==================== control
### I/O nets highlighted, control

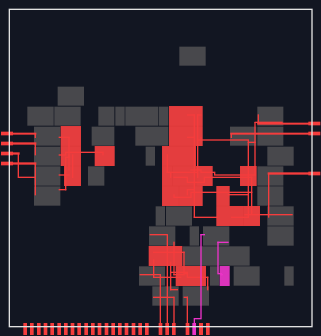

**config.mk**
```make
export PLATFORM = sky130hd
export DESIGN_NAME = control
export DESIGN_NICKNAME = d
export VERILOG_FILES = /design/src/rtl/control_pkg.sv /design/src/rtl/control_alu_ctrl.sv /design/src/rtl/control.sv
export SDC_FILE = /design/constraint.sdc
export NUM_CORES = 1
export LEC_CHECK = 0
export CAP_MARGIN = 10
export CORE_AREA = 2 2 39 41
export DETAILED_ROUTE_END_ITERATION = 8
export DIE_AREA = 0 0 41 43
export GPL_TIMING_DRIVEN = 1
export PLACE_DENSITY = 0.85
export SLEW_MARGIN = 20
export SYNTH_ARGS = -nofsm -noshare
export SYNTH_HDL_FRONTEND = slang
export SYNTH_HIERARCHICAL = 1
export SYNTH_SLANG_ARGS = --single-unit
```
**constraint.sdc**
```tcl
create_clock -name clk -period 4.83 [get_ports clk]
set_clock_uncertainty 0.15 [all_clocks]
set_input_delay 0.966 -clock clk [delete_from_list [all_inputs] [get_ports clk]]
set_output_delay 0.966 -clock clk [all_outputs]
set_load 0.01 [all_outputs]
```
**src/rtl/control_pkg.sv**
```systemverilog
// Shared constants and types for the RV32 main decoder and its ALU-control sub-block.
package control_pkg;

  localparam logic [6:0] OP_LOAD   = 7'b0000011;
  localparam logic [6:0] OP_STORE  = 7'b0100011;
  localparam logic [6:0] OP_BRANCH = 7'b1100011;
  localparam logic [6:0] OP_RTYPE  = 7'b0110011;

  localparam logic [3:0] ALU_AND = 4'b0000;
  localparam logic [3:0] ALU_OR  = 4'b0001;
  localparam logic [3:0] ALU_ADD = 4'b0010;
  localparam logic [3:0] ALU_SUB = 4'b0110;

  localparam logic [6:0] FUNCT7_BASE = 7'b0000000;
  localparam logic [6:0] FUNCT7_SUB  = 7'b0100000;

  typedef enum logic [1:0] {
    ALUOP_ADD   = 2'b00,
    ALUOP_SUB   = 2'b01,
    ALUOP_FUNCT = 2'b10
  } aluop_e;

endpackage

```
**src/rtl/control_alu_ctrl.sv**
```systemverilog
// ALU control: maps aluop and the {instr[30], funct3} select to a 4-bit ALU code.
module alu_ctrl
  import control_pkg::*;
(
  input  aluop_e      aluop,
  input  logic [3:0]  alu_sel,
  output logic [3:0]  aluctrl,
  output logic        rtype_illegal
);

  always_comb begin
    aluctrl       = ALU_ADD;
    rtype_illegal = 1'b0;
    unique case (aluop)
      ALUOP_ADD: aluctrl = ALU_ADD;
      ALUOP_SUB: aluctrl = ALU_SUB;
      ALUOP_FUNCT: begin
        unique case (alu_sel)
          4'b0000: aluctrl = ALU_ADD;
          4'b1000: aluctrl = ALU_SUB;
          4'b0111: aluctrl = ALU_AND;
          4'b0110: aluctrl = ALU_OR;
          default: rtype_illegal = 1'b1;  // unsupported op still executes as add
        endcase
      end
      default: aluctrl = ALU_ADD;
    endcase
  end

endmodule

```
**src/rtl/control.sv**
```systemverilog
// Main decoder for the single-cycle RV32 datapath (lw, sw, beq, add/sub/and/or).
// Optional strict R-type funct7 checking is enabled with CONTROL_RTYPE_STRICT_EN.
module control
  import control_pkg::*;
(
  input  logic        clk,
  input  logic        rst,
  input  logic [31:0] instr,
  output logic        branch,
  output logic        memread,
  output logic        memtoreg,
  output logic [3:0]  aluctrl,
  output logic        alusrc,
  output logic        memwrite,
  output logic        regwrite,
  output logic        illegal,
  output logic        illegal_seen
);

  logic [6:0] opcode;
  logic [3:0] alu_sel;
  aluop_e     aluop;
  logic       rtype_hit;
  logic       opcode_bad;
  logic       regwrite_base;
  logic       rtype_illegal;
  logic       funct7_bad;
  logic       rtype_reject;
  logic       illegal_seen_q;
  logic       illegal_seen_d;
  logic       unused_instr;

  assign opcode  = instr[6:0];
  assign alu_sel = {instr[30], instr[14:12]};

  // Register and immediate fields are not needed by the decoder.
  assign unused_instr = ^{instr[24:15], instr[11:7]};

  always_comb begin
    alusrc        = 1'b0;
    memtoreg      = 1'b0;
    regwrite_base = 1'b0;
    memread       = 1'b0;
    memwrite      = 1'b0;
    branch        = 1'b0;
    aluop         = ALUOP_ADD;
    rtype_hit     = 1'b0;
    opcode_bad    = 1'b0;
    case (opcode)
      OP_LOAD: begin
        alusrc        = 1'b1;
        memtoreg      = 1'b1;
        regwrite_base = 1'b1;
        memread       = 1'b1;
      end
      OP_STORE: begin
        alusrc   = 1'b1;
        memwrite = 1'b1;
      end
      OP_BRANCH: begin
        branch = 1'b1;
        aluop  = ALUOP_SUB;
      end
      OP_RTYPE: begin
        regwrite_base = 1'b1;
        aluop         = ALUOP_FUNCT;
        rtype_hit     = 1'b1;
      end
      default: opcode_bad = 1'b1;
    endcase
  end

  alu_ctrl u_alu_ctrl (
    .aluop         (aluop),
    .alu_sel       (alu_sel),
    .aluctrl       (aluctrl),
    .rtype_illegal (rtype_illegal)
  );

`ifdef CONTROL_RTYPE_STRICT_EN
  // sub needs funct7 0100000; every other supported op needs all-zero funct7
  assign funct7_bad   = (alu_sel == 4'b1000) ? (instr[31:25] != FUNCT7_SUB)
                                             : (instr[31:25] != FUNCT7_BASE);
  assign rtype_reject = rtype_illegal | funct7_bad;
`else
  assign funct7_bad   = ^{instr[31], instr[29:25]} & 1'b0;
  assign rtype_reject = 1'b0;
`endif

  assign regwrite = regwrite_base & ~(rtype_hit & rtype_reject);
  assign illegal  = opcode_bad | (rtype_hit & (rtype_illegal | funct7_bad));

  assign illegal_seen_d = illegal_seen_q | illegal;

  always_ff @(posedge clk or posedge rst) begin
    if (rst) begin
      illegal_seen_q <= 1'b0;
    end else begin
      illegal_seen_q <= illegal_seen_d;
    end
  end

  assign illegal_seen = illegal_seen_q;

endmodule

```
==================== audio_sd_dac_flat
==> src/rtl/audio_sd_dac_if.sv <==
// Sample/enable inputs and bitstream/status outputs of the delta-sigma audio DAC.
interface audio_sd_dac_if #(
   parameter int unsigned SAMPLE_BITS = 16
);
   logic                   sample_ce;
   logic [SAMPLE_BITS-1:0] sample;
   logic                   enable;
   logic                   dac_out;
   logic                   muted;
   logic                   ramp_busy;

   modport master (
      output sample_ce, sample, enable,
      input  dac_out, muted, ramp_busy
   );

   modport slave (
      input  sample_ce, sample, enable,
      output dac_out, muted, ramp_busy
   );
endinterface

==> src/rtl/audio_sd_dac.sv <==
// First-order delta-sigma audio DAC with a pop-free gain ramp between mute and full volume.
// Held sample is scaled by a 0..256 gain, then fed to a carry-out bitstream modulator.
module audio_sd_dac #(
   parameter int unsigned SAMPLE_BITS = 16,
   parameter int unsigned RAMP_DIV    = 4096
) (
   input  logic          clock,
   input  logic          reset_n,
   audio_sd_dac_if.slave bus
);
   localparam int unsigned GAIN_BITS = 9;
   localparam int unsigned PRE_BITS  = (RAMP_DIV > 1) ? $clog2(RAMP_DIV) : 1;
   localparam int unsigned PROD_BITS = SAMPLE_BITS + GAIN_BITS;
   localparam int unsigned ACC_BITS  = SAMPLE_BITS + 1;
   localparam logic [GAIN_BITS-1:0] GAIN_FULL = GAIN_BITS'(256);
   localparam logic [GAIN_BITS-1:0] GAIN_TOP1 = GAIN_BITS'(255);
   localparam logic [GAIN_BITS-1:0] GAIN_ONE  = GAIN_BITS'(1);
   localparam logic [PRE_BITS-1:0]  PRE_LAST  = PRE_BITS'(RAMP_DIV - 1);

   typedef enum logic [1:0] {
      MUTE      = 2'd0,
      RAMP_UP   = 2'd1,
      RUN       = 2'd2,
      RAMP_DOWN = 2'd3
   } state_t;

   state_t                 state;
   logic [GAIN_BITS-1:0]   gain;
   logic [PRE_BITS-1:0]    prescaler;
   logic [SAMPLE_BITS-1:0] hold;
   logic [SAMPLE_BITS-1:0] eff;
   logic [ACC_BITS-1:0]    acc;
   logic                   dac_q;
   logic                   tick;
   logic [PROD_BITS-1:0]   product;

   assign tick    = (prescaler == PRE_LAST);
   assign product = PROD_BITS'(hold) * PROD_BITS'(gain);

   // Gain ramp controller: a direction change wins over a coincident gain step.
   always_ff @(posedge clock or negedge reset_n) begin
      if (!reset_n) begin
         state     <= MUTE;
         gain      <= '0;
         prescaler <= '0;
      end else begin
         case (state)
            MUTE: begin
               gain      <= '0;
               prescaler <= '0;
               if (bus.enable) state <= RAMP_UP;
            end
            RAMP_UP: begin
               prescaler <= tick ? '0 : prescaler + PRE_BITS'(1);
               if (!bus.enable) begin
                  state <= RAMP_DOWN;
               end else if (tick) begin
                  if (gain != GAIN_FULL) gain <= gain + GAIN_ONE;
                  if (gain >= GAIN_TOP1) state <= RUN;
               end
            end
            RUN: begin
               gain      <= GAIN_FULL;
               prescaler <= '0;
               if (!bus.enable) state <= RAMP_DOWN;
            end
            RAMP_DOWN: begin
               prescaler <= tick ? '0 : prescaler + PRE_BITS'(1);
               if (bus.enable) begin
                  state <= RAMP_UP;
               end else if (tick) begin
                  if (gain != '0) gain <= gain - GAIN_ONE;
                  if (gain <= GAIN_ONE) state <= MUTE;
               end
            end
            default: state <= MUTE;
         endcase
      end
   end

   // Sample hold, gain scaling and modulator pipeline.
   always_ff @(posedge clock or negedge reset_n) begin
      if (!reset_n) begin
         hold  <= '0;
         eff   <= '0;
         acc   <= '0;
         dac_q <= 1'b0;
      end else begin
         if (bus.sample_ce) hold <= bus.sample;
         eff   <= SAMPLE_BITS'(product >> 8);
         acc   <= {1'b0, acc[SAMPLE_BITS-1:0]} + {1'b0, eff};
         dac_q <= acc[SAMPLE_BITS];
      end
   end

   assign bus.dac_out   = dac_q;
   assign bus.muted     = (state == MUTE);
   assign bus.ramp_busy = (state == RAMP_UP) || (state == RAMP_DOWN);
endmodule

==> src/flat_wrapper.sv <==
// flat-port wrapper written by rule: the top's interface ports become plain ports
module audio_sd_dac_flat 
#(
   parameter int unsigned SAMPLE_BITS = 16,
   parameter int unsigned RAMP_DIV    = 4096
)
  (clock, reset_n, bus_sample_ce, bus_sample, bus_enable, bus_dac_out, bus_muted, bus_ramp_busy);
  audio_sd_dac_if #(.SAMPLE_BITS(SAMPLE_BITS)) bus_i ();
  input  logic clock;
  input  logic reset_n;
  input wire logic [$bits(bus_i.sample_ce)-1:0] bus_sample_ce;
  input wire logic [$bits(bus_i.sample)-1:0] bus_sample;
  input wire logic [$bits(bus_i.enable)-1:0] bus_enable;
  output wire logic [$bits(bus_i.dac_out)-1:0] bus_dac_out;
  output wire logic [$bits(bus_i.muted)-1:0] bus_muted;
  output wire logic [$bits(bus_i.ramp_busy)-1:0] bus_ramp_busy;
  assign bus_i.sample_ce = bus_sample_ce;
  assign bus_i.sample = bus_sample;
  assign bus_i.enable = bus_enable;
  assign bus_dac_out = bus_i.dac_out;
  assign bus_muted = bus_i.muted;
  assign bus_ramp_busy = bus_i.ramp_busy;
  audio_sd_dac #(.SAMPLE_BITS(SAMPLE_BITS), .RAMP_DIV(RAMP_DIV)) u_core (.clock(clock), .reset_n(reset_n), .bus(bus_i));
endmodule
==> config.mk <==
export PLATFORM = sky130hd
export DESIGN_NAME = audio_sd_dac_flat
export DESIGN_NICKNAME = d
export VERILOG_FILES = /design/src/rtl/audio_sd_dac_if.sv /design/src/rtl/audio_sd_dac.sv /design/src/flat_wrapper.sv
export SDC_FILE = /design/constraint.sdc
export NUM_CORES = 1
export LEC_CHECK = 0
export CAP_MARGIN = 25
export CELL_PAD_IN_SITES_DETAIL_PLACEMENT = 2
export CELL_PAD_IN_SITES_GLOBAL_PLACEMENT = 2
export CORE_MARGIN = 2
export CORE_UTILIZATION = 38
export DETAILED_ROUTE_END_ITERATION = 12
export PLACE_DENSITY_LB_ADDON = 0.2
export SLEW_MARGIN = 10
export SYNTH_ARGS = -nofsm -noshare
export SYNTH_HDL_FRONTEND = slang
export SYNTH_SLANG_ARGS = --single-unit
==> constraint.sdc <==
create_clock -name clock -period 6.95 [get_ports clock]
set_input_delay 0.695 -clock clock [delete_from_list [all_inputs] [get_ports clock]]
set_output_delay 0.695 -clock clock [all_outputs]
set_load 0.01 [all_outputs]
==================== pp_bank_ctrl
## src/rtl/pp_bank_ctrl.sv

```systemverilog
// pp_bank_ctrl
//   Controller for a single-port ping-pong buffer pair. The producer writes words
//   into the bank currently filling over a valid/ready handshake. The other bank,
//   once full, is drained to the systolic array one module slice at a time.
//   Banks swap roles when each side completes.
//
// Ports
//   clk, rst_n                     clock, asynchronous active-low reset
//   in_valid / in_ready            producer handshake (din goes straight to the RAM)
//   sa_ready                       systolic array accepts a read issue this cycle
//   bankN_ena/_wea/_addra          per-bank RAM port controls (addr is 0 when ena is 0)
//   out_valid/out_bank/out_last    issue-cycle info delayed by READ_LATENCY
//   slicing_idx                    module slice of the word on out_valid
//   bank_full                      registered per-bank FULL/DRAINING status
//   wr_stall_cnt                   saturating count of cycles with in_valid && !in_ready
//
// Build option
//   PP_CTRL_STALL_CNT_EN  defined: the stall counter is built.
//                         undefined: wr_stall_cnt is tied to 0.

module pp_bank_ctrl #(
  parameter int unsigned DEPTH         = 16,
  parameter int unsigned TOTAL_MODULES = 4,
  parameter int unsigned READ_LATENCY  = 2,
  parameter int unsigned ADDR_WIDTH    = $clog2(DEPTH)
) (
  input  logic                  clk,
  input  logic                  rst_n,
  input  logic                  in_valid,
  output logic                  in_ready,
  input  logic                  sa_ready,
  output logic                  bank0_ena,
  output logic                  bank1_ena,
  output logic                  bank0_wea,
  output logic                  bank1_wea,
  output logic [ADDR_WIDTH-1:0] bank0_addra,
  output logic [ADDR_WIDTH-1:0] bank1_addra,
  output logic [(TOTAL_MODULES > 1 ? $clog2(TOTAL_MODULES) : 1)-1:0] slicing_idx,
  output logic                  out_valid,
  output logic                  out_bank,
  output logic                  out_last,
  output logic [1:0]            bank_full,
  output logic [15:0]           wr_stall_cnt
);

  localparam int unsigned SLICE_WIDTH = (TOTAL_MODULES > 1) ? $clog2(TOTAL_MODULES) : 1;

  typedef enum logic [1:0] {
    EMPTY    = 2'd0,
    FILLING  = 2'd1,
    FULL     = 2'd2,
    DRAINING = 2'd3
  } bank_state_t;

  bank_state_t            state_q [2];
  bank_state_t            state_d [2];
  logic                   run;
  logic                   wr_sel, rd_sel;
  logic [ADDR_WIDTH-1:0]  wr_addr, rd_addr;
  logic [SLICE_WIDTH-1:0] slice;
  logic [1:0]             loaded;
  logic                   wr_fire, rd_fire, wr_last, rd_last;
  logic [1:0]             wr_hit, rd_hit;

  // run is low in reset and for the first edge after release, so the handshake
  // stays closed while rst_n is asserted even though both banks read EMPTY.
  always_comb begin
    loaded[0] = (state_q[0] == FULL) || (state_q[0] == DRAINING);
    loaded[1] = (state_q[1] == FULL) || (state_q[1] == DRAINING);
  end

  assign in_ready = run && !loaded[wr_sel];
  assign wr_fire  = in_valid && in_ready;
  assign rd_fire  = run && loaded[rd_sel] && sa_ready;
  assign wr_last  = wr_fire && (wr_addr == ADDR_WIDTH'(DEPTH - 1));
  assign rd_last  = rd_fire && (rd_addr == ADDR_WIDTH'(DEPTH - 1)) &&
                    (slice == SLICE_WIDTH'(TOTAL_MODULES - 1));
  assign wr_hit   = {wr_fire & wr_sel, wr_fire & ~wr_sel};
  assign rd_hit   = {rd_fire & rd_sel, rd_fire & ~rd_sel};

  always_comb begin
    for (int unsigned b = 0; b < 2; b++) begin
      state_d[b] = state_q[b];
      if (wr_hit[b])      state_d[b] = wr_last ? FULL : FILLING;
      else if (rd_hit[b]) state_d[b] = rd_last ? EMPTY : DRAINING;
    end
  end

  always_ff @(posedge clk or negedge rst_n) begin
    if (!rst_n) begin
      run        <= 1'b0;
      state_q[0] <= EMPTY;
      state_q[1] <= EMPTY;
      wr_sel     <= 1'b0;
      rd_sel     <= 1'b0;
      wr_addr    <= '0;
      rd_addr    <= '0;
      slice      <= '0;
      bank_full  <= '0;
    end else begin
      run        <= 1'b1;
      state_q[0] <= state_d[0];
      state_q[1] <= state_d[1];
      bank_full  <= loaded;
      if (wr_fire) begin
        wr_addr <= wr_last ? '0 : wr_addr + 1'b1;
        if (wr_last) wr_sel <= ~wr_sel;
      end
      if (rd_fire) begin
        if (rd_addr == ADDR_WIDTH'(DEPTH - 1)) begin
          rd_addr <= '0;
          if (rd_last) begin
            slice  <= '0;
            rd_sel <= ~rd_sel;
          end else begin
            slice <= slice + 1'b1;
          end
        end else begin
          rd_addr <= rd_addr + 1'b1;
        end
      end
    end
  end

  // RAM port controls: write and read can never target the same bank in one cycle.
  assign bank0_ena   = wr_hit[0] | rd_hit[0];
  assign bank1_ena   = wr_hit[1] | rd_hit[1];
  assign bank0_wea   = wr_hit[0];
  assign bank1_wea   = wr_hit[1];
  assign bank0_addra = wr_hit[0] ? wr_addr : (rd_hit[0] ? rd_addr : '0);
  assign bank1_addra = wr_hit[1] ? wr_addr : (rd_hit[1] ? rd_addr : '0);

  assert property (@(posedge clk) disable iff (!rst_n)
                   !(wr_fire && rd_fire && (wr_sel == rd_sel)));

  // Read-side pipeline; side info is zeroed on idle cycles so it only ever
  // carries meaning alongside out_valid.
  logic [READ_LATENCY-1:0] v_pipe, b_pipe, l_pipe;
  logic [SLICE_WIDTH-1:0]  s_pipe [READ_LATENCY];

  always_ff @(posedge clk or negedge rst_n) begin
    if (!rst_n) begin
      v_pipe <= '0;
      b_pipe <= '0;
      l_pipe <= '0;
      for (int unsigned i = 0; i < READ_LATENCY; i++) s_pipe[i] <= '0;
    end else begin
      v_pipe[0] <= rd_fire;
      b_pipe[0] <= rd_fire & rd_sel;
      l_pipe[0] <= rd_last;
      s_pipe[0] <= rd_fire ? slice : '0;
      for (int unsigned i = 1; i < READ_LATENCY; i++) begin
        v_pipe[i] <= v_pipe[i-1];
        b_pipe[i] <= b_pipe[i-1];
        l_pipe[i] <= l_pipe[i-1];
        s_pipe[i] <= s_pipe[i-1];
      end
    end
  end

  assign out_valid   = v_pipe[READ_LATENCY-1];
  assign out_bank    = b_pipe[READ_LATENCY-1];
  assign out_last    = l_pipe[READ_LATENCY-1];
  assign slicing_idx = s_pipe[READ_LATENCY-1];

`ifdef PP_CTRL_STALL_CNT_EN
  logic [15:0] stall_cnt;

  always_ff @(posedge clk or negedge rst_n) begin
    if (!rst_n)
      stall_cnt <= '0;
    else if (run && in_valid && !in_ready && (stall_cnt != '1))
      stall_cnt <= stall_cnt + 1'b1;
  end

  assign wr_stall_cnt = stall_cnt;
`else
  assign wr_stall_cnt = '0;
`endif

endmodule

```

## config.mk

```make
export PLATFORM = sky130hd
export DESIGN_NAME = pp_bank_ctrl
export DESIGN_NICKNAME = d
export VERILOG_FILES = /design/src/rtl/pp_bank_ctrl.sv
export SDC_FILE = /design/constraint.sdc
export NUM_CORES = 1
export LEC_CHECK = 0
export ABC_CLOCK_PERIOD_IN_PS = 3000
export CORE_ASPECT_RATIO = 1.4
export CORE_MARGIN = 2
export CORE_UTILIZATION = 40
export CTS_CLUSTER_DIAMETER = 50
export CTS_CLUSTER_SIZE = 20
export DETAILED_ROUTE_END_ITERATION = 10
export HOLD_SLACK_MARGIN = 0.03
export PLACE_DENSITY_LB_ADDON = 0.3
export SLEW_MARGIN = 40
export SYNTH_ARGS = -nofsm -noshare
export SYNTH_HDL_FRONTEND = slang
export SYNTH_SLANG_ARGS = --single-unit
```

## constraint.sdc

```tcl
create_clock -name clk -period 3 [get_ports clk]
set_clock_uncertainty 0.1 [all_clocks]
set_input_delay 0.3 -clock clk [delete_from_list [all_inputs] [get_ports clk]]
set_output_delay 0.3 -clock clk [all_outputs]
set_load 0.005 [all_outputs]
```

==================== universal_dreg
===== src/rtl/universal_dreg.sv =====
// universal_dreg -- universal shift/load register with shift counter.
//
// Operation (sampled on rising clk, only while E=1):
//   mode 00 hold, 01 shift right (sin_r enters MSB, LSB -> sout),
//   10 shift left (sin_l enters LSB, MSB -> sout), 11 parallel load of D.
// E=0 holds all state regardless of mode.
//
// Ports:
//   clk, rst_n     clock, asynchronous active-low reset
//   E, mode        enable and 2-bit operation select
//   D              parallel load data
//   sin_r, sin_l   serial inputs for right / left shift
//   Q, Qbar        register contents and its combinational complement
//   sout           registered bit most recently shifted out
//   cnt            shifts since last load, saturating at WIDTH
//   done           one-cycle pulse on the shift that brings cnt to WIDTH
//   par            (only with UNIVERSAL_DREG_PARITY_EN) XOR of all Q bits
//
// Parameters: WIDTH 2..32, CW must satisfy 2**CW > WIDTH.
// Optional feature macro: UNIVERSAL_DREG_PARITY_EN.
module universal_dreg #(
  parameter int WIDTH = 8,
  parameter int CW    = 4
) (
  input  logic             clk,
  input  logic             rst_n,
  input  logic             E,
  input  logic [1:0]       mode,
  input  logic [WIDTH-1:0] D,
  input  logic             sin_r,
  input  logic             sin_l,
  output logic [WIDTH-1:0] Q,
  output logic [WIDTH-1:0] Qbar,
  output logic             sout,
  output logic [CW-1:0]    cnt,
`ifdef UNIVERSAL_DREG_PARITY_EN
  output logic             par,
`endif
  output logic             done
);

  typedef enum logic [1:0] {
    M_HOLD = 2'b00,
    M_SHR  = 2'b01,
    M_SHL  = 2'b10,
    M_LOAD = 2'b11
  } mode_e;

  localparam logic [CW-1:0] CNT_MAX = CW'(WIDTH);

  logic [WIDTH-1:0] q_nxt;
  logic             sout_nxt;
  logic [CW-1:0]    cnt_nxt;
  logic             done_nxt;
  logic             shift;

  assign shift = E && ((mode == M_SHR) || (mode == M_SHL));

  always_comb begin
    q_nxt    = Q;
    sout_nxt = sout;
    cnt_nxt  = cnt;
    done_nxt = 1'b0;   // done is a pulse: cleared by anything but the saturating shift
    if (E) begin
      case (mode_e'(mode))
        M_SHR: begin
          q_nxt    = {sin_r, Q[WIDTH-1:1]};
          sout_nxt = Q[0];
        end
        M_SHL: begin
          q_nxt    = {Q[WIDTH-2:0], sin_l};
          sout_nxt = Q[WIDTH-1];
        end
        M_LOAD: begin
          q_nxt   = D;
          cnt_nxt = '0;
        end
        default: ;
      endcase
    end
    // Counter saturates at WIDTH; done fires only on the WIDTH-1 -> WIDTH step,
    // so further shifts at saturation do not re-trigger it.
    if (shift && (cnt != CNT_MAX)) begin
      cnt_nxt  = cnt + 1'b1;
      done_nxt = (cnt == CNT_MAX - 1'b1);
    end
  end

  always_ff @(posedge clk or negedge rst_n) begin
    if (!rst_n) begin
      Q    <= '0;
      sout <= 1'b0;
      cnt  <= '0;
      done <= 1'b0;
    end else begin
      Q    <= q_nxt;
      sout <= sout_nxt;
      cnt  <= cnt_nxt;
      done <= done_nxt;
    end
  end

  // Purely combinational from Q so the complement holds through reset too.
  assign Qbar = ~Q;

`ifdef UNIVERSAL_DREG_PARITY_EN
  assign par = ^Q;
`endif

endmodule


===== config.mk =====
export PLATFORM = sky130hd
export DESIGN_NAME = universal_dreg
export DESIGN_NICKNAME = d
export VERILOG_FILES = /design/src/rtl/universal_dreg.sv
export SDC_FILE = /design/constraint.sdc
export NUM_CORES = 1
export LEC_CHECK = 0
export CORE_AREA = 2 2 48 50
export CTS_CLUSTER_DIAMETER = 80
export DETAILED_ROUTE_END_ITERATION = 16
export DIE_AREA = 0 0 50 52
export PLACE_DENSITY = 0.76
export SYNTH_ARGS = -nofsm -noshare
export SYNTH_HDL_FRONTEND = slang
export SYNTH_SLANG_ARGS = --single-unit

===== constraint.sdc =====
create_clock -name clk -period 1.72 [get_ports clk]
set_input_delay 0.344 -clock clk [delete_from_list [all_inputs] [get_ports clk]]
set_output_delay 0.344 -clock clk [all_outputs]
set_load 0.05 [all_outputs]


## Gallery

The clock network.
(a)
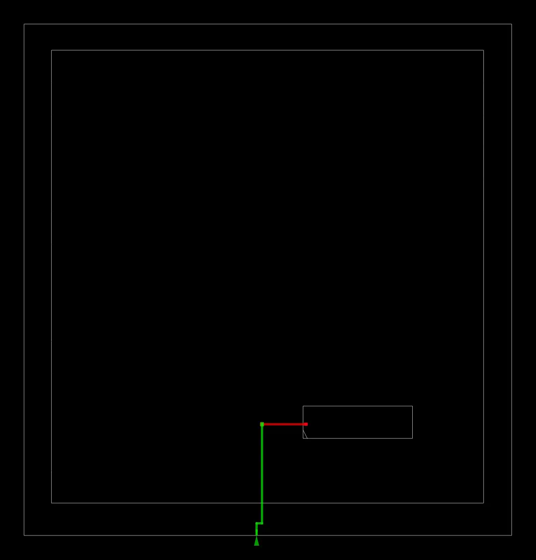
(b)
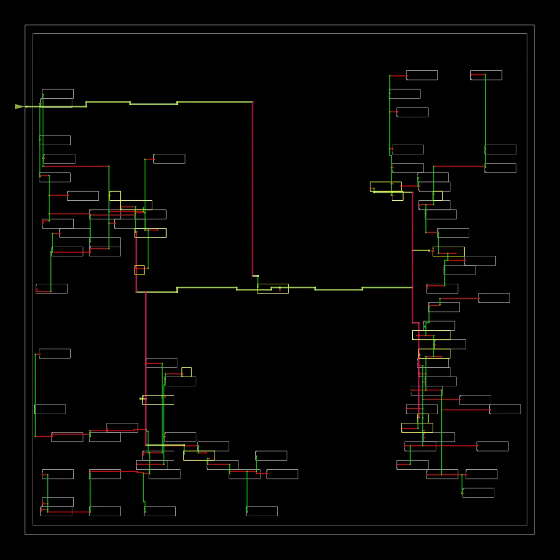
(c)
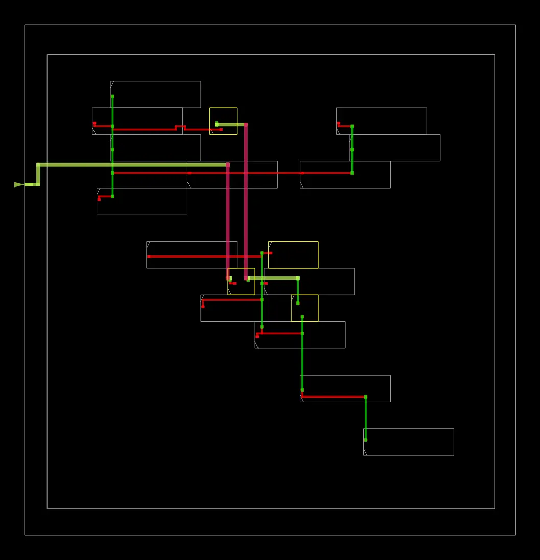
(d)
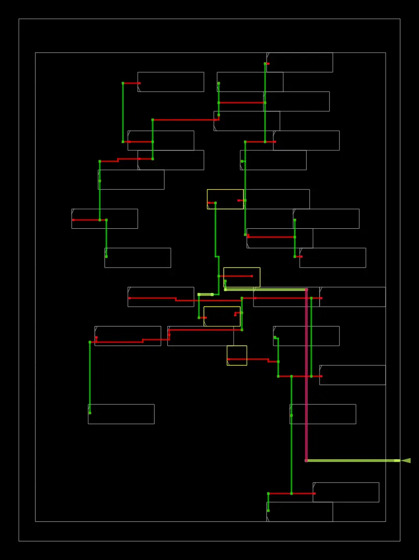
control is (a).
pp_bank_ctrl is (d).
audio_sd_dac_flat is (b).
universal_dreg is (c).

### Register map, names as in the netlist, audio_sd_dac_flat

Scale bar: 50 um. Other sequential cells in the stronger gray, the rest of the logic in the fainter gray.
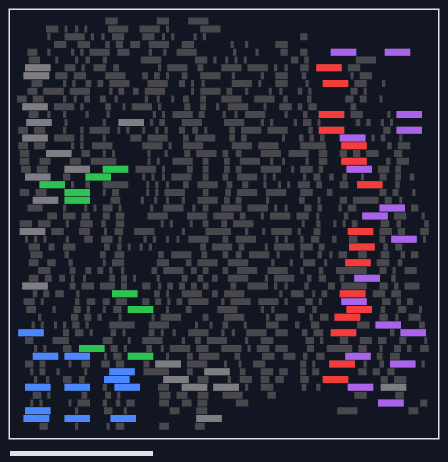
blue -> u_core.prescaler  # sequential cells 12, where lower left
purple -> u_core.acc  # sequential cells 17
green -> u_core.gain  # sequential cells 9
red -> u_core.eff  # sequential cells 16
not colored = 19

==> impl_metrics.toml, audio_sd_dac_flat <==
# flow metrics
[yosys]
post_synth_main_logic_family = "adder cells"
synthDominantCellAreaShare_pct = 24.4
synth-cells-yosys = 854
edf_count = 0
area_share_of_and_or_or_and_cells_after_synthesis_pct = 10.0
ys_warn_count = 0
avgSynthCellArea_um2 = 9.41

[flow_run]
tool_warnings = 32
maxCapViolCount = 0

[floorplanning]
initial_utilization_pct = 38.5
n_tap_cell = 275
floorplan.die.height_um = 149
die_w_um = 149
placeableCoreArea_um2 = 20900

[global_route]
grt.total_usage_pct = 19.6
gr-max-usage-layer = "met2"
grt_pass1_vias = 6809

[worst_setup_path]
worst_ep_arrival_time_ns = 5.39
worstPathMaxFanout = 24
end_kind = "flop"
setup.worst_path.end = "u_core.eff[14]$_DFF_PN0_"
worst-endpoint-required_ns = 7.18

[clock_network]
cts_made_buffers = 9
cts.htree.levels = 3
clock_path_buffers = 2

[cells_and_area]
final-nonclk-buf-share_pct = 2.72
final.clkbuf_count = 9
antenna-diode-count = 0
most_frequent_cells_in_the_layout = "inv_1 (134), fa_1 (98), and2_1 (84), nand2_1 (84), dfrtp_1 (73)"
largest_register_ffs = 17
synthToLayoutAreaGrowth_pct = 8.97
stdcell_area_um2 = 8750

[drt]
met2_wirelength_from_detailed_routing_um = 10600
drtPass1Iterations = 4
drt-vias-per-instance = 5.19

[sta]
timing.hold.ws_ns = 0.284
relSlewSlack_pct = 44.3
post-route-worst-setup-slack_ns = 1.79

[run_status]
run_status = "complete, no violations"

[pwr]
comb_power_share_pct = 71.5
totalPowerFinal_uw = 4490

[placed_design]
place_ws_ns = 1.72
### Cell sizes after repair, universal_dreg

Scale bar: 20 um.
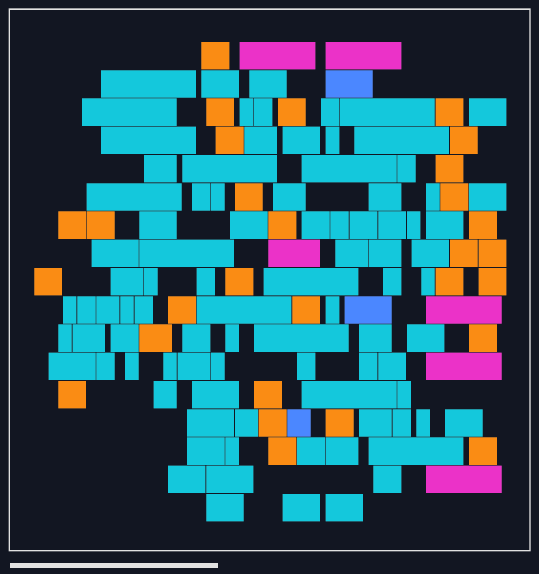
orange -> drive 3 to 4  # cells 29, share 23%
cyan -> drive 1 or less  # cells 89, share 70%
magenta -> drive 6 and up  # cells 6, share 4.7%
blue -> drive 2  # cells 3, share 2.4%

==> impl_metrics.toml, universal_dreg <==
# flow metrics
[worst_setup_path]
worst_r2r_startpoint = "cnt[0]$_DFFE_PN0P_"
criticalPathCategory = "in2reg"

[drt]
wl_um = 1930

[global_route]
grtUsageMet2_pct = 28.7
global_route.overflow_total = 0

[yosys]
synth-cells-yosys = 83
area_share_of_and_or_or_and_cells_after_synthesis_pct = 25.6

[pwr]
power_leader = "combinational logic"

[cells_and_area]
most_frequent_cells_in_the_layout = "buf_4 (25), dfrtp_1 (14), clkdlybuf4s50_1 (14)"
clk_tree_area_share_pct = 2.82
seq_share_pct = 27.2
layout.area.seq_um2 = 350
inverters_excl_clock = 13

[clock_network]
cts_post_setup_buffers_inserted = 0
holdBufCountCts = 0

[run_status]
run_status = "complete, no violations"

[sta]
hold_violations_final = 0
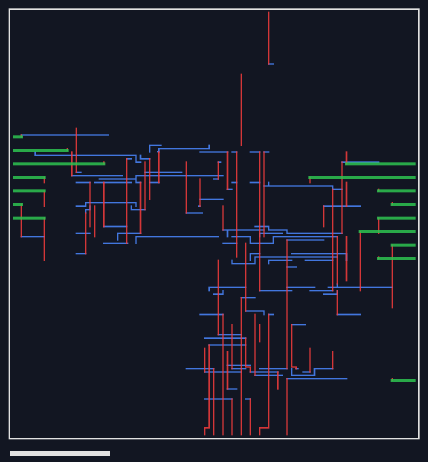
*Signal wires by layer, control*
Scale bar: 10 um.
red -> met2  # wire length 297 um
green -> met3  # wire length 64.6 um
blue -> met1  # wire length 253 um

### Routed clock nets over the placement, control

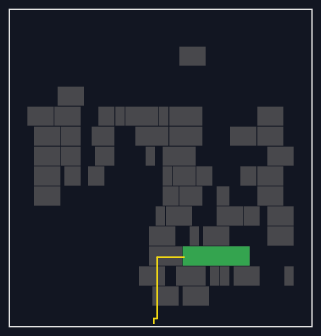
green -> flip-flops  # count 1
yellow -> clock wires  # length 13.2 um
routed clock nets = 1

About 'I/O nets highlighted' of control:
red -> instr  # direction input, edge 25 bottom, 4 left, 3 right, end cells 18, buffers 11, wire 256 um
magenta -> rst  # direction input, edge bottom, end cells 1, buffers 1, wire 19.9 um

==> impl_metrics.toml, control <==
# flow metrics
[yosys]
synthDominantCellAreaShare_pct = 13.8
adder_share_pct = 9.17
synthArstFlopShare_pct = 100

[cells_and_area]
largest_register_ffs = 1
layout.cells.non_filler = 71
area.combinational_um2 = 213
area.share.combinational_pct = 42.3
layout.area.top_class = "non-clock buffers"

[clock_network]
cts_post_setup_buffers_inserted = 0

[drt]
detailroute.wirelength.met3_um = 64
detailedRoute.firstIterationViolations = 7

[worst_setup_path]
worstPathMaxFanout = 4
cpLargestDelayFamily = "buffers and inverters"
setup.worst_path.start = "instr[2]"
timing.critical_path.buf_inv = 3
cp_max_stage_cell = "clkdlybuf4s50_1"
worst-r2r-setup-slack_ns = 4.03
setup.worst_path.end = "illegal"

[pwr]
totalPowerFinal_uw = 28.4
sequentialPower_uw = 8.53
p_leak_uw = 0.000163
power_leader = "combinational logic"

[sta]
hold_violations_final = 0
report.final.setup_viol = 0
grt_setup_unrepaired = "false"

[run_status]
run_status = "complete, no violations"

[floorplanning]
ios = 46
### Signal wires by layer, pp_bank_ctrl

Scale bar: 20 um.
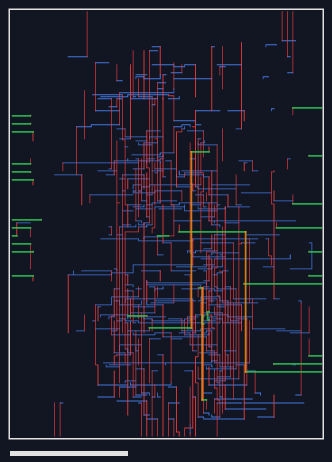
green -> met3  # wire length 128 um
blue -> met1  # wire length 970 um
red -> met2  # wire length 1390 um
orange -> met4  # wire length 72.8 um

### Cell sizes after repair, pp_bank_ctrl

Scale bar: 20 um.
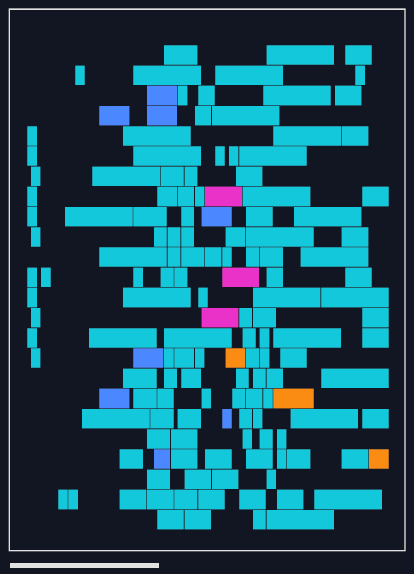
cyan -> drive 1 or less  # cells 133, share 90%
orange -> drive 3 to 4  # cells 3, share 2.0%
magenta -> drive 6 and up  # cells 3, share 2.0%
blue -> drive 2  # cells 8, share 5.4%

==> impl_metrics.toml, pp_bank_ctrl <==
# flow metrics
[placed_design]
place_ws_ns = 0.501
port_buffers = 23

[drt]
detailroute.via_count = 961
met1Wirelength_um = 969
drtAntennaViolNets = 0
dr.max_layer_used = "met4"

[floorplanning]
n_tap_cell = 39

[pwr]
switching_power_as_a_share_of_total_power_pct = 32.1
clkPwrFrac_pct = 21.3
power_frac_seq_pct = 52.5
p_sw_uw = 310

[cells_and_area]
nNonClkBuffers = 24
most_frequent_cells_in_the_layout = "dfrtp_1 (27), clkdlybuf4s50_1 (23), conb_1 (17)"
area.combinational_um2 = 542
final_cell_utilization_of_the_core_pct = 49.6

[clock_network]
cts-resized-gates = 0

[run_status]
run_status = "complete, no violations"

[yosys]
synth_sequential_area_ratio_pct = 50.1
avgSynthCellArea_um2 = 10.5

[min_path]
worst_hold_path_type = "reg2reg"

[sta]
post-route-worst-setup-slack_ns = 0.474

[worst_setup_path]
setup.worst_path.start = "run$_DFF_PN0_"

==================== long_divider_flat
File: config.mk
export PLATFORM = sky130hd
export DESIGN_NAME = long_divider_flat
export DESIGN_NICKNAME = d
export VERILOG_FILES = /design/src/rtl/long_divider_pkg.sv /design/src/rtl/long_divider_if.sv /design/src/rtl/long_divider_div_step.sv /design/src/rtl/long_divider.sv /design/src/flat_wrapper.sv
export SDC_FILE = /design/constraint.sdc
export NUM_CORES = 1
export LEC_CHECK = 0
export CAP_MARGIN = 20
export CORE_AREA = 2 2 86 88
export DETAILED_ROUTE_END_ITERATION = 10
export DIE_AREA = 0 0 88 90
export GPL_ROUTABILITY_DRIVEN = 0
export SYNTH_ARGS = -nofsm -noshare
export SYNTH_HDL_FRONTEND = slang
export SYNTH_SLANG_ARGS = --single-unit
File: constraint.sdc
create_clock -name iclk -period 7 [get_ports iclk]
set_clock_uncertainty 0.2 [all_clocks]
set_input_delay 1.4 -clock iclk [delete_from_list [all_inputs] [get_ports iclk]]
set_output_delay 1.4 -clock iclk [all_outputs]
set_load 0.01 [all_outputs]
File: src/rtl/long_divider_pkg.sv
// ----------------------------------------------------------------------------
// long_divider_pkg
// Shared definitions for the sequential long divider: controller state
// encoding, the default divisor width and a helper that sizes the step
// counter.
// ----------------------------------------------------------------------------
package long_divider_pkg;

    // Default divisor/remainder width; dividend and quotient are twice this.
    localparam int DEF_WIDTH = 5;

    typedef enum logic [1:0] {
        IDLE = 2'd0,
        CALC = 2'd1,
        DONE = 2'd2
    } state_t;

    // The step counter must be able to hold the value 2*w once the final
    // step has been taken, hence 2*w+1 distinct values.
    function automatic int stepCountWidth(input int w);
        return $clog2(2 * w + 1);
    endfunction

endpackage

File: src/rtl/long_divider_if.sv
// ----------------------------------------------------------------------------
// long_divider_if
// Request/result bundle of the long divider.
//   istart  request strobe (taken only while oready is high)
//   ia      dividend, 2*WIDTH bits
//   ib      divisor, WIDTH bits
//   oquot   quotient, 2*WIDTH bits
//   orem    remainder, WIDTH bits
//   ovalid  one-cycle strobe marking oquot/orem/odbz as a fresh result
//   oready  divider idle and able to accept istart
//   odbz    divide-by-zero flag belonging to the current result
// The master drives requests; the slave (the divider) returns results.
// ----------------------------------------------------------------------------
interface long_divider_if
    import long_divider_pkg::*;
#(
    parameter int WIDTH = DEF_WIDTH
);

    logic                 istart;
    logic [2*WIDTH-1:0]   ia;
    logic [WIDTH-1:0]     ib;
    logic [2*WIDTH-1:0]   oquot;
    logic [WIDTH-1:0]     orem;
    logic                 ovalid;
    logic                 oready;
    logic                 odbz;

    modport master (
        output istart, ia, ib,
        input  oquot, orem, ovalid, oready, odbz
    );

    modport slave (
        input  istart, ia, ib,
        output oquot, orem, ovalid, oready, odbz
    );

endinterface

File: src/rtl/long_divider_div_step.sv
// ----------------------------------------------------------------------------
// div_step
// One purely combinational iteration of restoring division.
//   prem_i     current partial remainder, WIDTH+1 bits
//   dbit_i     next dividend bit to shift in
//   divisor_i  divisor, WIDTH bits
//   prem_o     partial remainder after this iteration
//   qbit_o     quotient bit produced by this iteration
// ----------------------------------------------------------------------------
module div_step
    import long_divider_pkg::*;
#(
    parameter int WIDTH = DEF_WIDTH
) (
    input  logic [WIDTH:0]   prem_i,
    input  logic             dbit_i,
    input  logic [WIDTH-1:0] divisor_i,
    output logic [WIDTH:0]   prem_o,
    output logic             qbit_o
);

    logic [WIDTH+1:0] shifted;
    logic [WIDTH+1:0] divisorExt;
    logic             fits;

    // The shifted value is kept one bit wider than the partial remainder so
    // the comparison never loses the carried-out MSB. Because the incoming
    // remainder is always below the divisor, the shifted value stays below
    // twice the divisor and the difference fits back into WIDTH+1 bits.
    always_comb begin
        shifted    = {prem_i, dbit_i};
        divisorExt = {2'b00, divisor_i};
        fits       = (shifted >= divisorExt);
        qbit_o     = fits;
        if (fits) begin
            prem_o = shifted[WIDTH:0] - divisorExt[WIDTH:0];
        end else begin
            prem_o = shifted[WIDTH:0];
        end
    end

endmodule

File: src/rtl/long_divider.sv
// ----------------------------------------------------------------------------
// long_divider
// Sequential restoring divider: a 2*WIDTH-bit dividend by a WIDTH-bit
// divisor, one quotient bit per clock, MSB first.
//   iclk  sole clock, rising edge
//   irst  synchronous active-high reset
//   bus   long_divider_if slave port (request in, result out)
// A zero divisor skips the iterations and reports an all-ones quotient,
// zero remainder and odbz=1.
// ----------------------------------------------------------------------------
module long_divider
    import long_divider_pkg::*;
#(
    parameter int WIDTH = DEF_WIDTH
) (
    input  logic          iclk,
    input  logic          irst,
    long_divider_if.slave bus
);

    localparam int             QW        = 2 * WIDTH;
    localparam int             CW        = stepCountWidth(WIDTH);
    localparam logic [CW-1:0]  LAST_STEP = CW'(QW - 1);

    state_t            state_q;
    logic [QW-1:0]     a_q;
    logic [WIDTH-1:0]  b_q;
    logic [WIDTH:0]    prem_q;
    logic [CW-1:0]     cnt_q;
    logic [QW-1:0]     qWork_q;
    logic [QW-1:0]     quot_q;
    logic [WIDTH-1:0]  rem_q;
    logic              dbz_q;
    logic              valid_q;
    logic              ready_q;

    logic [CW-1:0]     bitIdx;
    logic              dividendBit;
    logic [WIDTH:0]    prem_d;
    logic              stepQ;
    logic [QW-1:0]     quot_d;

    // The step counter walks up from zero while the dividend is consumed from
    // its MSB down, so both the dividend bit and the quotient bit position are
    // LAST_STEP - count. The captured dividend itself never shifts.
    always_comb begin
        bitIdx         = LAST_STEP - cnt_q;
        dividendBit    = a_q[bitIdx];
        quot_d         = qWork_q;
        quot_d[bitIdx] = stepQ;
    end

    div_step #(
        .WIDTH(WIDTH)
    ) u_step (
        .prem_i    (prem_q),
        .dbit_i    (dividendBit),
        .divisor_i (b_q),
        .prem_o    (prem_d),
        .qbit_o    (stepQ)
    );

    // Controller, datapath registers and registered handshake outputs.
    // Results are written only on the transition into DONE and then held,
    // so the bus always shows the most recent result. oready and ovalid are
    // set from the state being entered so they line up with it exactly.
    always_ff @(posedge iclk) begin
        if (irst) begin
            state_q <= IDLE;
            a_q     <= '0;
            b_q     <= '0;
            prem_q  <= '0;
            cnt_q   <= '0;
            qWork_q <= '0;
            quot_q  <= '0;
            rem_q   <= '0;
            dbz_q   <= 1'b0;
            valid_q <= 1'b0;
            ready_q <= 1'b1;
        end else begin
            case (state_q)
                IDLE: begin
                    if (bus.istart) begin
                        a_q     <= bus.ia;
                        b_q     <= bus.ib;
                        prem_q  <= '0;
                        cnt_q   <= '0;
                        qWork_q <= '0;
                        ready_q <= 1'b0;
                        if (bus.ib == '0) begin
                            state_q <= DONE;
                            quot_q  <= '1;
                            rem_q   <= '0;
                            dbz_q   <= 1'b1;
                            valid_q <= 1'b1;
                        end else begin
                            state_q <= CALC;
                        end
                    end
                end

                CALC: begin
                    prem_q  <= prem_d;
                    qWork_q <= quot_d;
                    cnt_q   <= cnt_q + CW'(1);
                    if (cnt_q == LAST_STEP) begin
                        state_q <= DONE;
                        quot_q  <= quot_d;
                        rem_q   <= prem_d[WIDTH-1:0];
                        dbz_q   <= 1'b0;
                        valid_q <= 1'b1;
                    end
                end

                DONE: begin
                    state_q <= IDLE;
                    valid_q <= 1'b0;
                    ready_q <= 1'b1;
                end

                default: begin
                    state_q <= IDLE;
                    valid_q <= 1'b0;
                    ready_q <= 1'b1;
                end
            endcase
        end
    end

    assign bus.oquot  = quot_q;
    assign bus.orem   = rem_q;
    assign bus.odbz   = dbz_q;
    assign bus.ovalid = valid_q;
    assign bus.oready = ready_q;

endmodule

File: src/flat_wrapper.sv
// flat-port wrapper written by rule: the top's interface ports become plain ports
module long_divider_flat import long_divider_pkg::*;
#(
    parameter int WIDTH = DEF_WIDTH
)
  (iclk, irst, bus_istart, bus_ia, bus_ib, bus_oquot, bus_orem, bus_ovalid, bus_oready, bus_odbz);
  long_divider_if #(.WIDTH(WIDTH)) bus_i ();
  input  logic iclk;
  input  logic irst;
  input wire logic [$bits(bus_i.istart)-1:0] bus_istart;
  input wire logic [$bits(bus_i.ia)-1:0] bus_ia;
  input wire logic [$bits(bus_i.ib)-1:0] bus_ib;
  output wire logic [$bits(bus_i.oquot)-1:0] bus_oquot;
  output wire logic [$bits(bus_i.orem)-1:0] bus_orem;
  output wire logic [$bits(bus_i.ovalid)-1:0] bus_ovalid;
  output wire logic [$bits(bus_i.oready)-1:0] bus_oready;
  output wire logic [$bits(bus_i.odbz)-1:0] bus_odbz;
  assign bus_i.istart = bus_istart;
  assign bus_i.ia = bus_ia;
  assign bus_i.ib = bus_ib;
  assign bus_oquot = bus_i.oquot;
  assign bus_orem = bus_i.orem;
  assign bus_ovalid = bus_i.ovalid;
  assign bus_oready = bus_i.oready;
  assign bus_odbz = bus_i.odbz;
  long_divider #(.WIDTH(WIDTH)) u_core (.iclk(iclk), .irst(irst), .bus(bus_i));
endmodule
==================== bsg_mcl_host_packet_serdes
## src/rtl/bsg_mcl_host_packet_serdes.sv

```systemverilog
// Host word <-> 128-bit MCL packet serdes: TX packs 4 words per packet, RX buffers packets and unpacks to words.
// Define BSG_MCL_SERDES_OCC_EN to build the registered tx_words_o/rx_words_o occupancy counters.
module bsg_mcl_host_packet_serdes #(
  parameter int rx_els_p = 2,
  localparam int fifo_width_lp = 128,
  localparam int word_width_lp = 32,
  localparam int rx_cnt_width_lp = $clog2(4*rx_els_p+1)
) (
  input  logic                       clk_i,
  input  logic                       reset_i,
  input  logic                       tx_v_i,
  input  logic [word_width_lp-1:0]   tx_data_i,
  output logic                       tx_ready_o,
  output logic                       fifo_v_o,
  output logic [fifo_width_lp-1:0]   fifo_data_o,
  input  logic                       fifo_ready_i,
  input  logic                       fifo_v_i,
  input  logic [fifo_width_lp-1:0]   fifo_data_i,
  output logic                       fifo_ready_o,
  output logic                       rx_v_o,
  output logic [word_width_lp-1:0]   rx_data_o,
  input  logic                       rx_ready_i,
  output logic [2:0]                 tx_words_o,
  output logic [rx_cnt_width_lp-1:0] rx_words_o
);

  localparam int ptr_w_lp = (rx_els_p > 1) ? $clog2(rx_els_p) : 1;
  localparam int cnt_w_lp = $clog2(rx_els_p+1);
  localparam logic [ptr_w_lp-1:0] last_ptr_lp = ptr_w_lp'(rx_els_p-1);
  localparam logic [cnt_w_lp-1:0] els_cnt_lp  = cnt_w_lp'(rx_els_p);

  // ---------------- TX ----------------
  logic [1:0]                     tx_cnt_q, tx_cnt_d;
  logic [2:0][word_width_lp-1:0]  shadow_q;
  logic                           out_v_q, out_v_d;
  logic [fifo_width_lp-1:0]       out_data_q;
  logic                           tx_fire, tx_last;

  assign tx_ready_o  = (tx_cnt_q != 2'd3) | ~out_v_q | fifo_ready_i;
  assign tx_fire     = tx_v_i & tx_ready_o;
  assign tx_last     = tx_fire & (tx_cnt_q == 2'd3);
  assign fifo_v_o    = out_v_q;
  assign fifo_data_o = out_data_q;

  always_comb begin
    tx_cnt_d = tx_fire ? tx_cnt_q + 2'd1 : tx_cnt_q;
    out_v_d  = tx_last | (out_v_q & ~fifo_ready_i);
  end

  always_ff @(posedge clk_i or posedge reset_i) begin
    if (reset_i) begin
      tx_cnt_q   <= '0;
      shadow_q   <= '0;
      out_v_q    <= 1'b0;
      out_data_q <= '0;
    end else begin
      tx_cnt_q <= tx_cnt_d;
      out_v_q  <= out_v_d;
      if (tx_fire) begin
        case (tx_cnt_q)
          2'd0:    shadow_q[0] <= tx_data_i;
          2'd1:    shadow_q[1] <= tx_data_i;
          2'd2:    shadow_q[2] <= tx_data_i;
          default: out_data_q  <= {tx_data_i, shadow_q};
        endcase
      end
    end
  end

  // ---------------- RX ----------------
  logic [3:0][word_width_lp-1:0] mem_q [rx_els_p];
  logic [ptr_w_lp-1:0]           wr_ptr_q, wr_ptr_d, rd_ptr_q, rd_ptr_d;
  logic [cnt_w_lp-1:0]           count_q, count_d;
  logic [1:0]                    rd_idx_q, rd_idx_d;
  logic                          push, rd_fire, pop;

  assign fifo_ready_o = (count_q != els_cnt_lp);
  assign rx_v_o       = (count_q != '0);
  assign rx_data_o    = mem_q[rd_ptr_q][rd_idx_q];
  assign push         = fifo_v_i & fifo_ready_o;
  assign rd_fire      = rx_v_o & rx_ready_i;
  assign pop          = rd_fire & (rd_idx_q == 2'd3);

  always_comb begin
    rd_idx_d = rd_fire ? rd_idx_q + 2'd1 : rd_idx_q;
    wr_ptr_d = wr_ptr_q;
    if (push) wr_ptr_d = (wr_ptr_q == last_ptr_lp) ? '0 : wr_ptr_q + 1'b1;
    rd_ptr_d = rd_ptr_q;
    if (pop) rd_ptr_d = (rd_ptr_q == last_ptr_lp) ? '0 : rd_ptr_q + 1'b1;
    count_d = count_q;
    case ({push, pop})
      2'b10:   count_d = count_q + 1'b1;
      2'b01:   count_d = count_q - 1'b1;
      default: count_d = count_q;
    endcase
  end

  // Storage is reset too, so rx_data_o reads zero out of reset
  always_ff @(posedge clk_i or posedge reset_i) begin
    if (reset_i) begin
      for (int i = 0; i < rx_els_p; i++) mem_q[i] <= '0;
      wr_ptr_q <= '0;
      rd_ptr_q <= '0;
      count_q  <= '0;
      rd_idx_q <= '0;
    end else begin
      if (push) mem_q[wr_ptr_q] <= fifo_data_i;
      wr_ptr_q <= wr_ptr_d;
      rd_ptr_q <= rd_ptr_d;
      count_q  <= count_d;
      rd_idx_q <= rd_idx_d;
    end
  end

`ifdef BSG_MCL_SERDES_OCC_EN
  logic [2:0]                 tx_words_q;
  logic [rx_cnt_width_lp-1:0] rx_words_q;

  always_ff @(posedge clk_i or posedge reset_i) begin
    if (reset_i) begin
      tx_words_q <= '0;
      rx_words_q <= '0;
    end else begin
      tx_words_q <= {out_v_d, tx_cnt_d};
      rx_words_q <= rx_cnt_width_lp'({count_d, 2'b00}) - rx_cnt_width_lp'(rd_idx_d);
    end
  end

  assign tx_words_o = tx_words_q;
  assign rx_words_o = rx_words_q;
`else
  assign tx_words_o = '0;
  assign rx_words_o = '0;
`endif

endmodule

```

## config.mk

```make
export PLATFORM = sky130hd
export DESIGN_NAME = bsg_mcl_host_packet_serdes
export DESIGN_NICKNAME = d
export VERILOG_FILES = /design/src/rtl/bsg_mcl_host_packet_serdes.sv
export SDC_FILE = /design/constraint.sdc
export NUM_CORES = 1
export LEC_CHECK = 0
export ABC_AREA = 1
export CORE_MARGIN = 5
export CORE_UTILIZATION = 36
export CTS_BUF_LIST = sky130_fd_sc_hd__clkbuf_8
export DETAILED_ROUTE_END_ITERATION = 16
export GPL_ROUTABILITY_DRIVEN = 0
export PLACE_DENSITY_LB_ADDON = 0.08
export SLEW_MARGIN = 20
export SYNTH_ARGS = -nofsm -noshare
export SYNTH_HDL_FRONTEND = slang
export SYNTH_SLANG_ARGS = --single-unit
export TNS_END_PERCENT = 100
```

## constraint.sdc

```tcl
create_clock -name clk_i -period 16.9 [get_ports clk_i]
set_input_delay 3.38 -clock clk_i [delete_from_list [all_inputs] [get_ports clk_i]]
set_output_delay 3.38 -clock clk_i [all_outputs]
set_load 0.005 [all_outputs]
```

==================== arbiter_rr_nch
==> config.mk <==
export PLATFORM = sky130hd
export DESIGN_NAME = arbiter_rr_nch
export DESIGN_NICKNAME = d
export VERILOG_FILES = /design/src/rtl/arbiter_rr_nch.sv
export SDC_FILE = /design/constraint.sdc
export NUM_CORES = 1
export LEC_CHECK = 0
export CORE_ASPECT_RATIO = 0.9
export CORE_MARGIN = 2
export CORE_UTILIZATION = 38
export DETAILED_ROUTE_END_ITERATION = 8
export PLACE_DENSITY_LB_ADDON = 0.2
export SYNTH_ARGS = -nofsm -noshare
export SYNTH_HDL_FRONTEND = slang
export SYNTH_SLANG_ARGS = --single-unit
==> constraint.sdc <==
create_clock -name clk -period 5.35 [get_ports clk]
set_clock_uncertainty 0.15 [all_clocks]
set_input_delay 0.8025 -clock clk [delete_from_list [all_inputs] [get_ports clk]]
set_output_delay 0.8025 -clock clk [all_outputs]
set_load 0.01 [all_outputs]
==> src/rtl/arbiter_rr_nch.sv <==
// Round-robin merge of NUM_SLV slave streams into one tagged FIFO write stream; 1-cycle accept-to-output latency.
// fifo_full/mstr_cmplt drop slv_ready in the same cycle and hold the grant; no beat is lost or duplicated.
module arbiter_rr_nch #(
  parameter  int NUM_SLV  = 4,
  parameter  int DW       = 32,
  parameter  int MODE_W   = 2,
  parameter  int PV_W     = 8,
  parameter  int HOLD_MAX = 16,
  localparam int SRC_W    = $clog2(NUM_SLV)
) (
  input  logic                      clk,
  input  logic                      rst,
  input  logic [NUM_SLV*MODE_W-1:0] slv_mode,
  input  logic [NUM_SLV-1:0]        slv_data_valid,
  input  logic [NUM_SLV*DW-1:0]     slv_data,
  input  logic [NUM_SLV*PV_W-1:0]   slv_proc_val,
  output logic [NUM_SLV-1:0]        slv_ready,
  input  logic                      fifo_full,
  input  logic                      mstr_cmplt,
  output logic [MODE_W-1:0]         slvx_mode,
  output logic [DW-1:0]             slvx_data,
  output logic [PV_W-1:0]           slvx_proc_val,
  output logic                      slvx_data_valid,
  output logic [SRC_W-1:0]          data_source,
  output logic                      grant_active
);

  localparam int                CNT_W     = (HOLD_MAX > 0) ? $clog2(HOLD_MAX + 1) : 1;
  localparam logic [CNT_W-1:0]  HOLD_CAP  = CNT_W'(HOLD_MAX);
  localparam logic [CNT_W-1:0]  HOLD_LAST = CNT_W'((HOLD_MAX > 0) ? HOLD_MAX - 1 : 0);
  localparam logic [SRC_W-1:0]  LAST_CH   = SRC_W'(NUM_SLV - 1);

  typedef enum logic {S_IDLE, S_GRANT} state_t;

  state_t                   r_state;
  state_t                   w_state_nxt;
  logic [SRC_W-1:0]         r_gnt;
  logic [SRC_W-1:0]         r_last_gnt;
  logic [CNT_W-1:0]         r_beat_cnt;

  logic [NUM_SLV-1:0]       w_req;
  logic                     w_any_req;
  logic [SRC_W-1:0]         w_rr_base;
  logic [2*NUM_SLV-1:0]     w_req2;
  logic [2*NUM_SLV-1:0]     w_req_shift;
  logic [NUM_SLV-1:0]       w_rot;
  logic [SRC_W-1:0]         w_pick;

  logic [MODE_W-1:0]        w_g_mode;
  logic [DW-1:0]            w_g_data;
  logic [PV_W-1:0]          w_g_pv;
  logic                     w_g_vld;

  logic                     w_stall;
  logic                     w_xfer;
  logic                     w_release;
  logic                     w_arb;

  always_comb begin
    w_req = '0;
    for (int i = 0; i < NUM_SLV; i++) begin
      w_req[i] = |slv_mode[i*MODE_W +: MODE_W];
    end
  end

  assign w_any_req = |w_req;

  // Search starts one past the last owner: rotate the doubled request vector so bit 0 is that channel.
  assign w_rr_base   = (r_last_gnt == LAST_CH) ? '0 : r_last_gnt + 1'b1;
  assign w_req2      = {w_req, w_req};
  assign w_req_shift = w_req2 >> w_rr_base;
  assign w_rot       = w_req_shift[NUM_SLV-1:0];

  always_comb begin
    w_pick = '0;
    for (int k = NUM_SLV - 1; k >= 0; k--) begin
      if (w_rot[k]) begin
        w_pick = SRC_W'((int'(w_rr_base) + k) % NUM_SLV);
      end
    end
  end

  always_comb begin
    w_g_mode = '0;
    w_g_data = '0;
    w_g_pv   = '0;
    w_g_vld  = 1'b0;
    for (int i = 0; i < NUM_SLV; i++) begin
      if (r_gnt == SRC_W'(i)) begin
        w_g_mode = slv_mode[i*MODE_W +: MODE_W];
        w_g_data = slv_data[i*DW +: DW];
        w_g_pv   = slv_proc_val[i*PV_W +: PV_W];
        w_g_vld  = slv_data_valid[i];
      end
    end
  end

  // Ready is gated by rst so a beat presented during reset is never handshaken.
  assign w_stall   = fifo_full | mstr_cmplt;
  assign w_xfer    = (r_state == S_GRANT) & ~w_stall & ~rst & w_g_vld;
  assign w_release = (r_state == S_GRANT) &
                     ((w_g_mode == '0) ||
                      ((HOLD_MAX != 0) && w_xfer && (r_beat_cnt == HOLD_LAST)));

  always_comb begin
    slv_ready = '0;
    if ((r_state == S_GRANT) && !w_stall && !rst) begin
      slv_ready = NUM_SLV'(1) << r_gnt;
    end
  end

  assign grant_active = (r_state == S_GRANT);

  always_comb begin
    w_state_nxt = r_state;
    w_arb       = 1'b0;
    case (r_state)
      S_IDLE: begin
        if (w_any_req) begin
          w_state_nxt = S_GRANT;
          w_arb       = 1'b1;
        end
      end
      S_GRANT: begin
        if (w_release) begin
          w_state_nxt = S_IDLE;
        end
      end
      default: w_state_nxt = S_IDLE;
    endcase
  end

  always_ff @(posedge clk) begin
    if (rst) begin
      r_state <= S_IDLE;
    end else begin
      r_state <= w_state_nxt;
    end
  end

  // Counter saturates at HOLD_MAX and is cleared only when a new grant is latched.
  always_ff @(posedge clk) begin
    if (rst) begin
      r_gnt      <= '0;
      r_last_gnt <= LAST_CH;
      r_beat_cnt <= '0;
    end else begin
      if (w_arb) begin
        r_gnt      <= w_pick;
        r_beat_cnt <= '0;
      end
      if (w_xfer && (r_beat_cnt != HOLD_CAP)) begin
        r_beat_cnt <= r_beat_cnt + 1'b1;
      end
      if (w_release) begin
        r_last_gnt <= r_gnt;
      end
    end
  end

  always_ff @(posedge clk) begin
    if (rst) begin
      slvx_data_valid <= 1'b0;
      slvx_mode       <= '0;
      slvx_data       <= '0;
      slvx_proc_val   <= '0;
      data_source     <= '0;
    end else begin
      slvx_data_valid <= w_xfer;
      if (w_xfer) begin
        slvx_mode     <= w_g_mode;
        slvx_data     <= w_g_data;
        slvx_proc_val <= w_g_pv;
        data_source   <= r_gnt;
      end
    end
  end

endmodule

==================== mem_arbiter
## src/rtl/mem_arbiter_pkg.sv

```systemverilog
// ---------------------------------------------------------------------------
// mem_arbiter_pkg
// Shared definitions for the backing-memory arbiter and the L1 caches that
// sit in front of it: FSM state encoding, response-tag constants and a
// helper that maps a finished transaction onto its response tag.
// ---------------------------------------------------------------------------
package mem_arbiter_pkg;

  localparam int unsigned DATA_W = 32;

  typedef enum logic [1:0] {
    ST_IDLE    = 2'd0,
    ST_GRANT_I = 2'd1,
    ST_GRANT_D = 2'd2,
    ST_RESP    = 2'd3
  } arb_state_e;

  // Response tags seen by the L1s on data_source.
  localparam logic [1:0] DATA_SOURCE_NONE = 2'd0;
  localparam logic [1:0] DATA_SOURCE_ROM  = 2'd1;
  localparam logic [1:0] DATA_SOURCE_RAM  = 2'd2;

  // Writes carry no data back, so they are tagged NONE even though the
  // D-side owned the transaction.
  function automatic logic [1:0] resp_source(input logic side_d, input logic we);
    if (!side_d)  return DATA_SOURCE_ROM;
    else if (we)  return DATA_SOURCE_NONE;
    else          return DATA_SOURCE_RAM;
  endfunction

endpackage

```

## src/rtl/mem_arbiter_starve_counter.sv

```systemverilog
// ---------------------------------------------------------------------------
// arb_starve_counter
// Counts consecutive D-side grants taken while the I-side was waiting and
// flags when the count reaches LIMIT, at which point the I-side wins ties.
//
// Ports:
//   clock      in   rising-edge clock
//   reset      in   asynchronous active-high reset
//   inc        in   D-side grant entered while I-side is requesting
//   clr        in   I-side grant entered, or I-side idle during arbitration
//   saturated  out  count has reached LIMIT
// ---------------------------------------------------------------------------
module arb_starve_counter #(
  parameter int unsigned LIMIT = 4
) (
  input  logic clock,
  input  logic reset,
  input  logic inc,
  input  logic clr,
  output logic saturated
);

  localparam int unsigned CNT_W = (LIMIT == 0) ? 1 : $clog2(LIMIT + 1);
  localparam logic [CNT_W-1:0] CNT_MAX = CNT_W'(LIMIT);

  logic [CNT_W-1:0] cnt_q;

  // NOTE: sequential state uses non-blocking assignments so every register
  // samples pre-edge values; reset is in the sensitivity list because it is
  // asynchronous.
  always_ff @(posedge clock or posedge reset) begin
    if (reset) begin
      cnt_q <= '0;
    end else if (clr) begin
      cnt_q <= '0;
    end else if (inc && (cnt_q != CNT_MAX)) begin
      cnt_q <= cnt_q + 1'b1;
    end
  end

  assign saturated = (cnt_q == CNT_MAX);

endmodule

```

## src/rtl/mem_arbiter.sv

```systemverilog
// ---------------------------------------------------------------------------
// mem_arbiter
// Arbitrates the L1I miss path and the L1D path onto one backing memory.
// D-side normally wins ties; after STARVE_LIMIT consecutive D-side wins with
// the I-side waiting, the I-side is served. One transaction at a time:
// IDLE -> GRANT_x (until mem_ack) -> RESP (one cycle) -> IDLE.
//
// Ports:
//   clock, reset                 clock, asynchronous active-high reset
//   i_req, i_address             I-side read request and address
//   d_req, d_we, d_address,
//   d_wdata                      D-side request, write enable, address, data
//   mem_ack, mem_rdata           backing memory completion and read data
//   mem_req, mem_we, mem_address,
//   mem_wdata                    registered request to backing memory
//   output_data                  last read result (shared by both sides)
//   data_source                  response tag, valid in RESP only
//   stall_i, stall_d             per-side hold signals (combinational)
// ---------------------------------------------------------------------------
module mem_arbiter
  import mem_arbiter_pkg::*;
#(
  parameter int unsigned STARVE_LIMIT = 4,
  parameter int unsigned ADDR_W       = 32
) (
  input  logic              clock,
  input  logic              reset,
  input  logic              i_req,
  input  logic [ADDR_W-1:0] i_address,
  input  logic              d_req,
  input  logic              d_we,
  input  logic [ADDR_W-1:0] d_address,
  input  logic [DATA_W-1:0] d_wdata,
  input  logic              mem_ack,
  input  logic [DATA_W-1:0] mem_rdata,
  output logic              mem_req,
  output logic              mem_we,
  output logic [ADDR_W-1:0] mem_address,
  output logic [DATA_W-1:0] mem_wdata,
  output logic [DATA_W-1:0] output_data,
  output logic [1:0]        data_source,
  output logic              stall_i,
  output logic              stall_d
);

  arb_state_e        state_q;
  logic              side_d_q;       // owner of the current transaction
  logic              mem_req_q;
  logic              mem_we_q;
  logic [ADDR_W-1:0] mem_address_q;
  logic [DATA_W-1:0] mem_wdata_q;
  logic [DATA_W-1:0] output_data_q;
  logic [1:0]        data_source_q;

  logic starve_sat;
  logic pick_d;
  logic pick_i;
  logic cnt_inc;
  logic cnt_clr;

  // Arbitration decision, only meaningful in IDLE.
  // NOTE: every always_comb output gets a default first so no path can
  // leave it unassigned and infer a latch.
  always_comb begin
    pick_d  = 1'b0;
    pick_i  = 1'b0;
    cnt_inc = 1'b0;
    cnt_clr = 1'b0;
    if (state_q == ST_IDLE) begin
      pick_d  = d_req && !(i_req && starve_sat);
      pick_i  = i_req && !pick_d;
      cnt_inc = pick_d && i_req;
      // In IDLE the counter either counts a D win over a waiting I-side or
      // clears (I-side won, or I-side is not requesting).
      cnt_clr = !cnt_inc;
    end
  end

  arb_starve_counter #(
    .LIMIT (STARVE_LIMIT)
  ) u_starve (
    .clock     (clock),
    .reset     (reset),
    .inc       (cnt_inc),
    .clr       (cnt_clr),
    .saturated (starve_sat)
  );

  always_ff @(posedge clock or posedge reset) begin
    if (reset) begin
      state_q       <= ST_IDLE;
      side_d_q      <= 1'b0;
      mem_req_q     <= 1'b0;
      mem_we_q      <= 1'b0;
      mem_address_q <= '0;
      mem_wdata_q   <= '0;
      output_data_q <= '0;
      data_source_q <= DATA_SOURCE_NONE;
    end else begin
      case (state_q)
        ST_IDLE: begin
          if (pick_d) begin
            state_q       <= ST_GRANT_D;
            side_d_q      <= 1'b1;
            mem_req_q     <= 1'b1;
            mem_we_q      <= d_we;
            mem_address_q <= d_address;
            mem_wdata_q   <= d_wdata;
          end else if (pick_i) begin
            state_q       <= ST_GRANT_I;
            side_d_q      <= 1'b0;
            mem_req_q     <= 1'b1;
            mem_we_q      <= 1'b0;
            mem_address_q <= i_address;
            mem_wdata_q   <= '0;
          end
        end

        ST_GRANT_I, ST_GRANT_D: begin
          // Address/data were latched on entry; requester changes are
          // ignored until the memory completes.
          if (mem_ack) begin
            state_q       <= ST_RESP;
            mem_req_q     <= 1'b0;
            mem_we_q      <= 1'b0;
            data_source_q <= resp_source(side_d_q, mem_we_q);
            if (!mem_we_q) output_data_q <= mem_rdata;
          end
        end

        ST_RESP: begin
          state_q       <= ST_IDLE;
          data_source_q <= DATA_SOURCE_NONE;
        end

        default: begin
          state_q <= ST_IDLE;
        end
      endcase
    end
  end

  assign mem_req     = mem_req_q;
  assign mem_we      = mem_we_q;
  assign mem_address = mem_address_q;
  assign mem_wdata   = mem_wdata_q;
  assign output_data = output_data_q;
  assign data_source = data_source_q;

  // A side is released only in the RESP cycle of its own transaction.
  assign stall_i = i_req && !((state_q == ST_RESP) && !side_d_q);
  assign stall_d = d_req && !((state_q == ST_RESP) &&  side_d_q);

endmodule
```

## config.mk

```make
export PLATFORM = sky130hd
export DESIGN_NAME = mem_arbiter
export DESIGN_NICKNAME = d
export VERILOG_FILES = /design/src/rtl/mem_arbiter_pkg.sv /design/src/rtl/mem_arbiter_starve_counter.sv /design/src/rtl/mem_arbiter.sv
export SDC_FILE = /design/constraint.sdc
export NUM_CORES = 1
export LEC_CHECK = 0
export ABC_AREA = 1
export CORE_MARGIN = 1.5
export CORE_UTILIZATION = 45
export DETAILED_ROUTE_END_ITERATION = 7
export PLACE_DENSITY = 0.95
export SLEW_MARGIN = 10
export SYNTH_ARGS = -nofsm -noshare
export SYNTH_HDL_FRONTEND = slang
export SYNTH_SLANG_ARGS = --single-unit
```

## constraint.sdc

```tcl
create_clock -name clock -period 5.86 [get_ports clock]
set_clock_uncertainty 0.05 [all_clocks]
set_input_delay 1.172 -clock clock [delete_from_list [all_inputs] [get_ports clock]]
set_output_delay 1.172 -clock clock [all_outputs]
set_load 0.01 [all_outputs]
```

### The clock network, arbiter_rr_nch

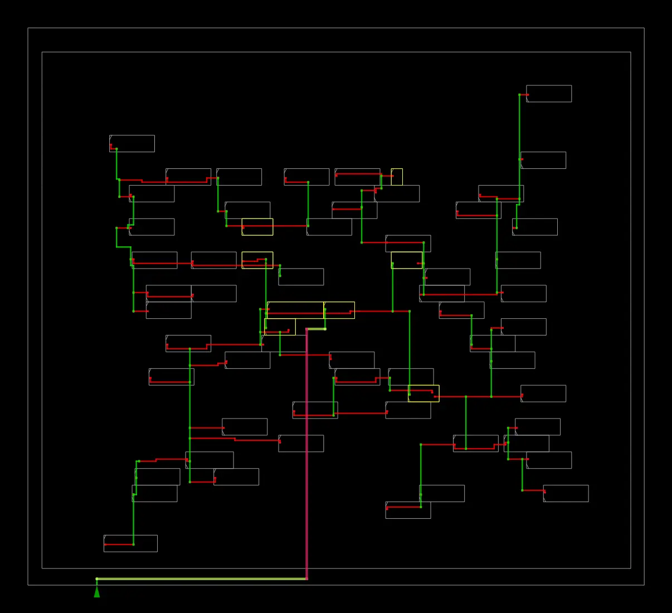
TritonCTS Buffers: 5
Clock Buffer Count: 7

### Cell sizes after repair, arbiter_rr_nch

Scale bar: 20 um.
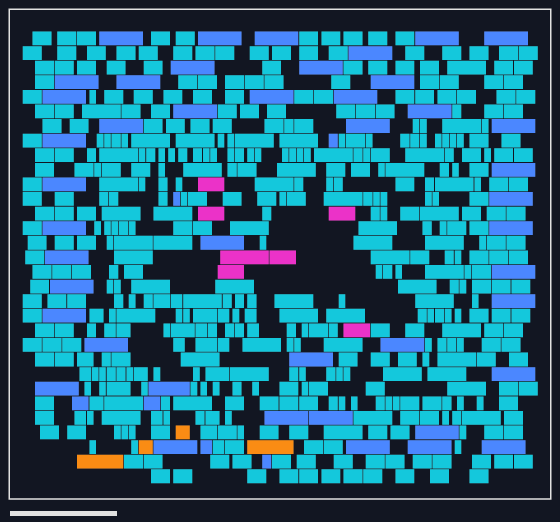
magenta -> drive 6 and up  # cells 7, share 1.3%
blue -> drive 2  # cells 50, share 9.4%
cyan -> drive 1 or less  # cells 472, share 89%
orange -> drive 3 to 4  # cells 4, share 0.75%

==> impl_metrics.toml, arbiter_rr_nch <==
# flow metrics
[cells_and_area]
area.share.combinational_pct = 34.7
antenna-diode-count = 0
final-nonclk-buf-share_pct = 40.8
area.combinational_um2 = 1920
layout.area.seq_um2 = 1110

[pwr]
internal_power_uw = 748
p_leak_uw = 0.00183

[sta]
post-route-worst-setup-slack_ns = 1.69
report.final.setup_viol = 0
timing.final.max_slew_violations = 0
grt_setup_unrepaired = "false"
timing.hold.ws_ns = 0.306

[floorplanning]
die_w_um = 101
ios = 226
placementRows = 31

[drt]
drtAntennaViolNets = 0
met1Wirelength_um = 3860

[worst_setup_path]
end_kind = "flop"
worst_r2r_startpoint = "grant_active$_SDFF_PP0_"
list_of_cells_traversed_by_the_critical_path = "buf_2, nor4b_4, nand2_2, inv_2, a21oi_2, nor2b_1, mux2i_1"
worst_ep_arrival_time_ns = 3.74
cpPeakStageDelay_ns = 0.85

[clock_network]
holdBufCountCts = 0
clock_path_buffers = 2

[placed_design]
globalplace.congestion = 0.879

[yosys]
avgSynthCellArea_um2 = 9.83
synth_area_leader_cell = "dfxtp_1"
yosys-stat-area_um2 = 3190
synthMuxAreaShare_pct = 30.9
netlist.top_cell.by_instances = "nand2_1"
ys_top_cells_by_count = "nand2_1 (90), dfxtp_1 (55), a21oi_1 (47)"
ys_flops = 55
postSynthCellCount = 325

[global_route]
grt.met3_usage_pct = 5.23
gr-max-usage-layer = "met2"
grt_first_pass_wirelength_um = 16200

[run_status]
run_status = "complete, no violations"
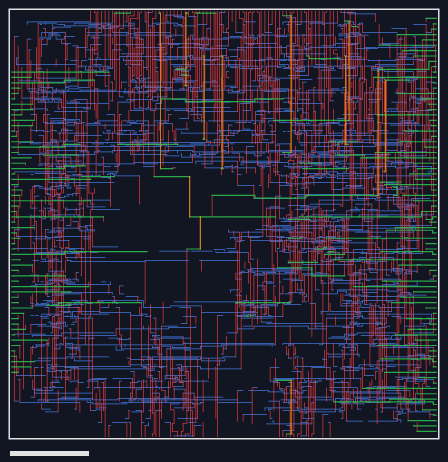
*Signal wires by layer, mem_arbiter*
Scale bar: 20 um.
orange -> met4  # wire length 277 um
green -> met3  # wire length 1300 um
red -> met2  # wire length 7380 um
blue -> met1  # wire length 5950 um

==> impl_metrics.toml, mem_arbiter <==
# flow metrics
[run_status]
run_status = "complete, no violations"

[worst_setup_path]
timing.critical_path.buf_inv = 3
path_depth = 4
crit_path_frequent_cell = "clkdlybuf4s50_1"
end_kind = "output pin"
timing.critical_path.from_type = "input pin"

[cells_and_area]
stdcell_area_um2 = 7590
layout.cells.non_filler = 1038
layout.area.top_class = "flip-flops and latches"
nNonClkBuffers = 237
area.share.combinational_pct = 23.4

[yosys]
syn_area_um2 = 5010
post_synth_main_logic_family = "simple AND/OR/NAND/NOR gates"
adder_share_pct = 0.998
yosys.cell_types.count = 20
fp_nets = 815

[floorplanning]
n_tap_cell = 140

[clock_network]
holdBufCountCts = 0
root_buffer = "clkbuf_8"
clkLatencyLatePin_ns = 0.37
tritoncts = "done"

[global_route]
grt_use_met1_pct = 29.5
grt_pass1_vias = 4778
grtUsageMet2_pct = 43.4

[pwr]
sequentialPower_uw = 1290
clkPwrFrac_pct = 12.7
p_sw_uw = 1470
vdd.ir_drop.worst_mv = 0.303
switching_power_as_a_share_of_total_power_pct = 39.8

[drt]
met1Wirelength_um = 5950
route.detailed.wl_per_inst_um = 14.4
drc_errors = 0
detailroute.via_count = 4923

[flow_run]
tool_warnings = 28

[placed_design]
post_place_instance_area_um2 = 7390

[min_path]
worst_hold_startpoint = "output_data[24]$_DFFE_PP0P_"
holdPathStages = 2
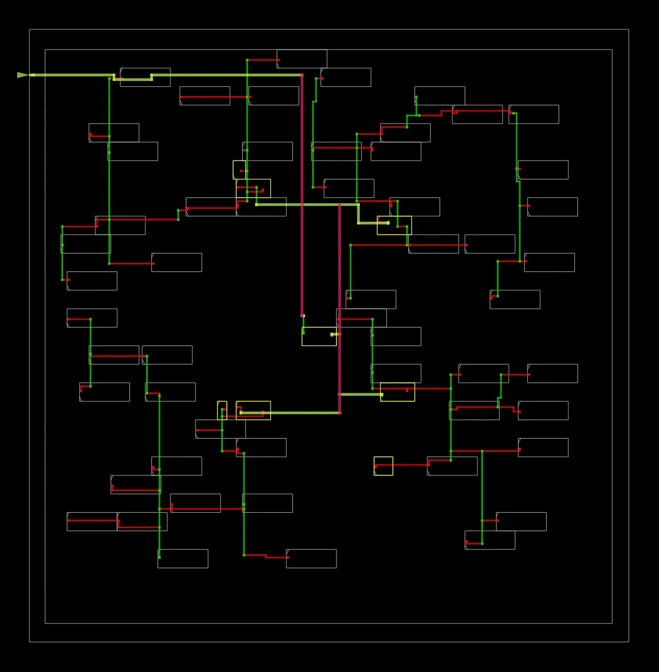
*The clock network, long_divider_flat*
flop count: 55
Late-Pin Clk Latency: 0.31 ns
count of clock tree sinks: 55
Clock Buffer Count: 6

### Register map, names as in the netlist, long_divider_flat

Scale bar: 20 um. Other sequential cells in the stronger gray, the rest of the logic in the fainter gray.
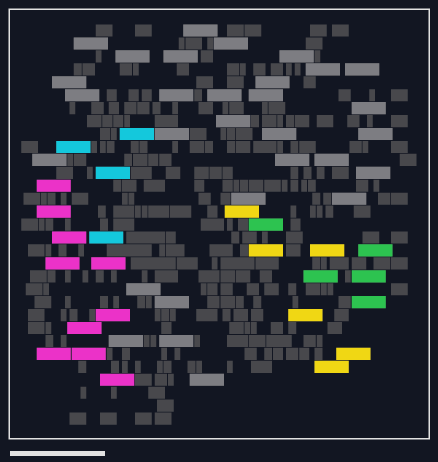
yellow -> u_core.prem_q  # sequential cells 6
green -> u_core.bus.orem  # sequential cells 5
cyan -> u_core.cnt_q  # sequential cells 4
magenta -> u_core.a_q  # sequential cells 10
not colored = 30

==> impl_metrics.toml, long_divider_flat <==
# flow metrics
[drt]
dr.max_layer_used = "met4"
wl_um = 5700
met1Wirelength_um = 2790

[min_path]
worst_hold_path_type = "reg2reg"

[worst_setup_path]
reg2reg_depth = 11
worst_ep_arrival_time_ns = 3.90

[placed_design]
port_buffers = 35

[global_route]
global_route.overflow_total = 0
grtUsageMet2_pct = 23.0

[cells_and_area]
stdcell_area_um2 = 3190

[clock_network]
holdBufCountCts = 0
cts_post_setup_buffers_inserted = 0
cts.htree.levels = 2

[yosys]
synth-cells-yosys = 309
synthArstFlopShare_pct = 0
synthMuxAreaShare_pct = 6.78
top_cells_by_area = "dfxtp_1 (41%), nand2_1 (5.9%), ha_1 (5.1%)"

[pwr]
comb-power_uw = 137

[run_status]
run_status = "complete, no violations"
### Cell sizes after repair, bsg_mcl_host_packet_serdes

Scale bar: 100 um.
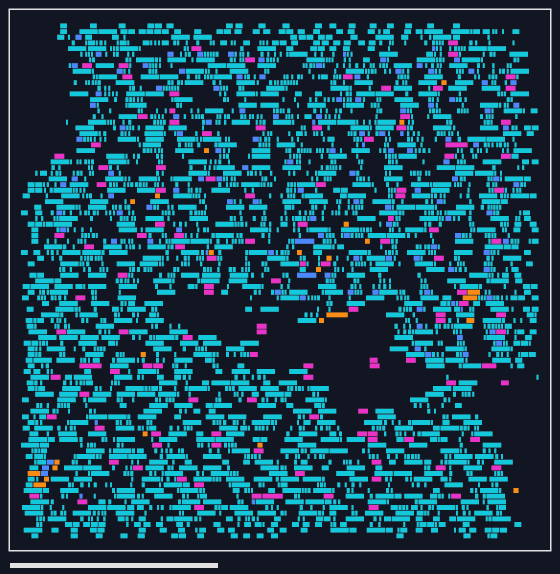
cyan -> drive 1 or less  # cells 2794, share 91%
magenta -> drive 6 and up  # cells 119, share 3.9%
blue -> drive 2  # cells 126, share 4.1%
orange -> drive 3 to 4  # cells 25, share 0.82%

### The clock network, bsg_mcl_host_packet_serdes

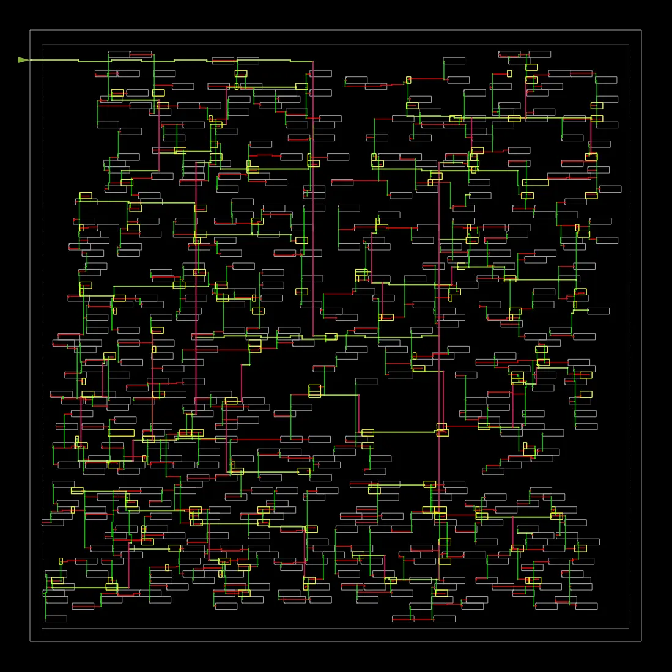
flop count: 489
Layout Skew: 0.0246 ns
Late-Pin Clk Latency: 0.66 ns
Clock Buffer Count: 109
clock distribution power: 1110 uW

==> impl_metrics.toml, bsg_mcl_host_packet_serdes <==
# flow metrics
[worst_setup_path]
timing.critical_path.from_type = "input pin"
worstPathMaxFanout = 6
cp_max_stage_cell = "clkdlybuf4s50_1"

[clock_network]
cts_post_setup_buffers_inserted = 0
holdBufCountCts = 0
cts-resized-gates = 0
tritoncts = "done"

[pwr]
comb_power_share_pct = 42.1
power_frac_seq_pct = 37.3

[drt]
drtAntennaViolNets = 0
met2_wirelength_from_detailed_routing_um = 30000

[sta]
report.final.setup_viol = 0

[yosys]
synth_area_leader_cell = "dfrtp_1"
yosys-stat-area_um2 = 22400
ys_flops = 489
synth-cells-yosys = 2712

[cells_and_area]
synthToLayoutAreaGrowth_pct = 23.7
clk_tree_area_share_pct = 6.37

[global_route]
grt.met3_usage_pct = 3.54
grt_first_pass_wirelength_um = 100000

[flow_run]
maxCapViolCount = 0

[floorplanning]
chip_area_um2 = 67200

[run_status]
run_status = "complete, no violations"

==> notes/layouts.md <==
Pictures saved along the way, in no particular order.

I/O nets highlighted.
Plate I
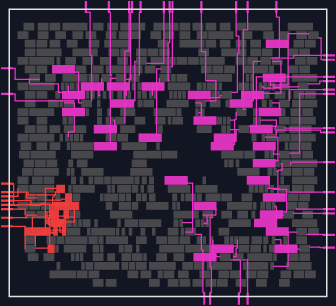
Plate II
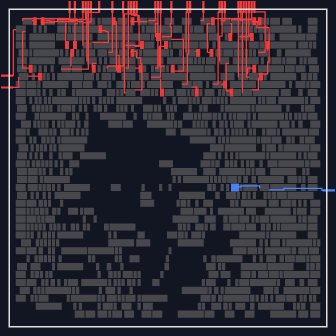
Plate III
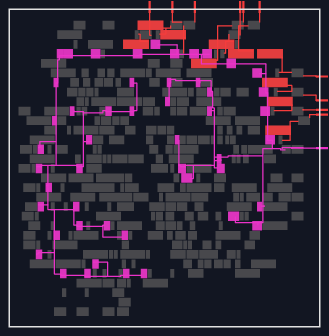
Plate IV
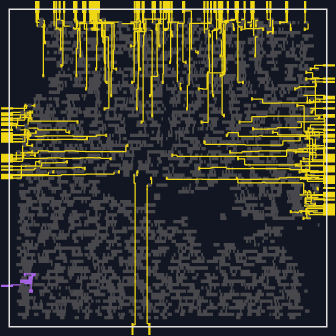
Plate II is mem_arbiter.
Plate III is long_divider_flat.
Plate IV is bsg_mcl_host_packet_serdes.
Plate I is arbiter_rr_nch.
- fewest cells: Plate III
- most cells: Plate IV

Key to Plate IV:
yellow -> fifo_data_i  # direction input, edge 60 top, 42 right, 24 left, 2 bottom, end cells 128, buffers 128, wire 6110 um
purple -> tx_v_i  # direction input, edge left, end cells 6, buffers 1, wire 44.6 um


==================== burst_ram
### I/O nets highlighted, burst_ram

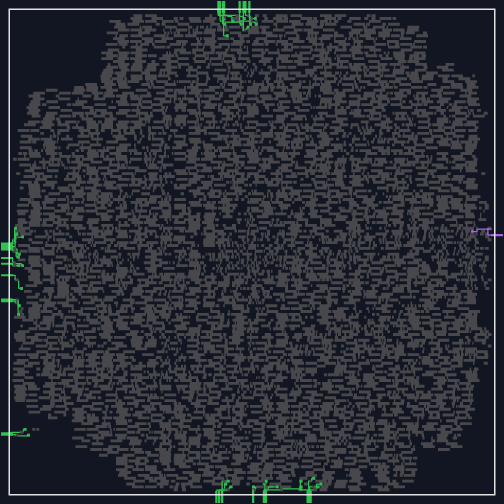

--- config.mk ---
export PLATFORM = sky130hd
export DESIGN_NAME = burst_ram
export DESIGN_NICKNAME = d
export VERILOG_FILES = /design/src/rtl/burst_ram.sv
export SDC_FILE = /design/constraint.sdc
export NUM_CORES = 2
export LEC_CHECK = 0
export ABC_CLOCK_PERIOD_IN_PS = 3300
export CAP_MARGIN = 40
export CELL_PAD_IN_SITES_DETAIL_PLACEMENT = 1
export CELL_PAD_IN_SITES_GLOBAL_PLACEMENT = 1
export CORE_MARGIN = 1.5
export CORE_UTILIZATION = 40
export DETAILED_ROUTE_END_ITERATION = 10
export PLACE_DENSITY_LB_ADDON = 0.1
export SYNTH_ARGS = -nofsm -noshare
export SYNTH_HDL_FRONTEND = slang
export SYNTH_SLANG_ARGS = --single-unit
--- constraint.sdc ---
create_clock -name CLK -period 3.3 [get_ports CLK]
set_input_delay 0.495 -clock CLK [delete_from_list [all_inputs] [get_ports CLK]]
set_output_delay 0.495 -clock CLK [all_outputs]
set_load 0.005 [all_outputs]
--- src/rtl/burst_ram.sv ---
// Single-port word RAM with a valid/ready burst command interface, byte strobes,
// wrapping auto-increment addressing and a sequenced clear of every word after reset.
module burst_ram #(
  parameter int DATA_WIDTH = 32,
  parameter int ADDR_WIDTH = 6,
  parameter int BLEN_WIDTH = 4
) (
  input  logic                    CLK,
  input  logic                    RST,
  input  logic                    CS,
  input  logic                    WE,
  input  logic [ADDR_WIDTH-1:0]   ADDR,
  input  logic [BLEN_WIDTH-1:0]   BLEN,
  output logic                    CMD_READY,
  input  logic [DATA_WIDTH-1:0]   WDATA,
  input  logic [DATA_WIDTH/8-1:0] WSTRB,
  input  logic                    WVALID,
  output logic                    WREADY,
  output logic [DATA_WIDTH-1:0]   RDATA,
  output logic                    RVALID,
  input  logic                    RREADY,
  output logic                    BUSY
);

  localparam int STRB_WIDTH = DATA_WIDTH / 8;
  localparam int DEPTH      = 2 ** ADDR_WIDTH;
  localparam logic [ADDR_WIDTH-1:0] ADDR_LAST = {ADDR_WIDTH{1'b1}};
  localparam logic [ADDR_WIDTH-1:0] ADDR_ONE  = ADDR_WIDTH'(1);
  localparam logic [BLEN_WIDTH:0]   BEAT_ONE  = (BLEN_WIDTH + 1)'(1);

  typedef enum logic [1:0] {
    ST_INIT  = 2'd0,
    ST_IDLE  = 2'd1,
    ST_WRITE = 2'd2,
    ST_READ  = 2'd3
  } state_t;

  state_t                  state_r;
  logic [ADDR_WIDTH-1:0]   ptr_r;
  logic [BLEN_WIDTH-1:0]   remaining_r;
  logic [BLEN_WIDTH:0]     issued_r;
  logic                    cmd_ready_r;
  logic                    wready_r;
  logic                    rvalid_r;
  logic                    busy_r;
  logic [DATA_WIDTH-1:0]   rdata_r;
  logic [DATA_WIDTH-1:0]   mem_r [DEPTH];

  logic                    wbeat_s;
  logic                    rissue_s;
  logic                    rlast_s;
  logic [BLEN_WIDTH:0]     beats_s;
  logic                    mem_we_s;
  logic [STRB_WIDTH-1:0]   mem_strb_s;
  logic [DATA_WIDTH-1:0]   mem_wdata_s;

  assign CMD_READY = cmd_ready_r;
  assign WREADY    = wready_r;
  assign RVALID    = rvalid_r;
  assign RDATA     = rdata_r;
  assign BUSY      = busy_r;

  // Handshake qualifiers and the single memory write port (clear engine or write beats).
  always_comb begin
    wbeat_s     = 1'b0;
    rissue_s    = 1'b0;
    rlast_s     = 1'b0;
    beats_s     = {1'b0, remaining_r} + BEAT_ONE;
    mem_we_s    = 1'b0;
    mem_strb_s  = {STRB_WIDTH{1'b0}};
    mem_wdata_s = {DATA_WIDTH{1'b0}};
    case (state_r)
      ST_INIT: begin
        mem_we_s   = !RST;
        mem_strb_s = {STRB_WIDTH{1'b1}};
      end
      ST_WRITE: begin
        wbeat_s     = WVALID && wready_r;
        mem_we_s    = wbeat_s && !RST;
        mem_strb_s  = WSTRB;
        mem_wdata_s = WDATA;
      end
      ST_READ: begin
        // A new beat may enter the output register when it is empty or being drained.
        rissue_s = (!rvalid_r || RREADY) && (issued_r < beats_s);
        rlast_s  = rvalid_r && RREADY && (issued_r == beats_s);
      end
      default: begin
        mem_we_s = 1'b0;
      end
    endcase
  end

  // Byte-lane storage write; contents are not reset, the clear engine zeroes them.
  always_ff @(posedge CLK) begin
    for (int i = 0; i < STRB_WIDTH; i++) begin
      if (mem_we_s && mem_strb_s[i]) begin
        mem_r[ptr_r][8*i +: 8] <= mem_wdata_s[8*i +: 8];
      end
    end
  end

  // Burst sequencer with registered handshake outputs.
  always_ff @(posedge CLK) begin
    if (RST) begin
      state_r     <= ST_INIT;
      ptr_r       <= {ADDR_WIDTH{1'b0}};
      remaining_r <= {BLEN_WIDTH{1'b0}};
      issued_r    <= {(BLEN_WIDTH+1){1'b0}};
      cmd_ready_r <= 1'b0;
      wready_r    <= 1'b0;
      rvalid_r    <= 1'b0;
      rdata_r     <= {DATA_WIDTH{1'b0}};
      busy_r      <= 1'b1;
    end else begin
      case (state_r)
        ST_INIT: begin
          ptr_r <= ptr_r + ADDR_ONE;
          if (ptr_r == ADDR_LAST) begin
            state_r     <= ST_IDLE;
            cmd_ready_r <= 1'b1;
            busy_r      <= 1'b0;
          end
        end
        ST_IDLE: begin
          if (CS) begin
            ptr_r       <= ADDR;
            remaining_r <= BLEN;
            issued_r    <= {(BLEN_WIDTH+1){1'b0}};
            cmd_ready_r <= 1'b0;
            busy_r      <= 1'b1;
            if (WE) begin
              state_r  <= ST_WRITE;
              wready_r <= 1'b1;
            end else begin
              state_r  <= ST_READ;
            end
          end
        end
        ST_WRITE: begin
          if (wbeat_s) begin
            ptr_r <= ptr_r + ADDR_ONE;
            if (remaining_r == {BLEN_WIDTH{1'b0}}) begin
              state_r     <= ST_IDLE;
              wready_r    <= 1'b0;
              cmd_ready_r <= 1'b1;
              busy_r      <= 1'b0;
            end else begin
              remaining_r <= remaining_r - BLEN_WIDTH'(1);
            end
          end
        end
        ST_READ: begin
          if (rlast_s) begin
            rvalid_r    <= 1'b0;
            state_r     <= ST_IDLE;
            cmd_ready_r <= 1'b1;
            busy_r      <= 1'b0;
          end else if (rissue_s) begin
            rdata_r  <= mem_r[ptr_r];
            rvalid_r <= 1'b1;
            ptr_r    <= ptr_r + ADDR_ONE;
            issued_r <= issued_r + BEAT_ONE;
          end
        end
        default: begin
          state_r     <= ST_INIT;
          ptr_r       <= {ADDR_WIDTH{1'b0}};
          cmd_ready_r <= 1'b0;
          wready_r    <= 1'b0;
          rvalid_r    <= 1'b0;
          busy_r      <= 1'b1;
        end
      endcase
    end
  end

endmodule

==================== equiv_monitor
==> src/rtl/gates_pkg.sv <==
// Shared definitions for the equivalence monitor.
// Holds the FSM state encoding and the default sizing constants
// used by equiv_monitor and its saturating counters.
package gates_pkg;

   // FSM state encoding
   localparam logic [1:0] ST_IDLE = 2'd0;
   localparam logic [1:0] ST_RUN  = 2'd1;
   localparam logic [1:0] ST_DONE = 2'd2;

   // Default sizing
   localparam int N_IN_DEF  = 2;
   localparam int CNT_W_DEF = 8;

endpackage

==> src/rtl/equiv_monitor_sat_counter.sv <==
// sat_counter: CNT_W-wide up-counter that clears on clr and sticks at
// all-ones instead of wrapping.
// Ports:
//   clk   - clock, rising edge
//   rst   - synchronous active-high reset, forces count to 0
//   clr   - synchronous clear (wins over inc)
//   inc   - add one this edge unless already saturated
//   count - current value
module sat_counter #(
   parameter int CNT_W = gates_pkg::CNT_W_DEF
) (
   input  logic             clk,
   input  logic             rst,
   input  logic             clr,
   input  logic             inc,
   output logic [CNT_W-1:0] count
);

   always_ff @(posedge clk) begin
      if (rst || clr) begin
         count <= '0;
      end else if (inc && (count != {CNT_W{1'b1}})) begin
         count <= count + 1'b1;
      end
   end

endmodule

==> src/rtl/equiv_monitor.sv <==
// equiv_monitor: compares a gate-level implementation against its
// expression-level reference over the full stimulus space (2**N_IN
// samples). Counts accepted samples and mismatches, then reports pass.
//
// Optional feature: define EQUIV_MONITOR_FIRSTFAIL_EN to add the
// first_fail_vec port, which records vec of the first mismatch of a run.
//
// Ports:
//   clk, rst          - clock and synchronous active-high reset
//   start             - pulse; begins a run from IDLE or DONE
//   in_valid/in_ready - sample handshake; ready only while running
//   vec               - stimulus vector of the current sample
//   ref_out, dut_out  - reference and gate-level responses
//   busy, done, pass  - run status; pass only meaningful with done
//   vec_count         - accepted samples this run (saturating)
//   err_count         - mismatching samples this run (saturating)
//   first_fail_vec    - (macro only) vec of first mismatch, else 0
module equiv_monitor
   import gates_pkg::*;
#(
   parameter int N_IN  = N_IN_DEF,
   parameter int CNT_W = CNT_W_DEF
) (
   input  logic             clk,
   input  logic             rst,
   input  logic             start,
   input  logic             in_valid,
   output logic             in_ready,
   input  logic [N_IN-1:0]  vec,
   input  logic             ref_out,
   input  logic             dut_out,
   output logic             busy,
   output logic             done,
   output logic             pass,
   output logic [CNT_W-1:0] vec_count,
   output logic [CNT_W-1:0] err_count
`ifdef EQUIV_MONITOR_FIRSTFAIL_EN
   ,
   output logic [N_IN-1:0]  first_fail_vec
`endif
);

   // vec_count value just before the final sample of a run is accepted
   localparam logic [CNT_W-1:0] LAST_IDX = CNT_W'((1 << N_IN) - 1);

   logic [1:0] state;
   logic       accept;
   logic       mismatch;
   logic       new_run;

   assign accept   = in_valid && (state == ST_RUN);
   assign mismatch = ref_out != dut_out;
   // start is only honoured outside RUN
   assign new_run  = start && (state != ST_RUN);

   assign in_ready = (state == ST_RUN);
   assign busy     = (state == ST_RUN);
   assign done     = (state == ST_DONE);
   assign pass     = done && (err_count == '0);

   always_ff @(posedge clk) begin
      if (rst) begin
         state <= ST_IDLE;
      end else begin
         case (state)
            ST_IDLE: if (start) state <= ST_RUN;
            ST_RUN:  if (accept && (vec_count == LAST_IDX)) state <= ST_DONE;
            ST_DONE: if (start) state <= ST_RUN;
            default: state <= ST_IDLE;
         endcase
      end
   end

   sat_counter #(.CNT_W(CNT_W)) u_vec_cnt (
      .clk   (clk),
      .rst   (rst),
      .clr   (new_run),
      .inc   (accept),
      .count (vec_count)
   );

   sat_counter #(.CNT_W(CNT_W)) u_err_cnt (
      .clk   (clk),
      .rst   (rst),
      .clr   (new_run),
      .inc   (accept && mismatch),
      .count (err_count)
   );

`ifdef EQUIV_MONITOR_FIRSTFAIL_EN
   // err_count is still zero exactly when this is the run's first mismatch
   always_ff @(posedge clk) begin
      if (rst || new_run) begin
         first_fail_vec <= '0;
      end else if (accept && mismatch && (err_count == '0)) begin
         first_fail_vec <= vec;
      end
   end
`else
   logic unused_vec;
   assign unused_vec = ^vec;
`endif

endmodule

==> config.mk <==
export PLATFORM = sky130hd
export DESIGN_NAME = equiv_monitor
export DESIGN_NICKNAME = d
export VERILOG_FILES = /design/src/rtl/gates_pkg.sv /design/src/rtl/equiv_monitor_sat_counter.sv /design/src/rtl/equiv_monitor.sv
export SDC_FILE = /design/constraint.sdc
export NUM_CORES = 1
export LEC_CHECK = 0
export CORE_MARGIN = 3
export CORE_UTILIZATION = 40
export CTS_CLUSTER_DIAMETER = 120
export DETAILED_ROUTE_END_ITERATION = 16
export GPL_ROUTABILITY_DRIVEN = 0
export GPL_TIMING_DRIVEN = 0
export PLACE_DENSITY = 0.7
export SLEW_MARGIN = 20
export SYNTH_ARGS = -nofsm -noshare
export SYNTH_HDL_FRONTEND = slang
export SYNTH_SLANG_ARGS = --single-unit
==> constraint.sdc <==
create_clock -name clk -period 2.2 [get_ports clk]
set_clock_uncertainty 0.2 [all_clocks]
set_input_delay 0.66 -clock clk [delete_from_list [all_inputs] [get_ports clk]]
set_output_delay 0.66 -clock clk [all_outputs]
set_load 0.05 [all_outputs]
### Cell sizes after repair, equiv_monitor

Scale bar: 20 um.
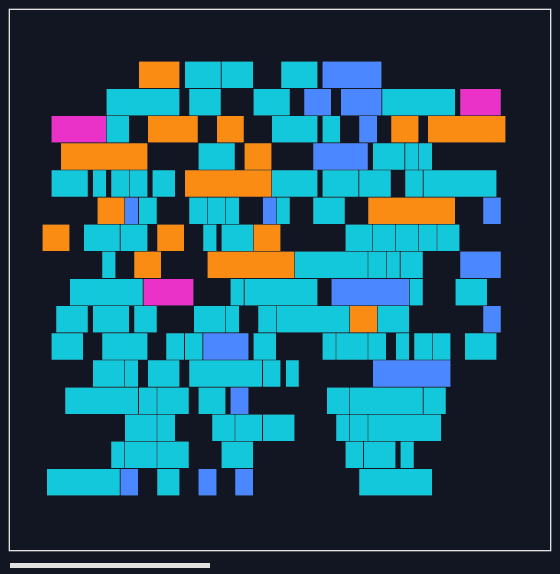
orange -> drive 3 to 4  # cells 16, share 12%
blue -> drive 2  # cells 17, share 13%
magenta -> drive 6 and up  # cells 3, share 2.2%
cyan -> drive 1 or less  # cells 100, share 74%

==> impl_metrics.toml, equiv_monitor <==
# flow metrics
[run_status]
run_status = "complete, but fails checks"
failed_checks = "setup timing"

[floorplanning]
chip_area_um2 = 2930
n_tap_cell = 27
initial_utilization_pct = 44.5

[global_route]
grt_max_degree = 11
grt_use_met1_pct = 22.7
grtUsageMet2_pct = 31.3

[yosys]
ys_warn_count = 0
top_cells_by_area = "dfxtp_1 (39%), xor2_1 (7.6%), nor2_1 (4.5%)"
avgSynthCellArea_um2 = 8.90
netlist.top_cell.by_instances = "dfxtp_1"
adder_share_pct = 4.05
edf_count = 0

[cells_and_area]
antenna-diode-count = 0
inverters_excl_clock = 3
area.combinational_um2 = 576
layout_top_registers = "u_err_cnt.count: 8 flops, u_vec_cnt.count: 8 flops, state: 2 flops"

[clock_network]
clkLatencyLatePin_ns = 0.30

[worst_setup_path]
path_depth = 6
timing.critical_path.buf_inv = 2
worst-r2r-setup-slack_ns = 0.37
criticalPathCategory = "reg2out"
cp_max_stage_cell = "dfxtp_4"
worst-endpoint-required_ns = 1.34
worstPathMaxFanout = 2
setup.worst_path.start = "u_err_cnt.count[0]$_SDFFE_PP0P_"

[sta]
relSlewSlack_pct = 67.2
report.final.setup_viol = 1
layout_min_cycle_time_ns = 2.38
timing_worst_slew_pin_value_ns = 0.494
post-route-worst-setup-slack_ns = -0.175
setup_tns_ns = -0.175
timing.final.max_slew_violations = 0

[drt]
wl_um = 2180
route.detailed.wl_per_inst_um = 13.3

[pwr]
internal_power_uw = 463
p_leak_uw = 0.000534
powerClk_uw = 208
vdd.ir_drop.worst_mv = 0.369

[flow_run]
maxCapViolCount = 0
tool_warnings = 32

[min_path]
holdPathStages = 2
min_to = "u_err_cnt.count[1]$_SDFFE_PP0P_"
worst_hold_startpoint = "u_err_cnt.count[1]$_SDFFE_PP0P_"
### The clock network, burst_ram

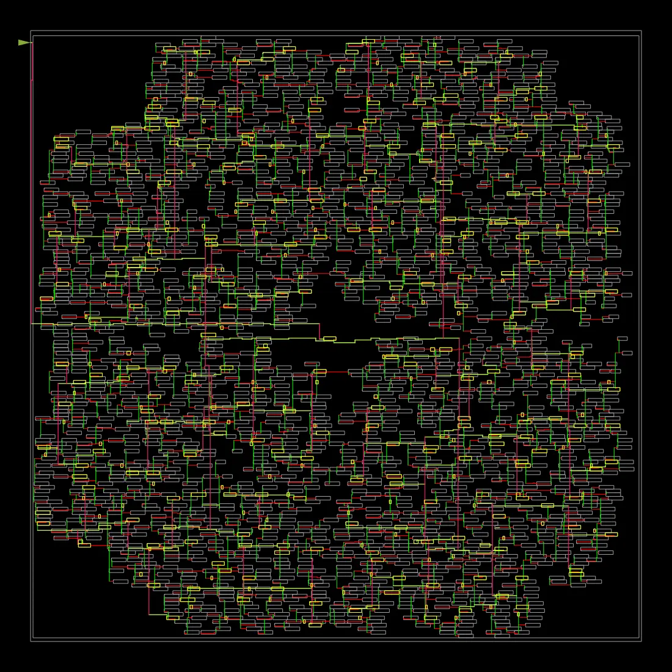
Layout Skew: 0.0314 ns
Clock Buffer Count: 278
count of clock tree sinks: 2101
flop count: 2101

Notes on 'I/O nets highlighted' of burst_ram above:
green -> WDATA  # direction input, edge 12 left, 11 bottom, 9 top, end cells 32, buffers 32, wire 501 um
purple -> WE  # direction input, edge right, end cells 1, buffers 1, wire 33.2 um

==> impl_metrics.toml, burst_ram <==
# flow metrics
[global_route]
antenna_violations_before_repair = 23
grt_max_degree = 65
grt_first_pass_wirelength_um = 421000

[worst_setup_path]
worst-endpoint-required_ns = 3.87

[yosys]
netlist.top_cell.by_instances = "edfxtp_1"
yosys-stat-area_um2 = 82900
post_synth_main_logic_family = "multiplexers"

[drt]
drt-vias-per-instance = 6.08
detailroute.wirelength.met3_um = 23200
dr.max_layer_used = "met5"

[min_path]
holdPathStages = 4

[cells_and_area]
final_layout_size_suffix_gt1_share_pct = 24.0
largest_register_ffs = 2048

[pwr]
p_sw_uw = 13000
clkPwrFrac_pct = 43.3

[floorplanning]
ios = 88
n_tap_cell = 2688

[clock_network]
cts_post_setup_buffers_inserted = 0

[placed_design]
placed_instances = 7847

[flow_run]
tool_warnings = 28

[run_status]
run_status = "complete, no violations"

==================== ir_dispatch_queue
==> src/rtl/ir_dispatch_queue.sv <==
// Instruction dispatch queue: decodes fetched IR words into control-unit entry states
// at push time and buffers them in a DEPTH-entry FIFO ahead of the control unit.
module ir_dispatch_queue #(
   parameter int STATE_W  = 8,
   parameter int DEPTH    = 2,
   parameter int NOP_CODE = 1
) (
   input  logic                       clk,
   input  logic                       rst_n,
   input  logic                       flush,
   input  logic                       in_valid,
   output logic                       in_ready,
   input  logic [31:0]                in_ir,
   input  logic [3:0]                 in_nzcv,
   output logic                       out_valid,
   input  logic                       out_ready,
   output logic [STATE_W-1:0]         out_state,
   output logic [31:0]                out_ir,
   output logic [4:0]                 out_regcnt,
   output logic                       out_condfail,
   output logic [$clog2(DEPTH):0]     level
);

   localparam int AW = $clog2(DEPTH);
   localparam int LW = AW + 1;

   // Handshake: a push happens on a rising edge where in_valid & in_ready, a pop where
   // out_valid & out_ready; both flags come from the registered level only.
   logic          push;
   logic          pop;
   logic [AW-1:0] wr_ptr;
   logic [AW-1:0] rd_ptr;

   logic [STATE_W-1:0] state_mem [DEPTH];
   logic [31:0]        ir_mem    [DEPTH];
   logic [4:0]         cnt_mem   [DEPTH];
   logic               cf_mem    [DEPTH];

   logic [STATE_W-1:0] enc_state;
   logic [4:0]         enc_cnt;
   logic               enc_cf;
   logic               cond_pass;

   assign in_ready  = (level != LW'(DEPTH));
   assign out_valid = (level != '0);
   assign push      = in_valid & in_ready;
   assign pop       = out_valid & out_ready;

   function automatic logic [4:0] popcount16(input logic [15:0] v);
      logic [4:0] acc;
      acc = '0;
      for (int i = 0; i < 16; i++) acc = acc + 5'(v[i]);
      return acc;
   endfunction

   always_comb begin
      logic n, z, c, v;
      {n, z, c, v} = in_nzcv;
      cond_pass = 1'b0;
      case (in_ir[31:28])
         4'h0: cond_pass = z;
         4'h1: cond_pass = !z;
         4'h2: cond_pass = c;
         4'h3: cond_pass = !c;
         4'h4: cond_pass = n;
         4'h5: cond_pass = !n;
         4'h6: cond_pass = v;
         4'h7: cond_pass = !v;
         4'h8: cond_pass = c & !z;
         4'h9: cond_pass = !c | z;
         4'hA: cond_pass = (n == v);
         4'hB: cond_pass = (n != v);
         4'hC: cond_pass = !z & (n == v);
         4'hD: cond_pass = z | (n != v);
         4'hE: cond_pass = 1'b1;
         default: cond_pass = 1'b0;
      endcase
   end

   // Priority decode; the all-zero word skips the condition check entirely.
   always_comb begin
      logic [2:0] op;
      logic       p, w, b4;
      op        = in_ir[27:25];
      p         = in_ir[24];
      w         = in_ir[21];
      b4        = in_ir[4];
      enc_state = '0;
      enc_cnt   = '0;
      enc_cf    = 1'b0;
      if (in_ir == 32'h0) begin
         enc_state = '0;
      end else if (!cond_pass) begin
         enc_state = STATE_W'(NOP_CODE);
         enc_cf    = 1'b1;
      end else if (in_ir[27:24] == 4'hF) begin
         enc_state = STATE_W'(60);
      end else if (op == 3'b011 && b4) begin
         enc_state = STATE_W'(61);
      end else if (op == 3'b000 && !b4) begin
         enc_state = STATE_W'(10);
      end else if (op == 3'b001) begin
         enc_state = STATE_W'(11);
      end else if (op == 3'b010) begin
         enc_state = !p ? STATE_W'(17) : (!w ? STATE_W'(16) : STATE_W'(19));
      end else if (op == 3'b011) begin
         enc_state = !p ? STATE_W'(22) : (!w ? STATE_W'(21) : STATE_W'(23));
      end else if (op == 3'b000 && in_ir[22]) begin
         enc_state = !p ? STATE_W'(46) : (!w ? STATE_W'(47) : STATE_W'(48));
      end else if (op == 3'b000) begin
         enc_state = !p ? STATE_W'(49) : (!w ? STATE_W'(50) : STATE_W'(51));
      end else if (op == 3'b100) begin
         enc_state = !p ? STATE_W'(30) : STATE_W'(31);
         enc_cnt   = popcount16(in_ir[15:0]);
      end else begin
         enc_state = !p ? STATE_W'(45) : STATE_W'(44);
      end
   end

   // Storage is not reset: head outputs are gated by out_valid instead.
   always_ff @(posedge clk) begin
      if (push && !flush) begin
         state_mem[wr_ptr] <= enc_state;
         ir_mem[wr_ptr]    <= in_ir;
         cnt_mem[wr_ptr]   <= enc_cnt;
         cf_mem[wr_ptr]    <= enc_cf;
      end
   end

   always_ff @(posedge clk or negedge rst_n) begin
      if (!rst_n) begin
         wr_ptr <= '0;
         rd_ptr <= '0;
         level  <= '0;
      end else if (flush) begin
         wr_ptr <= '0;
         rd_ptr <= '0;
         level  <= '0;
      end else begin
         if (push) wr_ptr <= wr_ptr + AW'(1);
         if (pop)  rd_ptr <= rd_ptr + AW'(1);
         case ({push, pop})
            2'b10:   level <= level + LW'(1);
            2'b01:   level <= level - LW'(1);
            default: level <= level;
         endcase
      end
   end

   assign out_state    = out_valid ? state_mem[rd_ptr] : '0;
   assign out_ir       = out_valid ? ir_mem[rd_ptr]    : '0;
   assign out_regcnt   = out_valid ? cnt_mem[rd_ptr]   : '0;
   assign out_condfail = out_valid ? cf_mem[rd_ptr]    : 1'b0;

endmodule

==> config.mk <==
export PLATFORM = sky130hd
export DESIGN_NAME = ir_dispatch_queue
export DESIGN_NICKNAME = d
export VERILOG_FILES = /design/src/rtl/ir_dispatch_queue.sv
export SDC_FILE = /design/constraint.sdc
export NUM_CORES = 1
export LEC_CHECK = 0
export CAP_MARGIN = 20
export CORE_MARGIN = 8
export CORE_UTILIZATION = 43
export CTS_CLUSTER_DIAMETER = 200
export DETAILED_ROUTE_END_ITERATION = 8
export MAX_ROUTING_LAYER = met4
export PLACE_DENSITY = 0.66
export SKIP_CTS_REPAIR_TIMING = 1
export SLEW_MARGIN = 20
export SYNTH_ARGS = -nofsm -noshare
export SYNTH_HDL_FRONTEND = slang
export SYNTH_SLANG_ARGS = --single-unit
export TNS_END_PERCENT = 100
==> constraint.sdc <==
create_clock -name clk -period 9.47 [get_ports clk]
set_clock_uncertainty 0.15 [all_clocks]
set_input_delay 1.894 -clock clk [delete_from_list [all_inputs] [get_ports clk]]
set_output_delay 1.894 -clock clk [all_outputs]
set_load 0.1 [all_outputs]
==================== qtcore_scan_sequencer
[src/rtl/qtcore_scan_sequencer.sv]
// Drives the qtcore scan/proc pins: LOAD shifts host bytes into the chain, RUN clocks the core, DUMP recirculates the chain out as bytes.
// Latency: shifting starts the cycle after a byte handshake; in_ready/out_ready backpressure stalls the chain (scan_enable low).
module qtcore_scan_sequencer #(
  parameter int CHAIN_LEN   = 128,
  parameter int RUN_TIMEOUT = 4096,
  parameter int CNT_W       = 16
) (
  input  logic             clk,
  input  logic             rst_n,
  input  logic             load_start,
  input  logic             run_start,
  input  logic             dump_start,
  input  logic             abort,
  input  logic             in_valid,
  input  logic [7:0]       in_data,
  output logic             in_ready,
  output logic             out_valid,
  output logic [7:0]       out_data,
  input  logic             out_ready,
  input  logic             scan_out_in,
  input  logic             halt_in,
  output logic             scan_enable,
  output logic             scan_in,
  output logic             proc_en,
  output logic             busy,
  output logic             timeout,
  output logic [CNT_W-1:0] run_cycles
);

  localparam int BIT_W = $clog2(CHAIN_LEN + 1);
  localparam logic [BIT_W-1:0] LAST_BIT = BIT_W'(CHAIN_LEN - 1);
  localparam logic [BIT_W-1:0] ALL_BITS = BIT_W'(CHAIN_LEN);
  localparam logic [CNT_W-1:0] RUN_LAST = CNT_W'(RUN_TIMEOUT - 1);

  typedef enum logic [1:0] {
    S_IDLE = 2'd0,
    S_LOAD = 2'd1,
    S_RUN  = 2'd2,
    S_DUMP = 2'd3
  } state_t;

  state_t           state;
  state_t           state_nxt;

  // sh_byte serves both directions: MSB feeds scan_in on LOAD, scan_out_in enters the LSB on DUMP
  logic [7:0]       sh_byte;
  logic             ld_full;
  logic [2:0]       bit_cnt;
  logic [BIT_W-1:0] bit_total;

  logic             load_shift;
  logic             dump_shift;
  logic             load_hs;
  logic             byte_end;
  logic             run_hit;
  logic             dump_done;
  logic             run_accept;

  assign load_shift = (state == S_LOAD) && ld_full;
  assign dump_shift = (state == S_DUMP) && (bit_total != ALL_BITS) && (!out_valid || out_ready);
  assign load_hs    = in_valid && in_ready;
  assign byte_end   = (bit_cnt == 3'd7);
  assign run_hit    = (state == S_RUN) && (run_cycles == RUN_LAST);
  assign dump_done  = (state == S_DUMP) && (bit_total == ALL_BITS) && out_valid && out_ready;
  assign run_accept = (state == S_IDLE) && (state_nxt == S_RUN);

  always_ff @(posedge clk or negedge rst_n) begin
    if (!rst_n) begin
      state <= S_IDLE;
    end else begin
      state <= state_nxt;
    end
  end

  always_comb begin
    state_nxt = state;
    if (abort) begin
      state_nxt = S_IDLE;
    end else begin
      case (state)
        S_IDLE: begin
          if (load_start) begin
            state_nxt = S_LOAD;
          end else if (run_start) begin
            state_nxt = S_RUN;
          end else if (dump_start) begin
            state_nxt = S_DUMP;
          end
        end
        S_LOAD: begin
          if (load_shift && (bit_total == LAST_BIT)) begin
            state_nxt = S_IDLE;
          end
        end
        S_RUN: begin
          if (halt_in || run_hit) begin
            state_nxt = S_IDLE;
          end
        end
        S_DUMP: begin
          if (dump_done) begin
            state_nxt = S_IDLE;
          end
        end
        default: state_nxt = S_IDLE;
      endcase
    end
  end

  // The next byte is taken on the 8th shift so back-to-back bytes stream without a bubble
  always_comb begin
    scan_enable = 1'b0;
    scan_in     = 1'b0;
    proc_en     = 1'b0;
    in_ready    = 1'b0;
    busy        = (state != S_IDLE);
    case (state)
      S_LOAD: begin
        scan_enable = load_shift;
        scan_in     = load_shift && sh_byte[7];
        in_ready    = !ld_full || (byte_end && (bit_total != LAST_BIT));
      end
      S_RUN: begin
        proc_en = 1'b1;
      end
      S_DUMP: begin
        scan_enable = dump_shift;
        scan_in     = dump_shift && scan_out_in;
      end
      default: begin
        scan_enable = 1'b0;
      end
    endcase
  end

  always_ff @(posedge clk or negedge rst_n) begin
    if (!rst_n) begin
      sh_byte   <= '0;
      ld_full   <= 1'b0;
      bit_cnt   <= '0;
      bit_total <= '0;
      out_data  <= '0;
      out_valid <= 1'b0;
    end else if (state_nxt == S_IDLE) begin
      // completion, abort and idle all leave the byte path empty for the next operation
      sh_byte   <= '0;
      ld_full   <= 1'b0;
      bit_cnt   <= '0;
      bit_total <= '0;
      out_data  <= '0;
      out_valid <= 1'b0;
    end else begin
      if (load_shift || dump_shift) begin
        sh_byte   <= {sh_byte[6:0], dump_shift && scan_out_in};
        bit_cnt   <= bit_cnt + 3'd1;
        bit_total <= bit_total + 1'b1;
      end
      if (load_hs) begin
        sh_byte <= in_data;
        ld_full <= 1'b1;
      end else if (load_shift && byte_end) begin
        ld_full <= 1'b0;
      end
      if (dump_shift && byte_end) begin
        out_data  <= {sh_byte[6:0], scan_out_in};
        out_valid <= 1'b1;
      end else if (out_valid && out_ready) begin
        out_valid <= 1'b0;
      end
    end
  end

  // halt on the final allowed cycle still reports a clean stop, not a timeout
  always_ff @(posedge clk or negedge rst_n) begin
    if (!rst_n) begin
      run_cycles <= '0;
      timeout    <= 1'b0;
    end else if (run_accept) begin
      run_cycles <= '0;
      timeout    <= 1'b0;
    end else if (proc_en) begin
      if (run_cycles != {CNT_W{1'b1}}) begin
        run_cycles <= run_cycles + 1'b1;
      end
      if (halt_in) begin
        timeout <= 1'b0;
      end else if (run_hit) begin
        timeout <= 1'b1;
      end
    end
  end

endmodule
[config.mk]
export PLATFORM = sky130hd
export DESIGN_NAME = qtcore_scan_sequencer
export DESIGN_NICKNAME = d
export VERILOG_FILES = /design/src/rtl/qtcore_scan_sequencer.sv
export SDC_FILE = /design/constraint.sdc
export NUM_CORES = 1
export LEC_CHECK = 0
export ABC_AREA = 1
export CAP_MARGIN = 20
export CORE_UTILIZATION = 48
export DETAILED_ROUTE_END_ITERATION = 10
export GPL_ROUTABILITY_DRIVEN = 0
export PLACE_DENSITY = 0.81
export SYNTH_ARGS = -nofsm -noshare
export SYNTH_HDL_FRONTEND = slang
export SYNTH_SLANG_ARGS = --single-unit
export TNS_END_PERCENT = 10
[constraint.sdc]
create_clock -name clk -period 1.6 [get_ports clk]
set_input_delay 0.24 -clock clk [delete_from_list [all_inputs] [get_ports clk]]
set_output_delay 0.24 -clock clk [all_outputs]
set_load 0.005 [all_outputs]

==> screenshots <==
Register map, names as in the netlist.
Scale bar: 20 um. Other sequential cells in the stronger gray, the rest of the logic in the fainter gray.
image #1
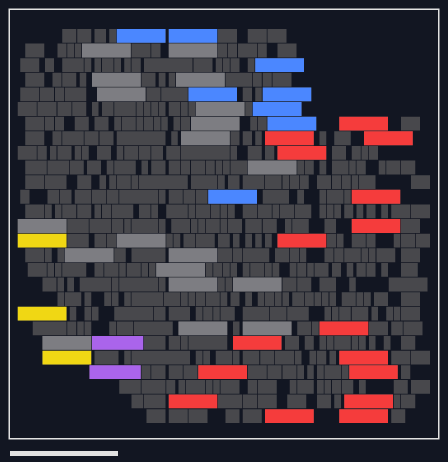
image #2
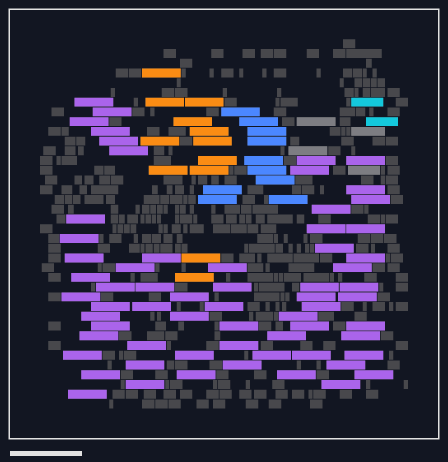
Image #1 comes from qtcore_scan_sequencer.
Image #2 comes from ir_dispatch_queue.

Key to image #2:
blue -> cnt_mem  # sequential cells 10
cyan -> level  # sequential cells 2
purple -> ir_mem  # sequential cells 64
orange -> state_mem  # sequential cells 12
not colored = 4

### Signal wires by layer, qtcore_scan_sequencer

Scale bar: 20 um.
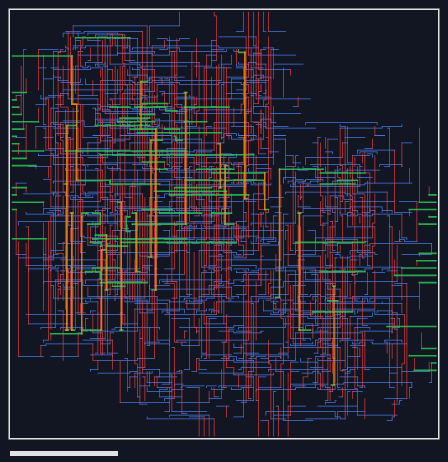
blue -> met1  # wire length 3450 um
green -> met3  # wire length 534 um
red -> met2  # wire length 4370 um
orange -> met4  # wire length 367 um

==> impl_metrics.toml, qtcore_scan_sequencer <==
# flow metrics
[sta]
timing.final.max_slew_violations = 0
clock-skew-final_ns = 0.0120
timing_worst_slew_pin_value_ns = 0.512
post-route-worst-setup-slack_ns = -0.290
report.final.setup_viol = 50

[worst_setup_path]
criticalPathCategory = "reg2reg"
timing.critical_path.buf_inv = 4

[floorplanning]
placeableCoreArea_um2 = 5640

[cells_and_area]
antenna-diode-count = 0
layout.area.top_class = "multi-input combinational cells"

[yosys]
ys_warn_count = 0
area_share_of_and_or_or_and_cells_after_synthesis_pct = 6.14
synth-xor-area-share_pct = 5.15

[drt]
drc_errors = 0
route.detailed.wl_per_inst_um = 15.4
met1Wirelength_um = 3450

[pwr]
power_frac_seq_pct = 30.7
power_leader = "combinational logic"

[run_status]
run_status = "complete, but fails checks"
failed_checks = "setup timing"

[global_route]
gr-max-usage-layer = "met2"
grt_max_degree = 29

[placed_design]
placed_instances = 542
### Signal wires by layer, ir_dispatch_queue

Scale bar: 20 um.
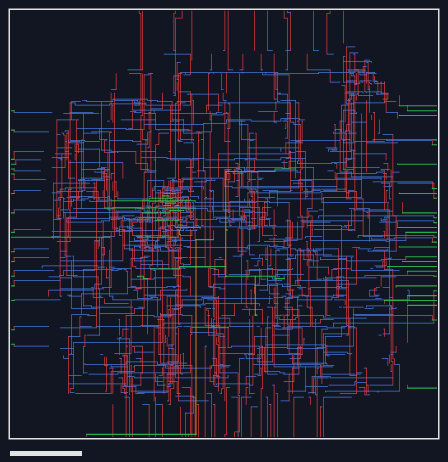
orange -> met4  # wire length 94.5 um
red -> met2  # wire length 4970 um
green -> met3  # wire length 446 um
blue -> met1  # wire length 4400 um

==> impl_metrics.toml, ir_dispatch_queue <==
# flow metrics
[yosys]
netlist.top_cell.by_instances = "edfxtp_1"
synth_area_leader_cell = "edfxtp_1"
ys_sh_simple_pct = 13.1
yosys-stat-area_um2 = 4610
synth-xor-area-share_pct = 1.52
synth-cells-yosys = 361
postSynthCellCount = 361

[cells_and_area]
nNonClkBuffers = 92
numSequentialCells = 92
most_frequent_cells_in_the_layout = "edfxtp_1 (88), clkdlybuf4s50_1 (88), nor2_1 (52)"
area.share.combinational_pct = 28.9
layout.cells.non_filler = 589
largest_register_ffs = 64

[run_status]
run_status = "complete, no violations"

[pwr]
power_leader = "registers"
sequentialPower_uw = 476

[min_path]
holdPathStages = 2
worst_hold_path_type = "reg2reg"

[drt]
drtAntennaViolNets = 0
wl_um = 9900
detailedRoute.firstIterationViolations = 255
dr.max_layer_used = "met4"

[worst_setup_path]
worst_ep_arrival_time_ns = 5.38
worst-endpoint-required_ns = 9.38
setup.worst_path.end = "cnt_mem[1][4]$_DFFE_PP_"

[placed_design]
post_place_instance_area_um2 = 5600
place_ws_ns = 3.63

[sta]
fmax_ghz = 0.183


==> notes/layouts.md <==
Pictures saved along the way, in no particular order.

Signal wires by layer.
picture 1
Scale bar: 50 um.
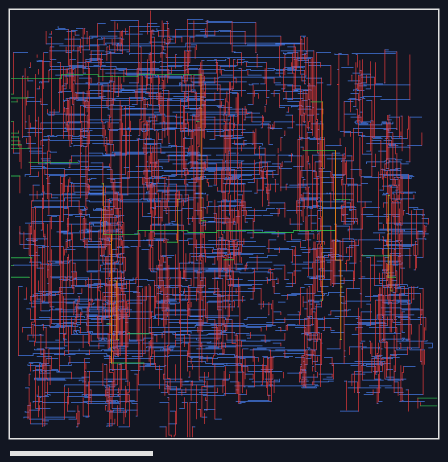
picture 2
Scale bar: 100 um.
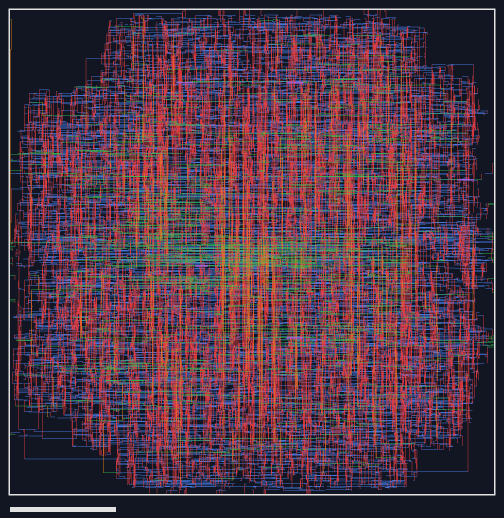
picture 3
Scale bar: 20 um.
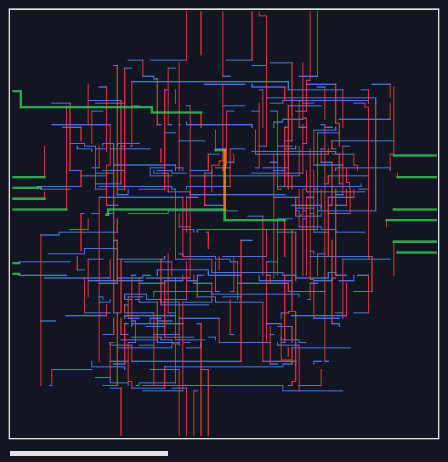
picture 4
Scale bar: 20 um.
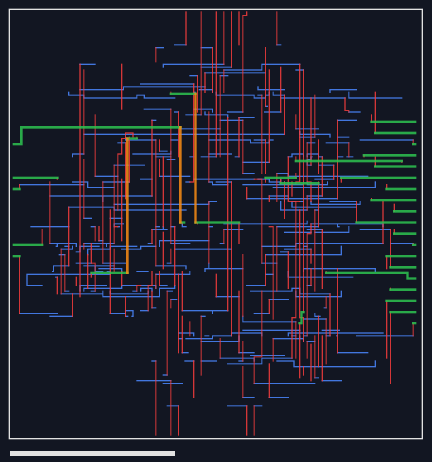
picture 5
Scale bar: 20 um.
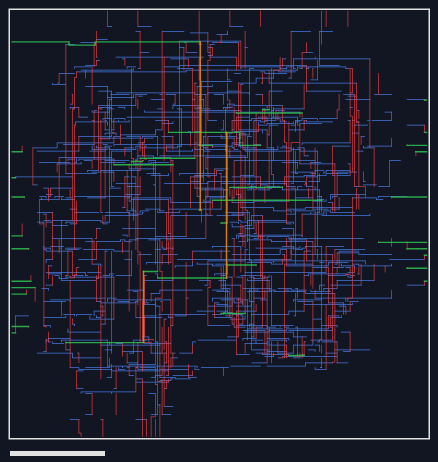
picture 6
Scale bar: 100 um.
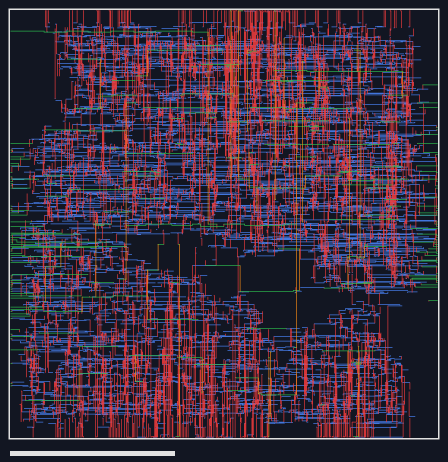
burst_ram: picture 2
universal_dreg: picture 4
equiv_monitor: picture 3
bsg_mcl_host_packet_serdes: picture 6
audio_sd_dac_flat: picture 1
long_divider_flat: picture 5


==> gallery <==
Cell sizes after repair.
panel A
Scale bar: 20 um.
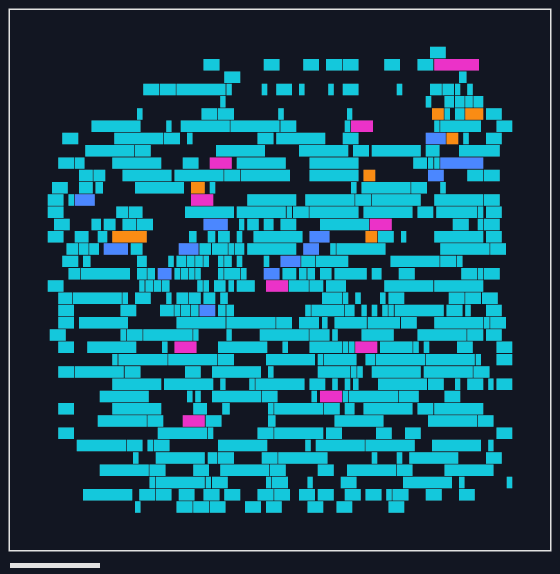
panel B
Scale bar: 20 um.
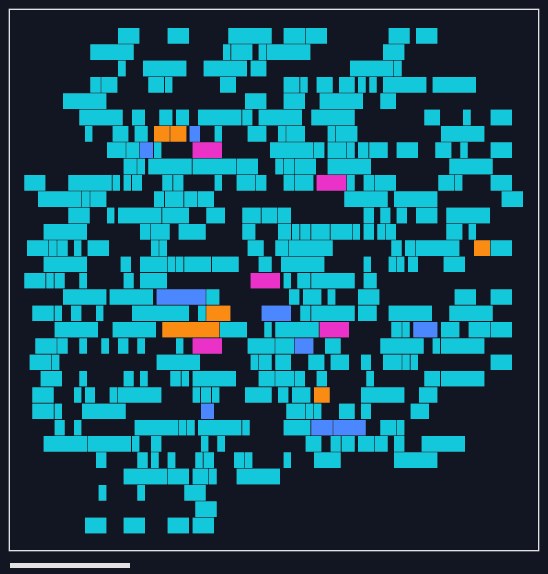
panel C
Scale bar: 20 um.
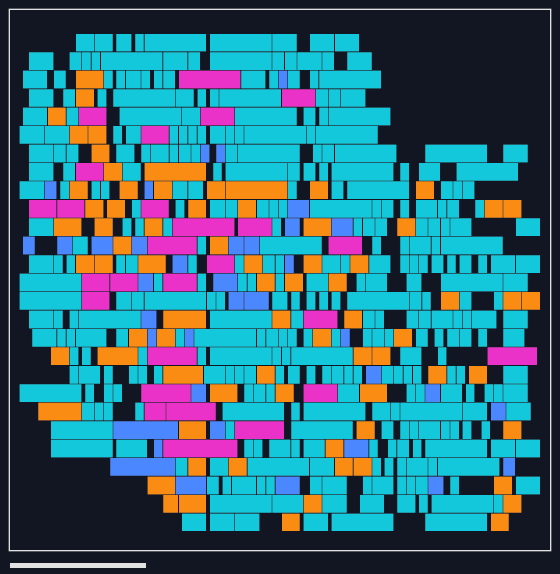
panel D
Scale bar: 20 um.
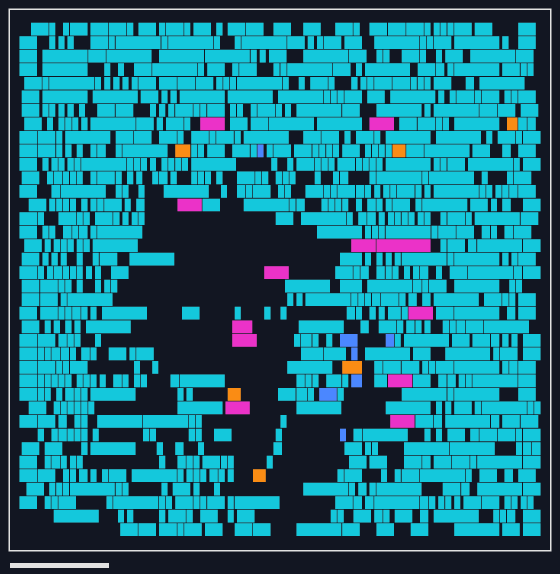
panel E
Scale bar: 10 um.
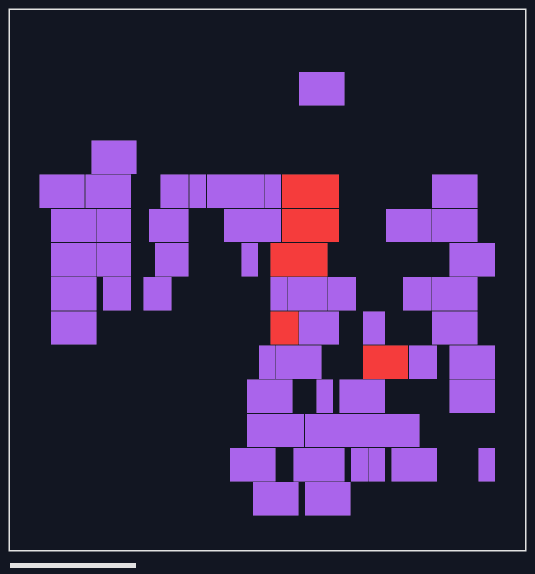
panel F
Scale bar: 50 um.
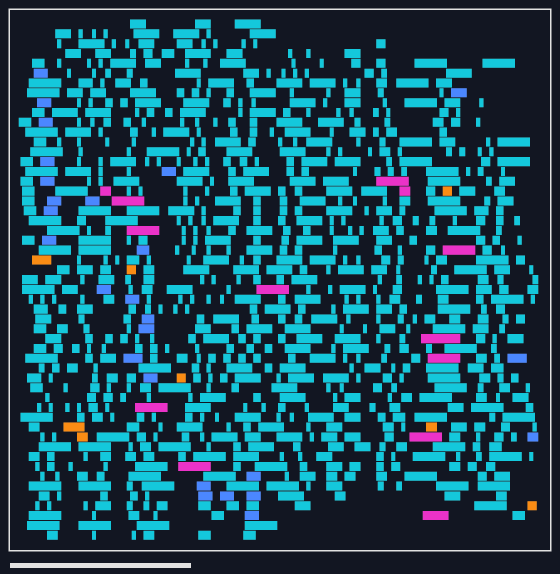
panel B: long_divider_flat
panel F: audio_sd_dac_flat
panel E: control
panel A: ir_dispatch_queue
panel D: mem_arbiter
panel C: qtcore_scan_sequencer

Power and IR drop assume default switching activity.
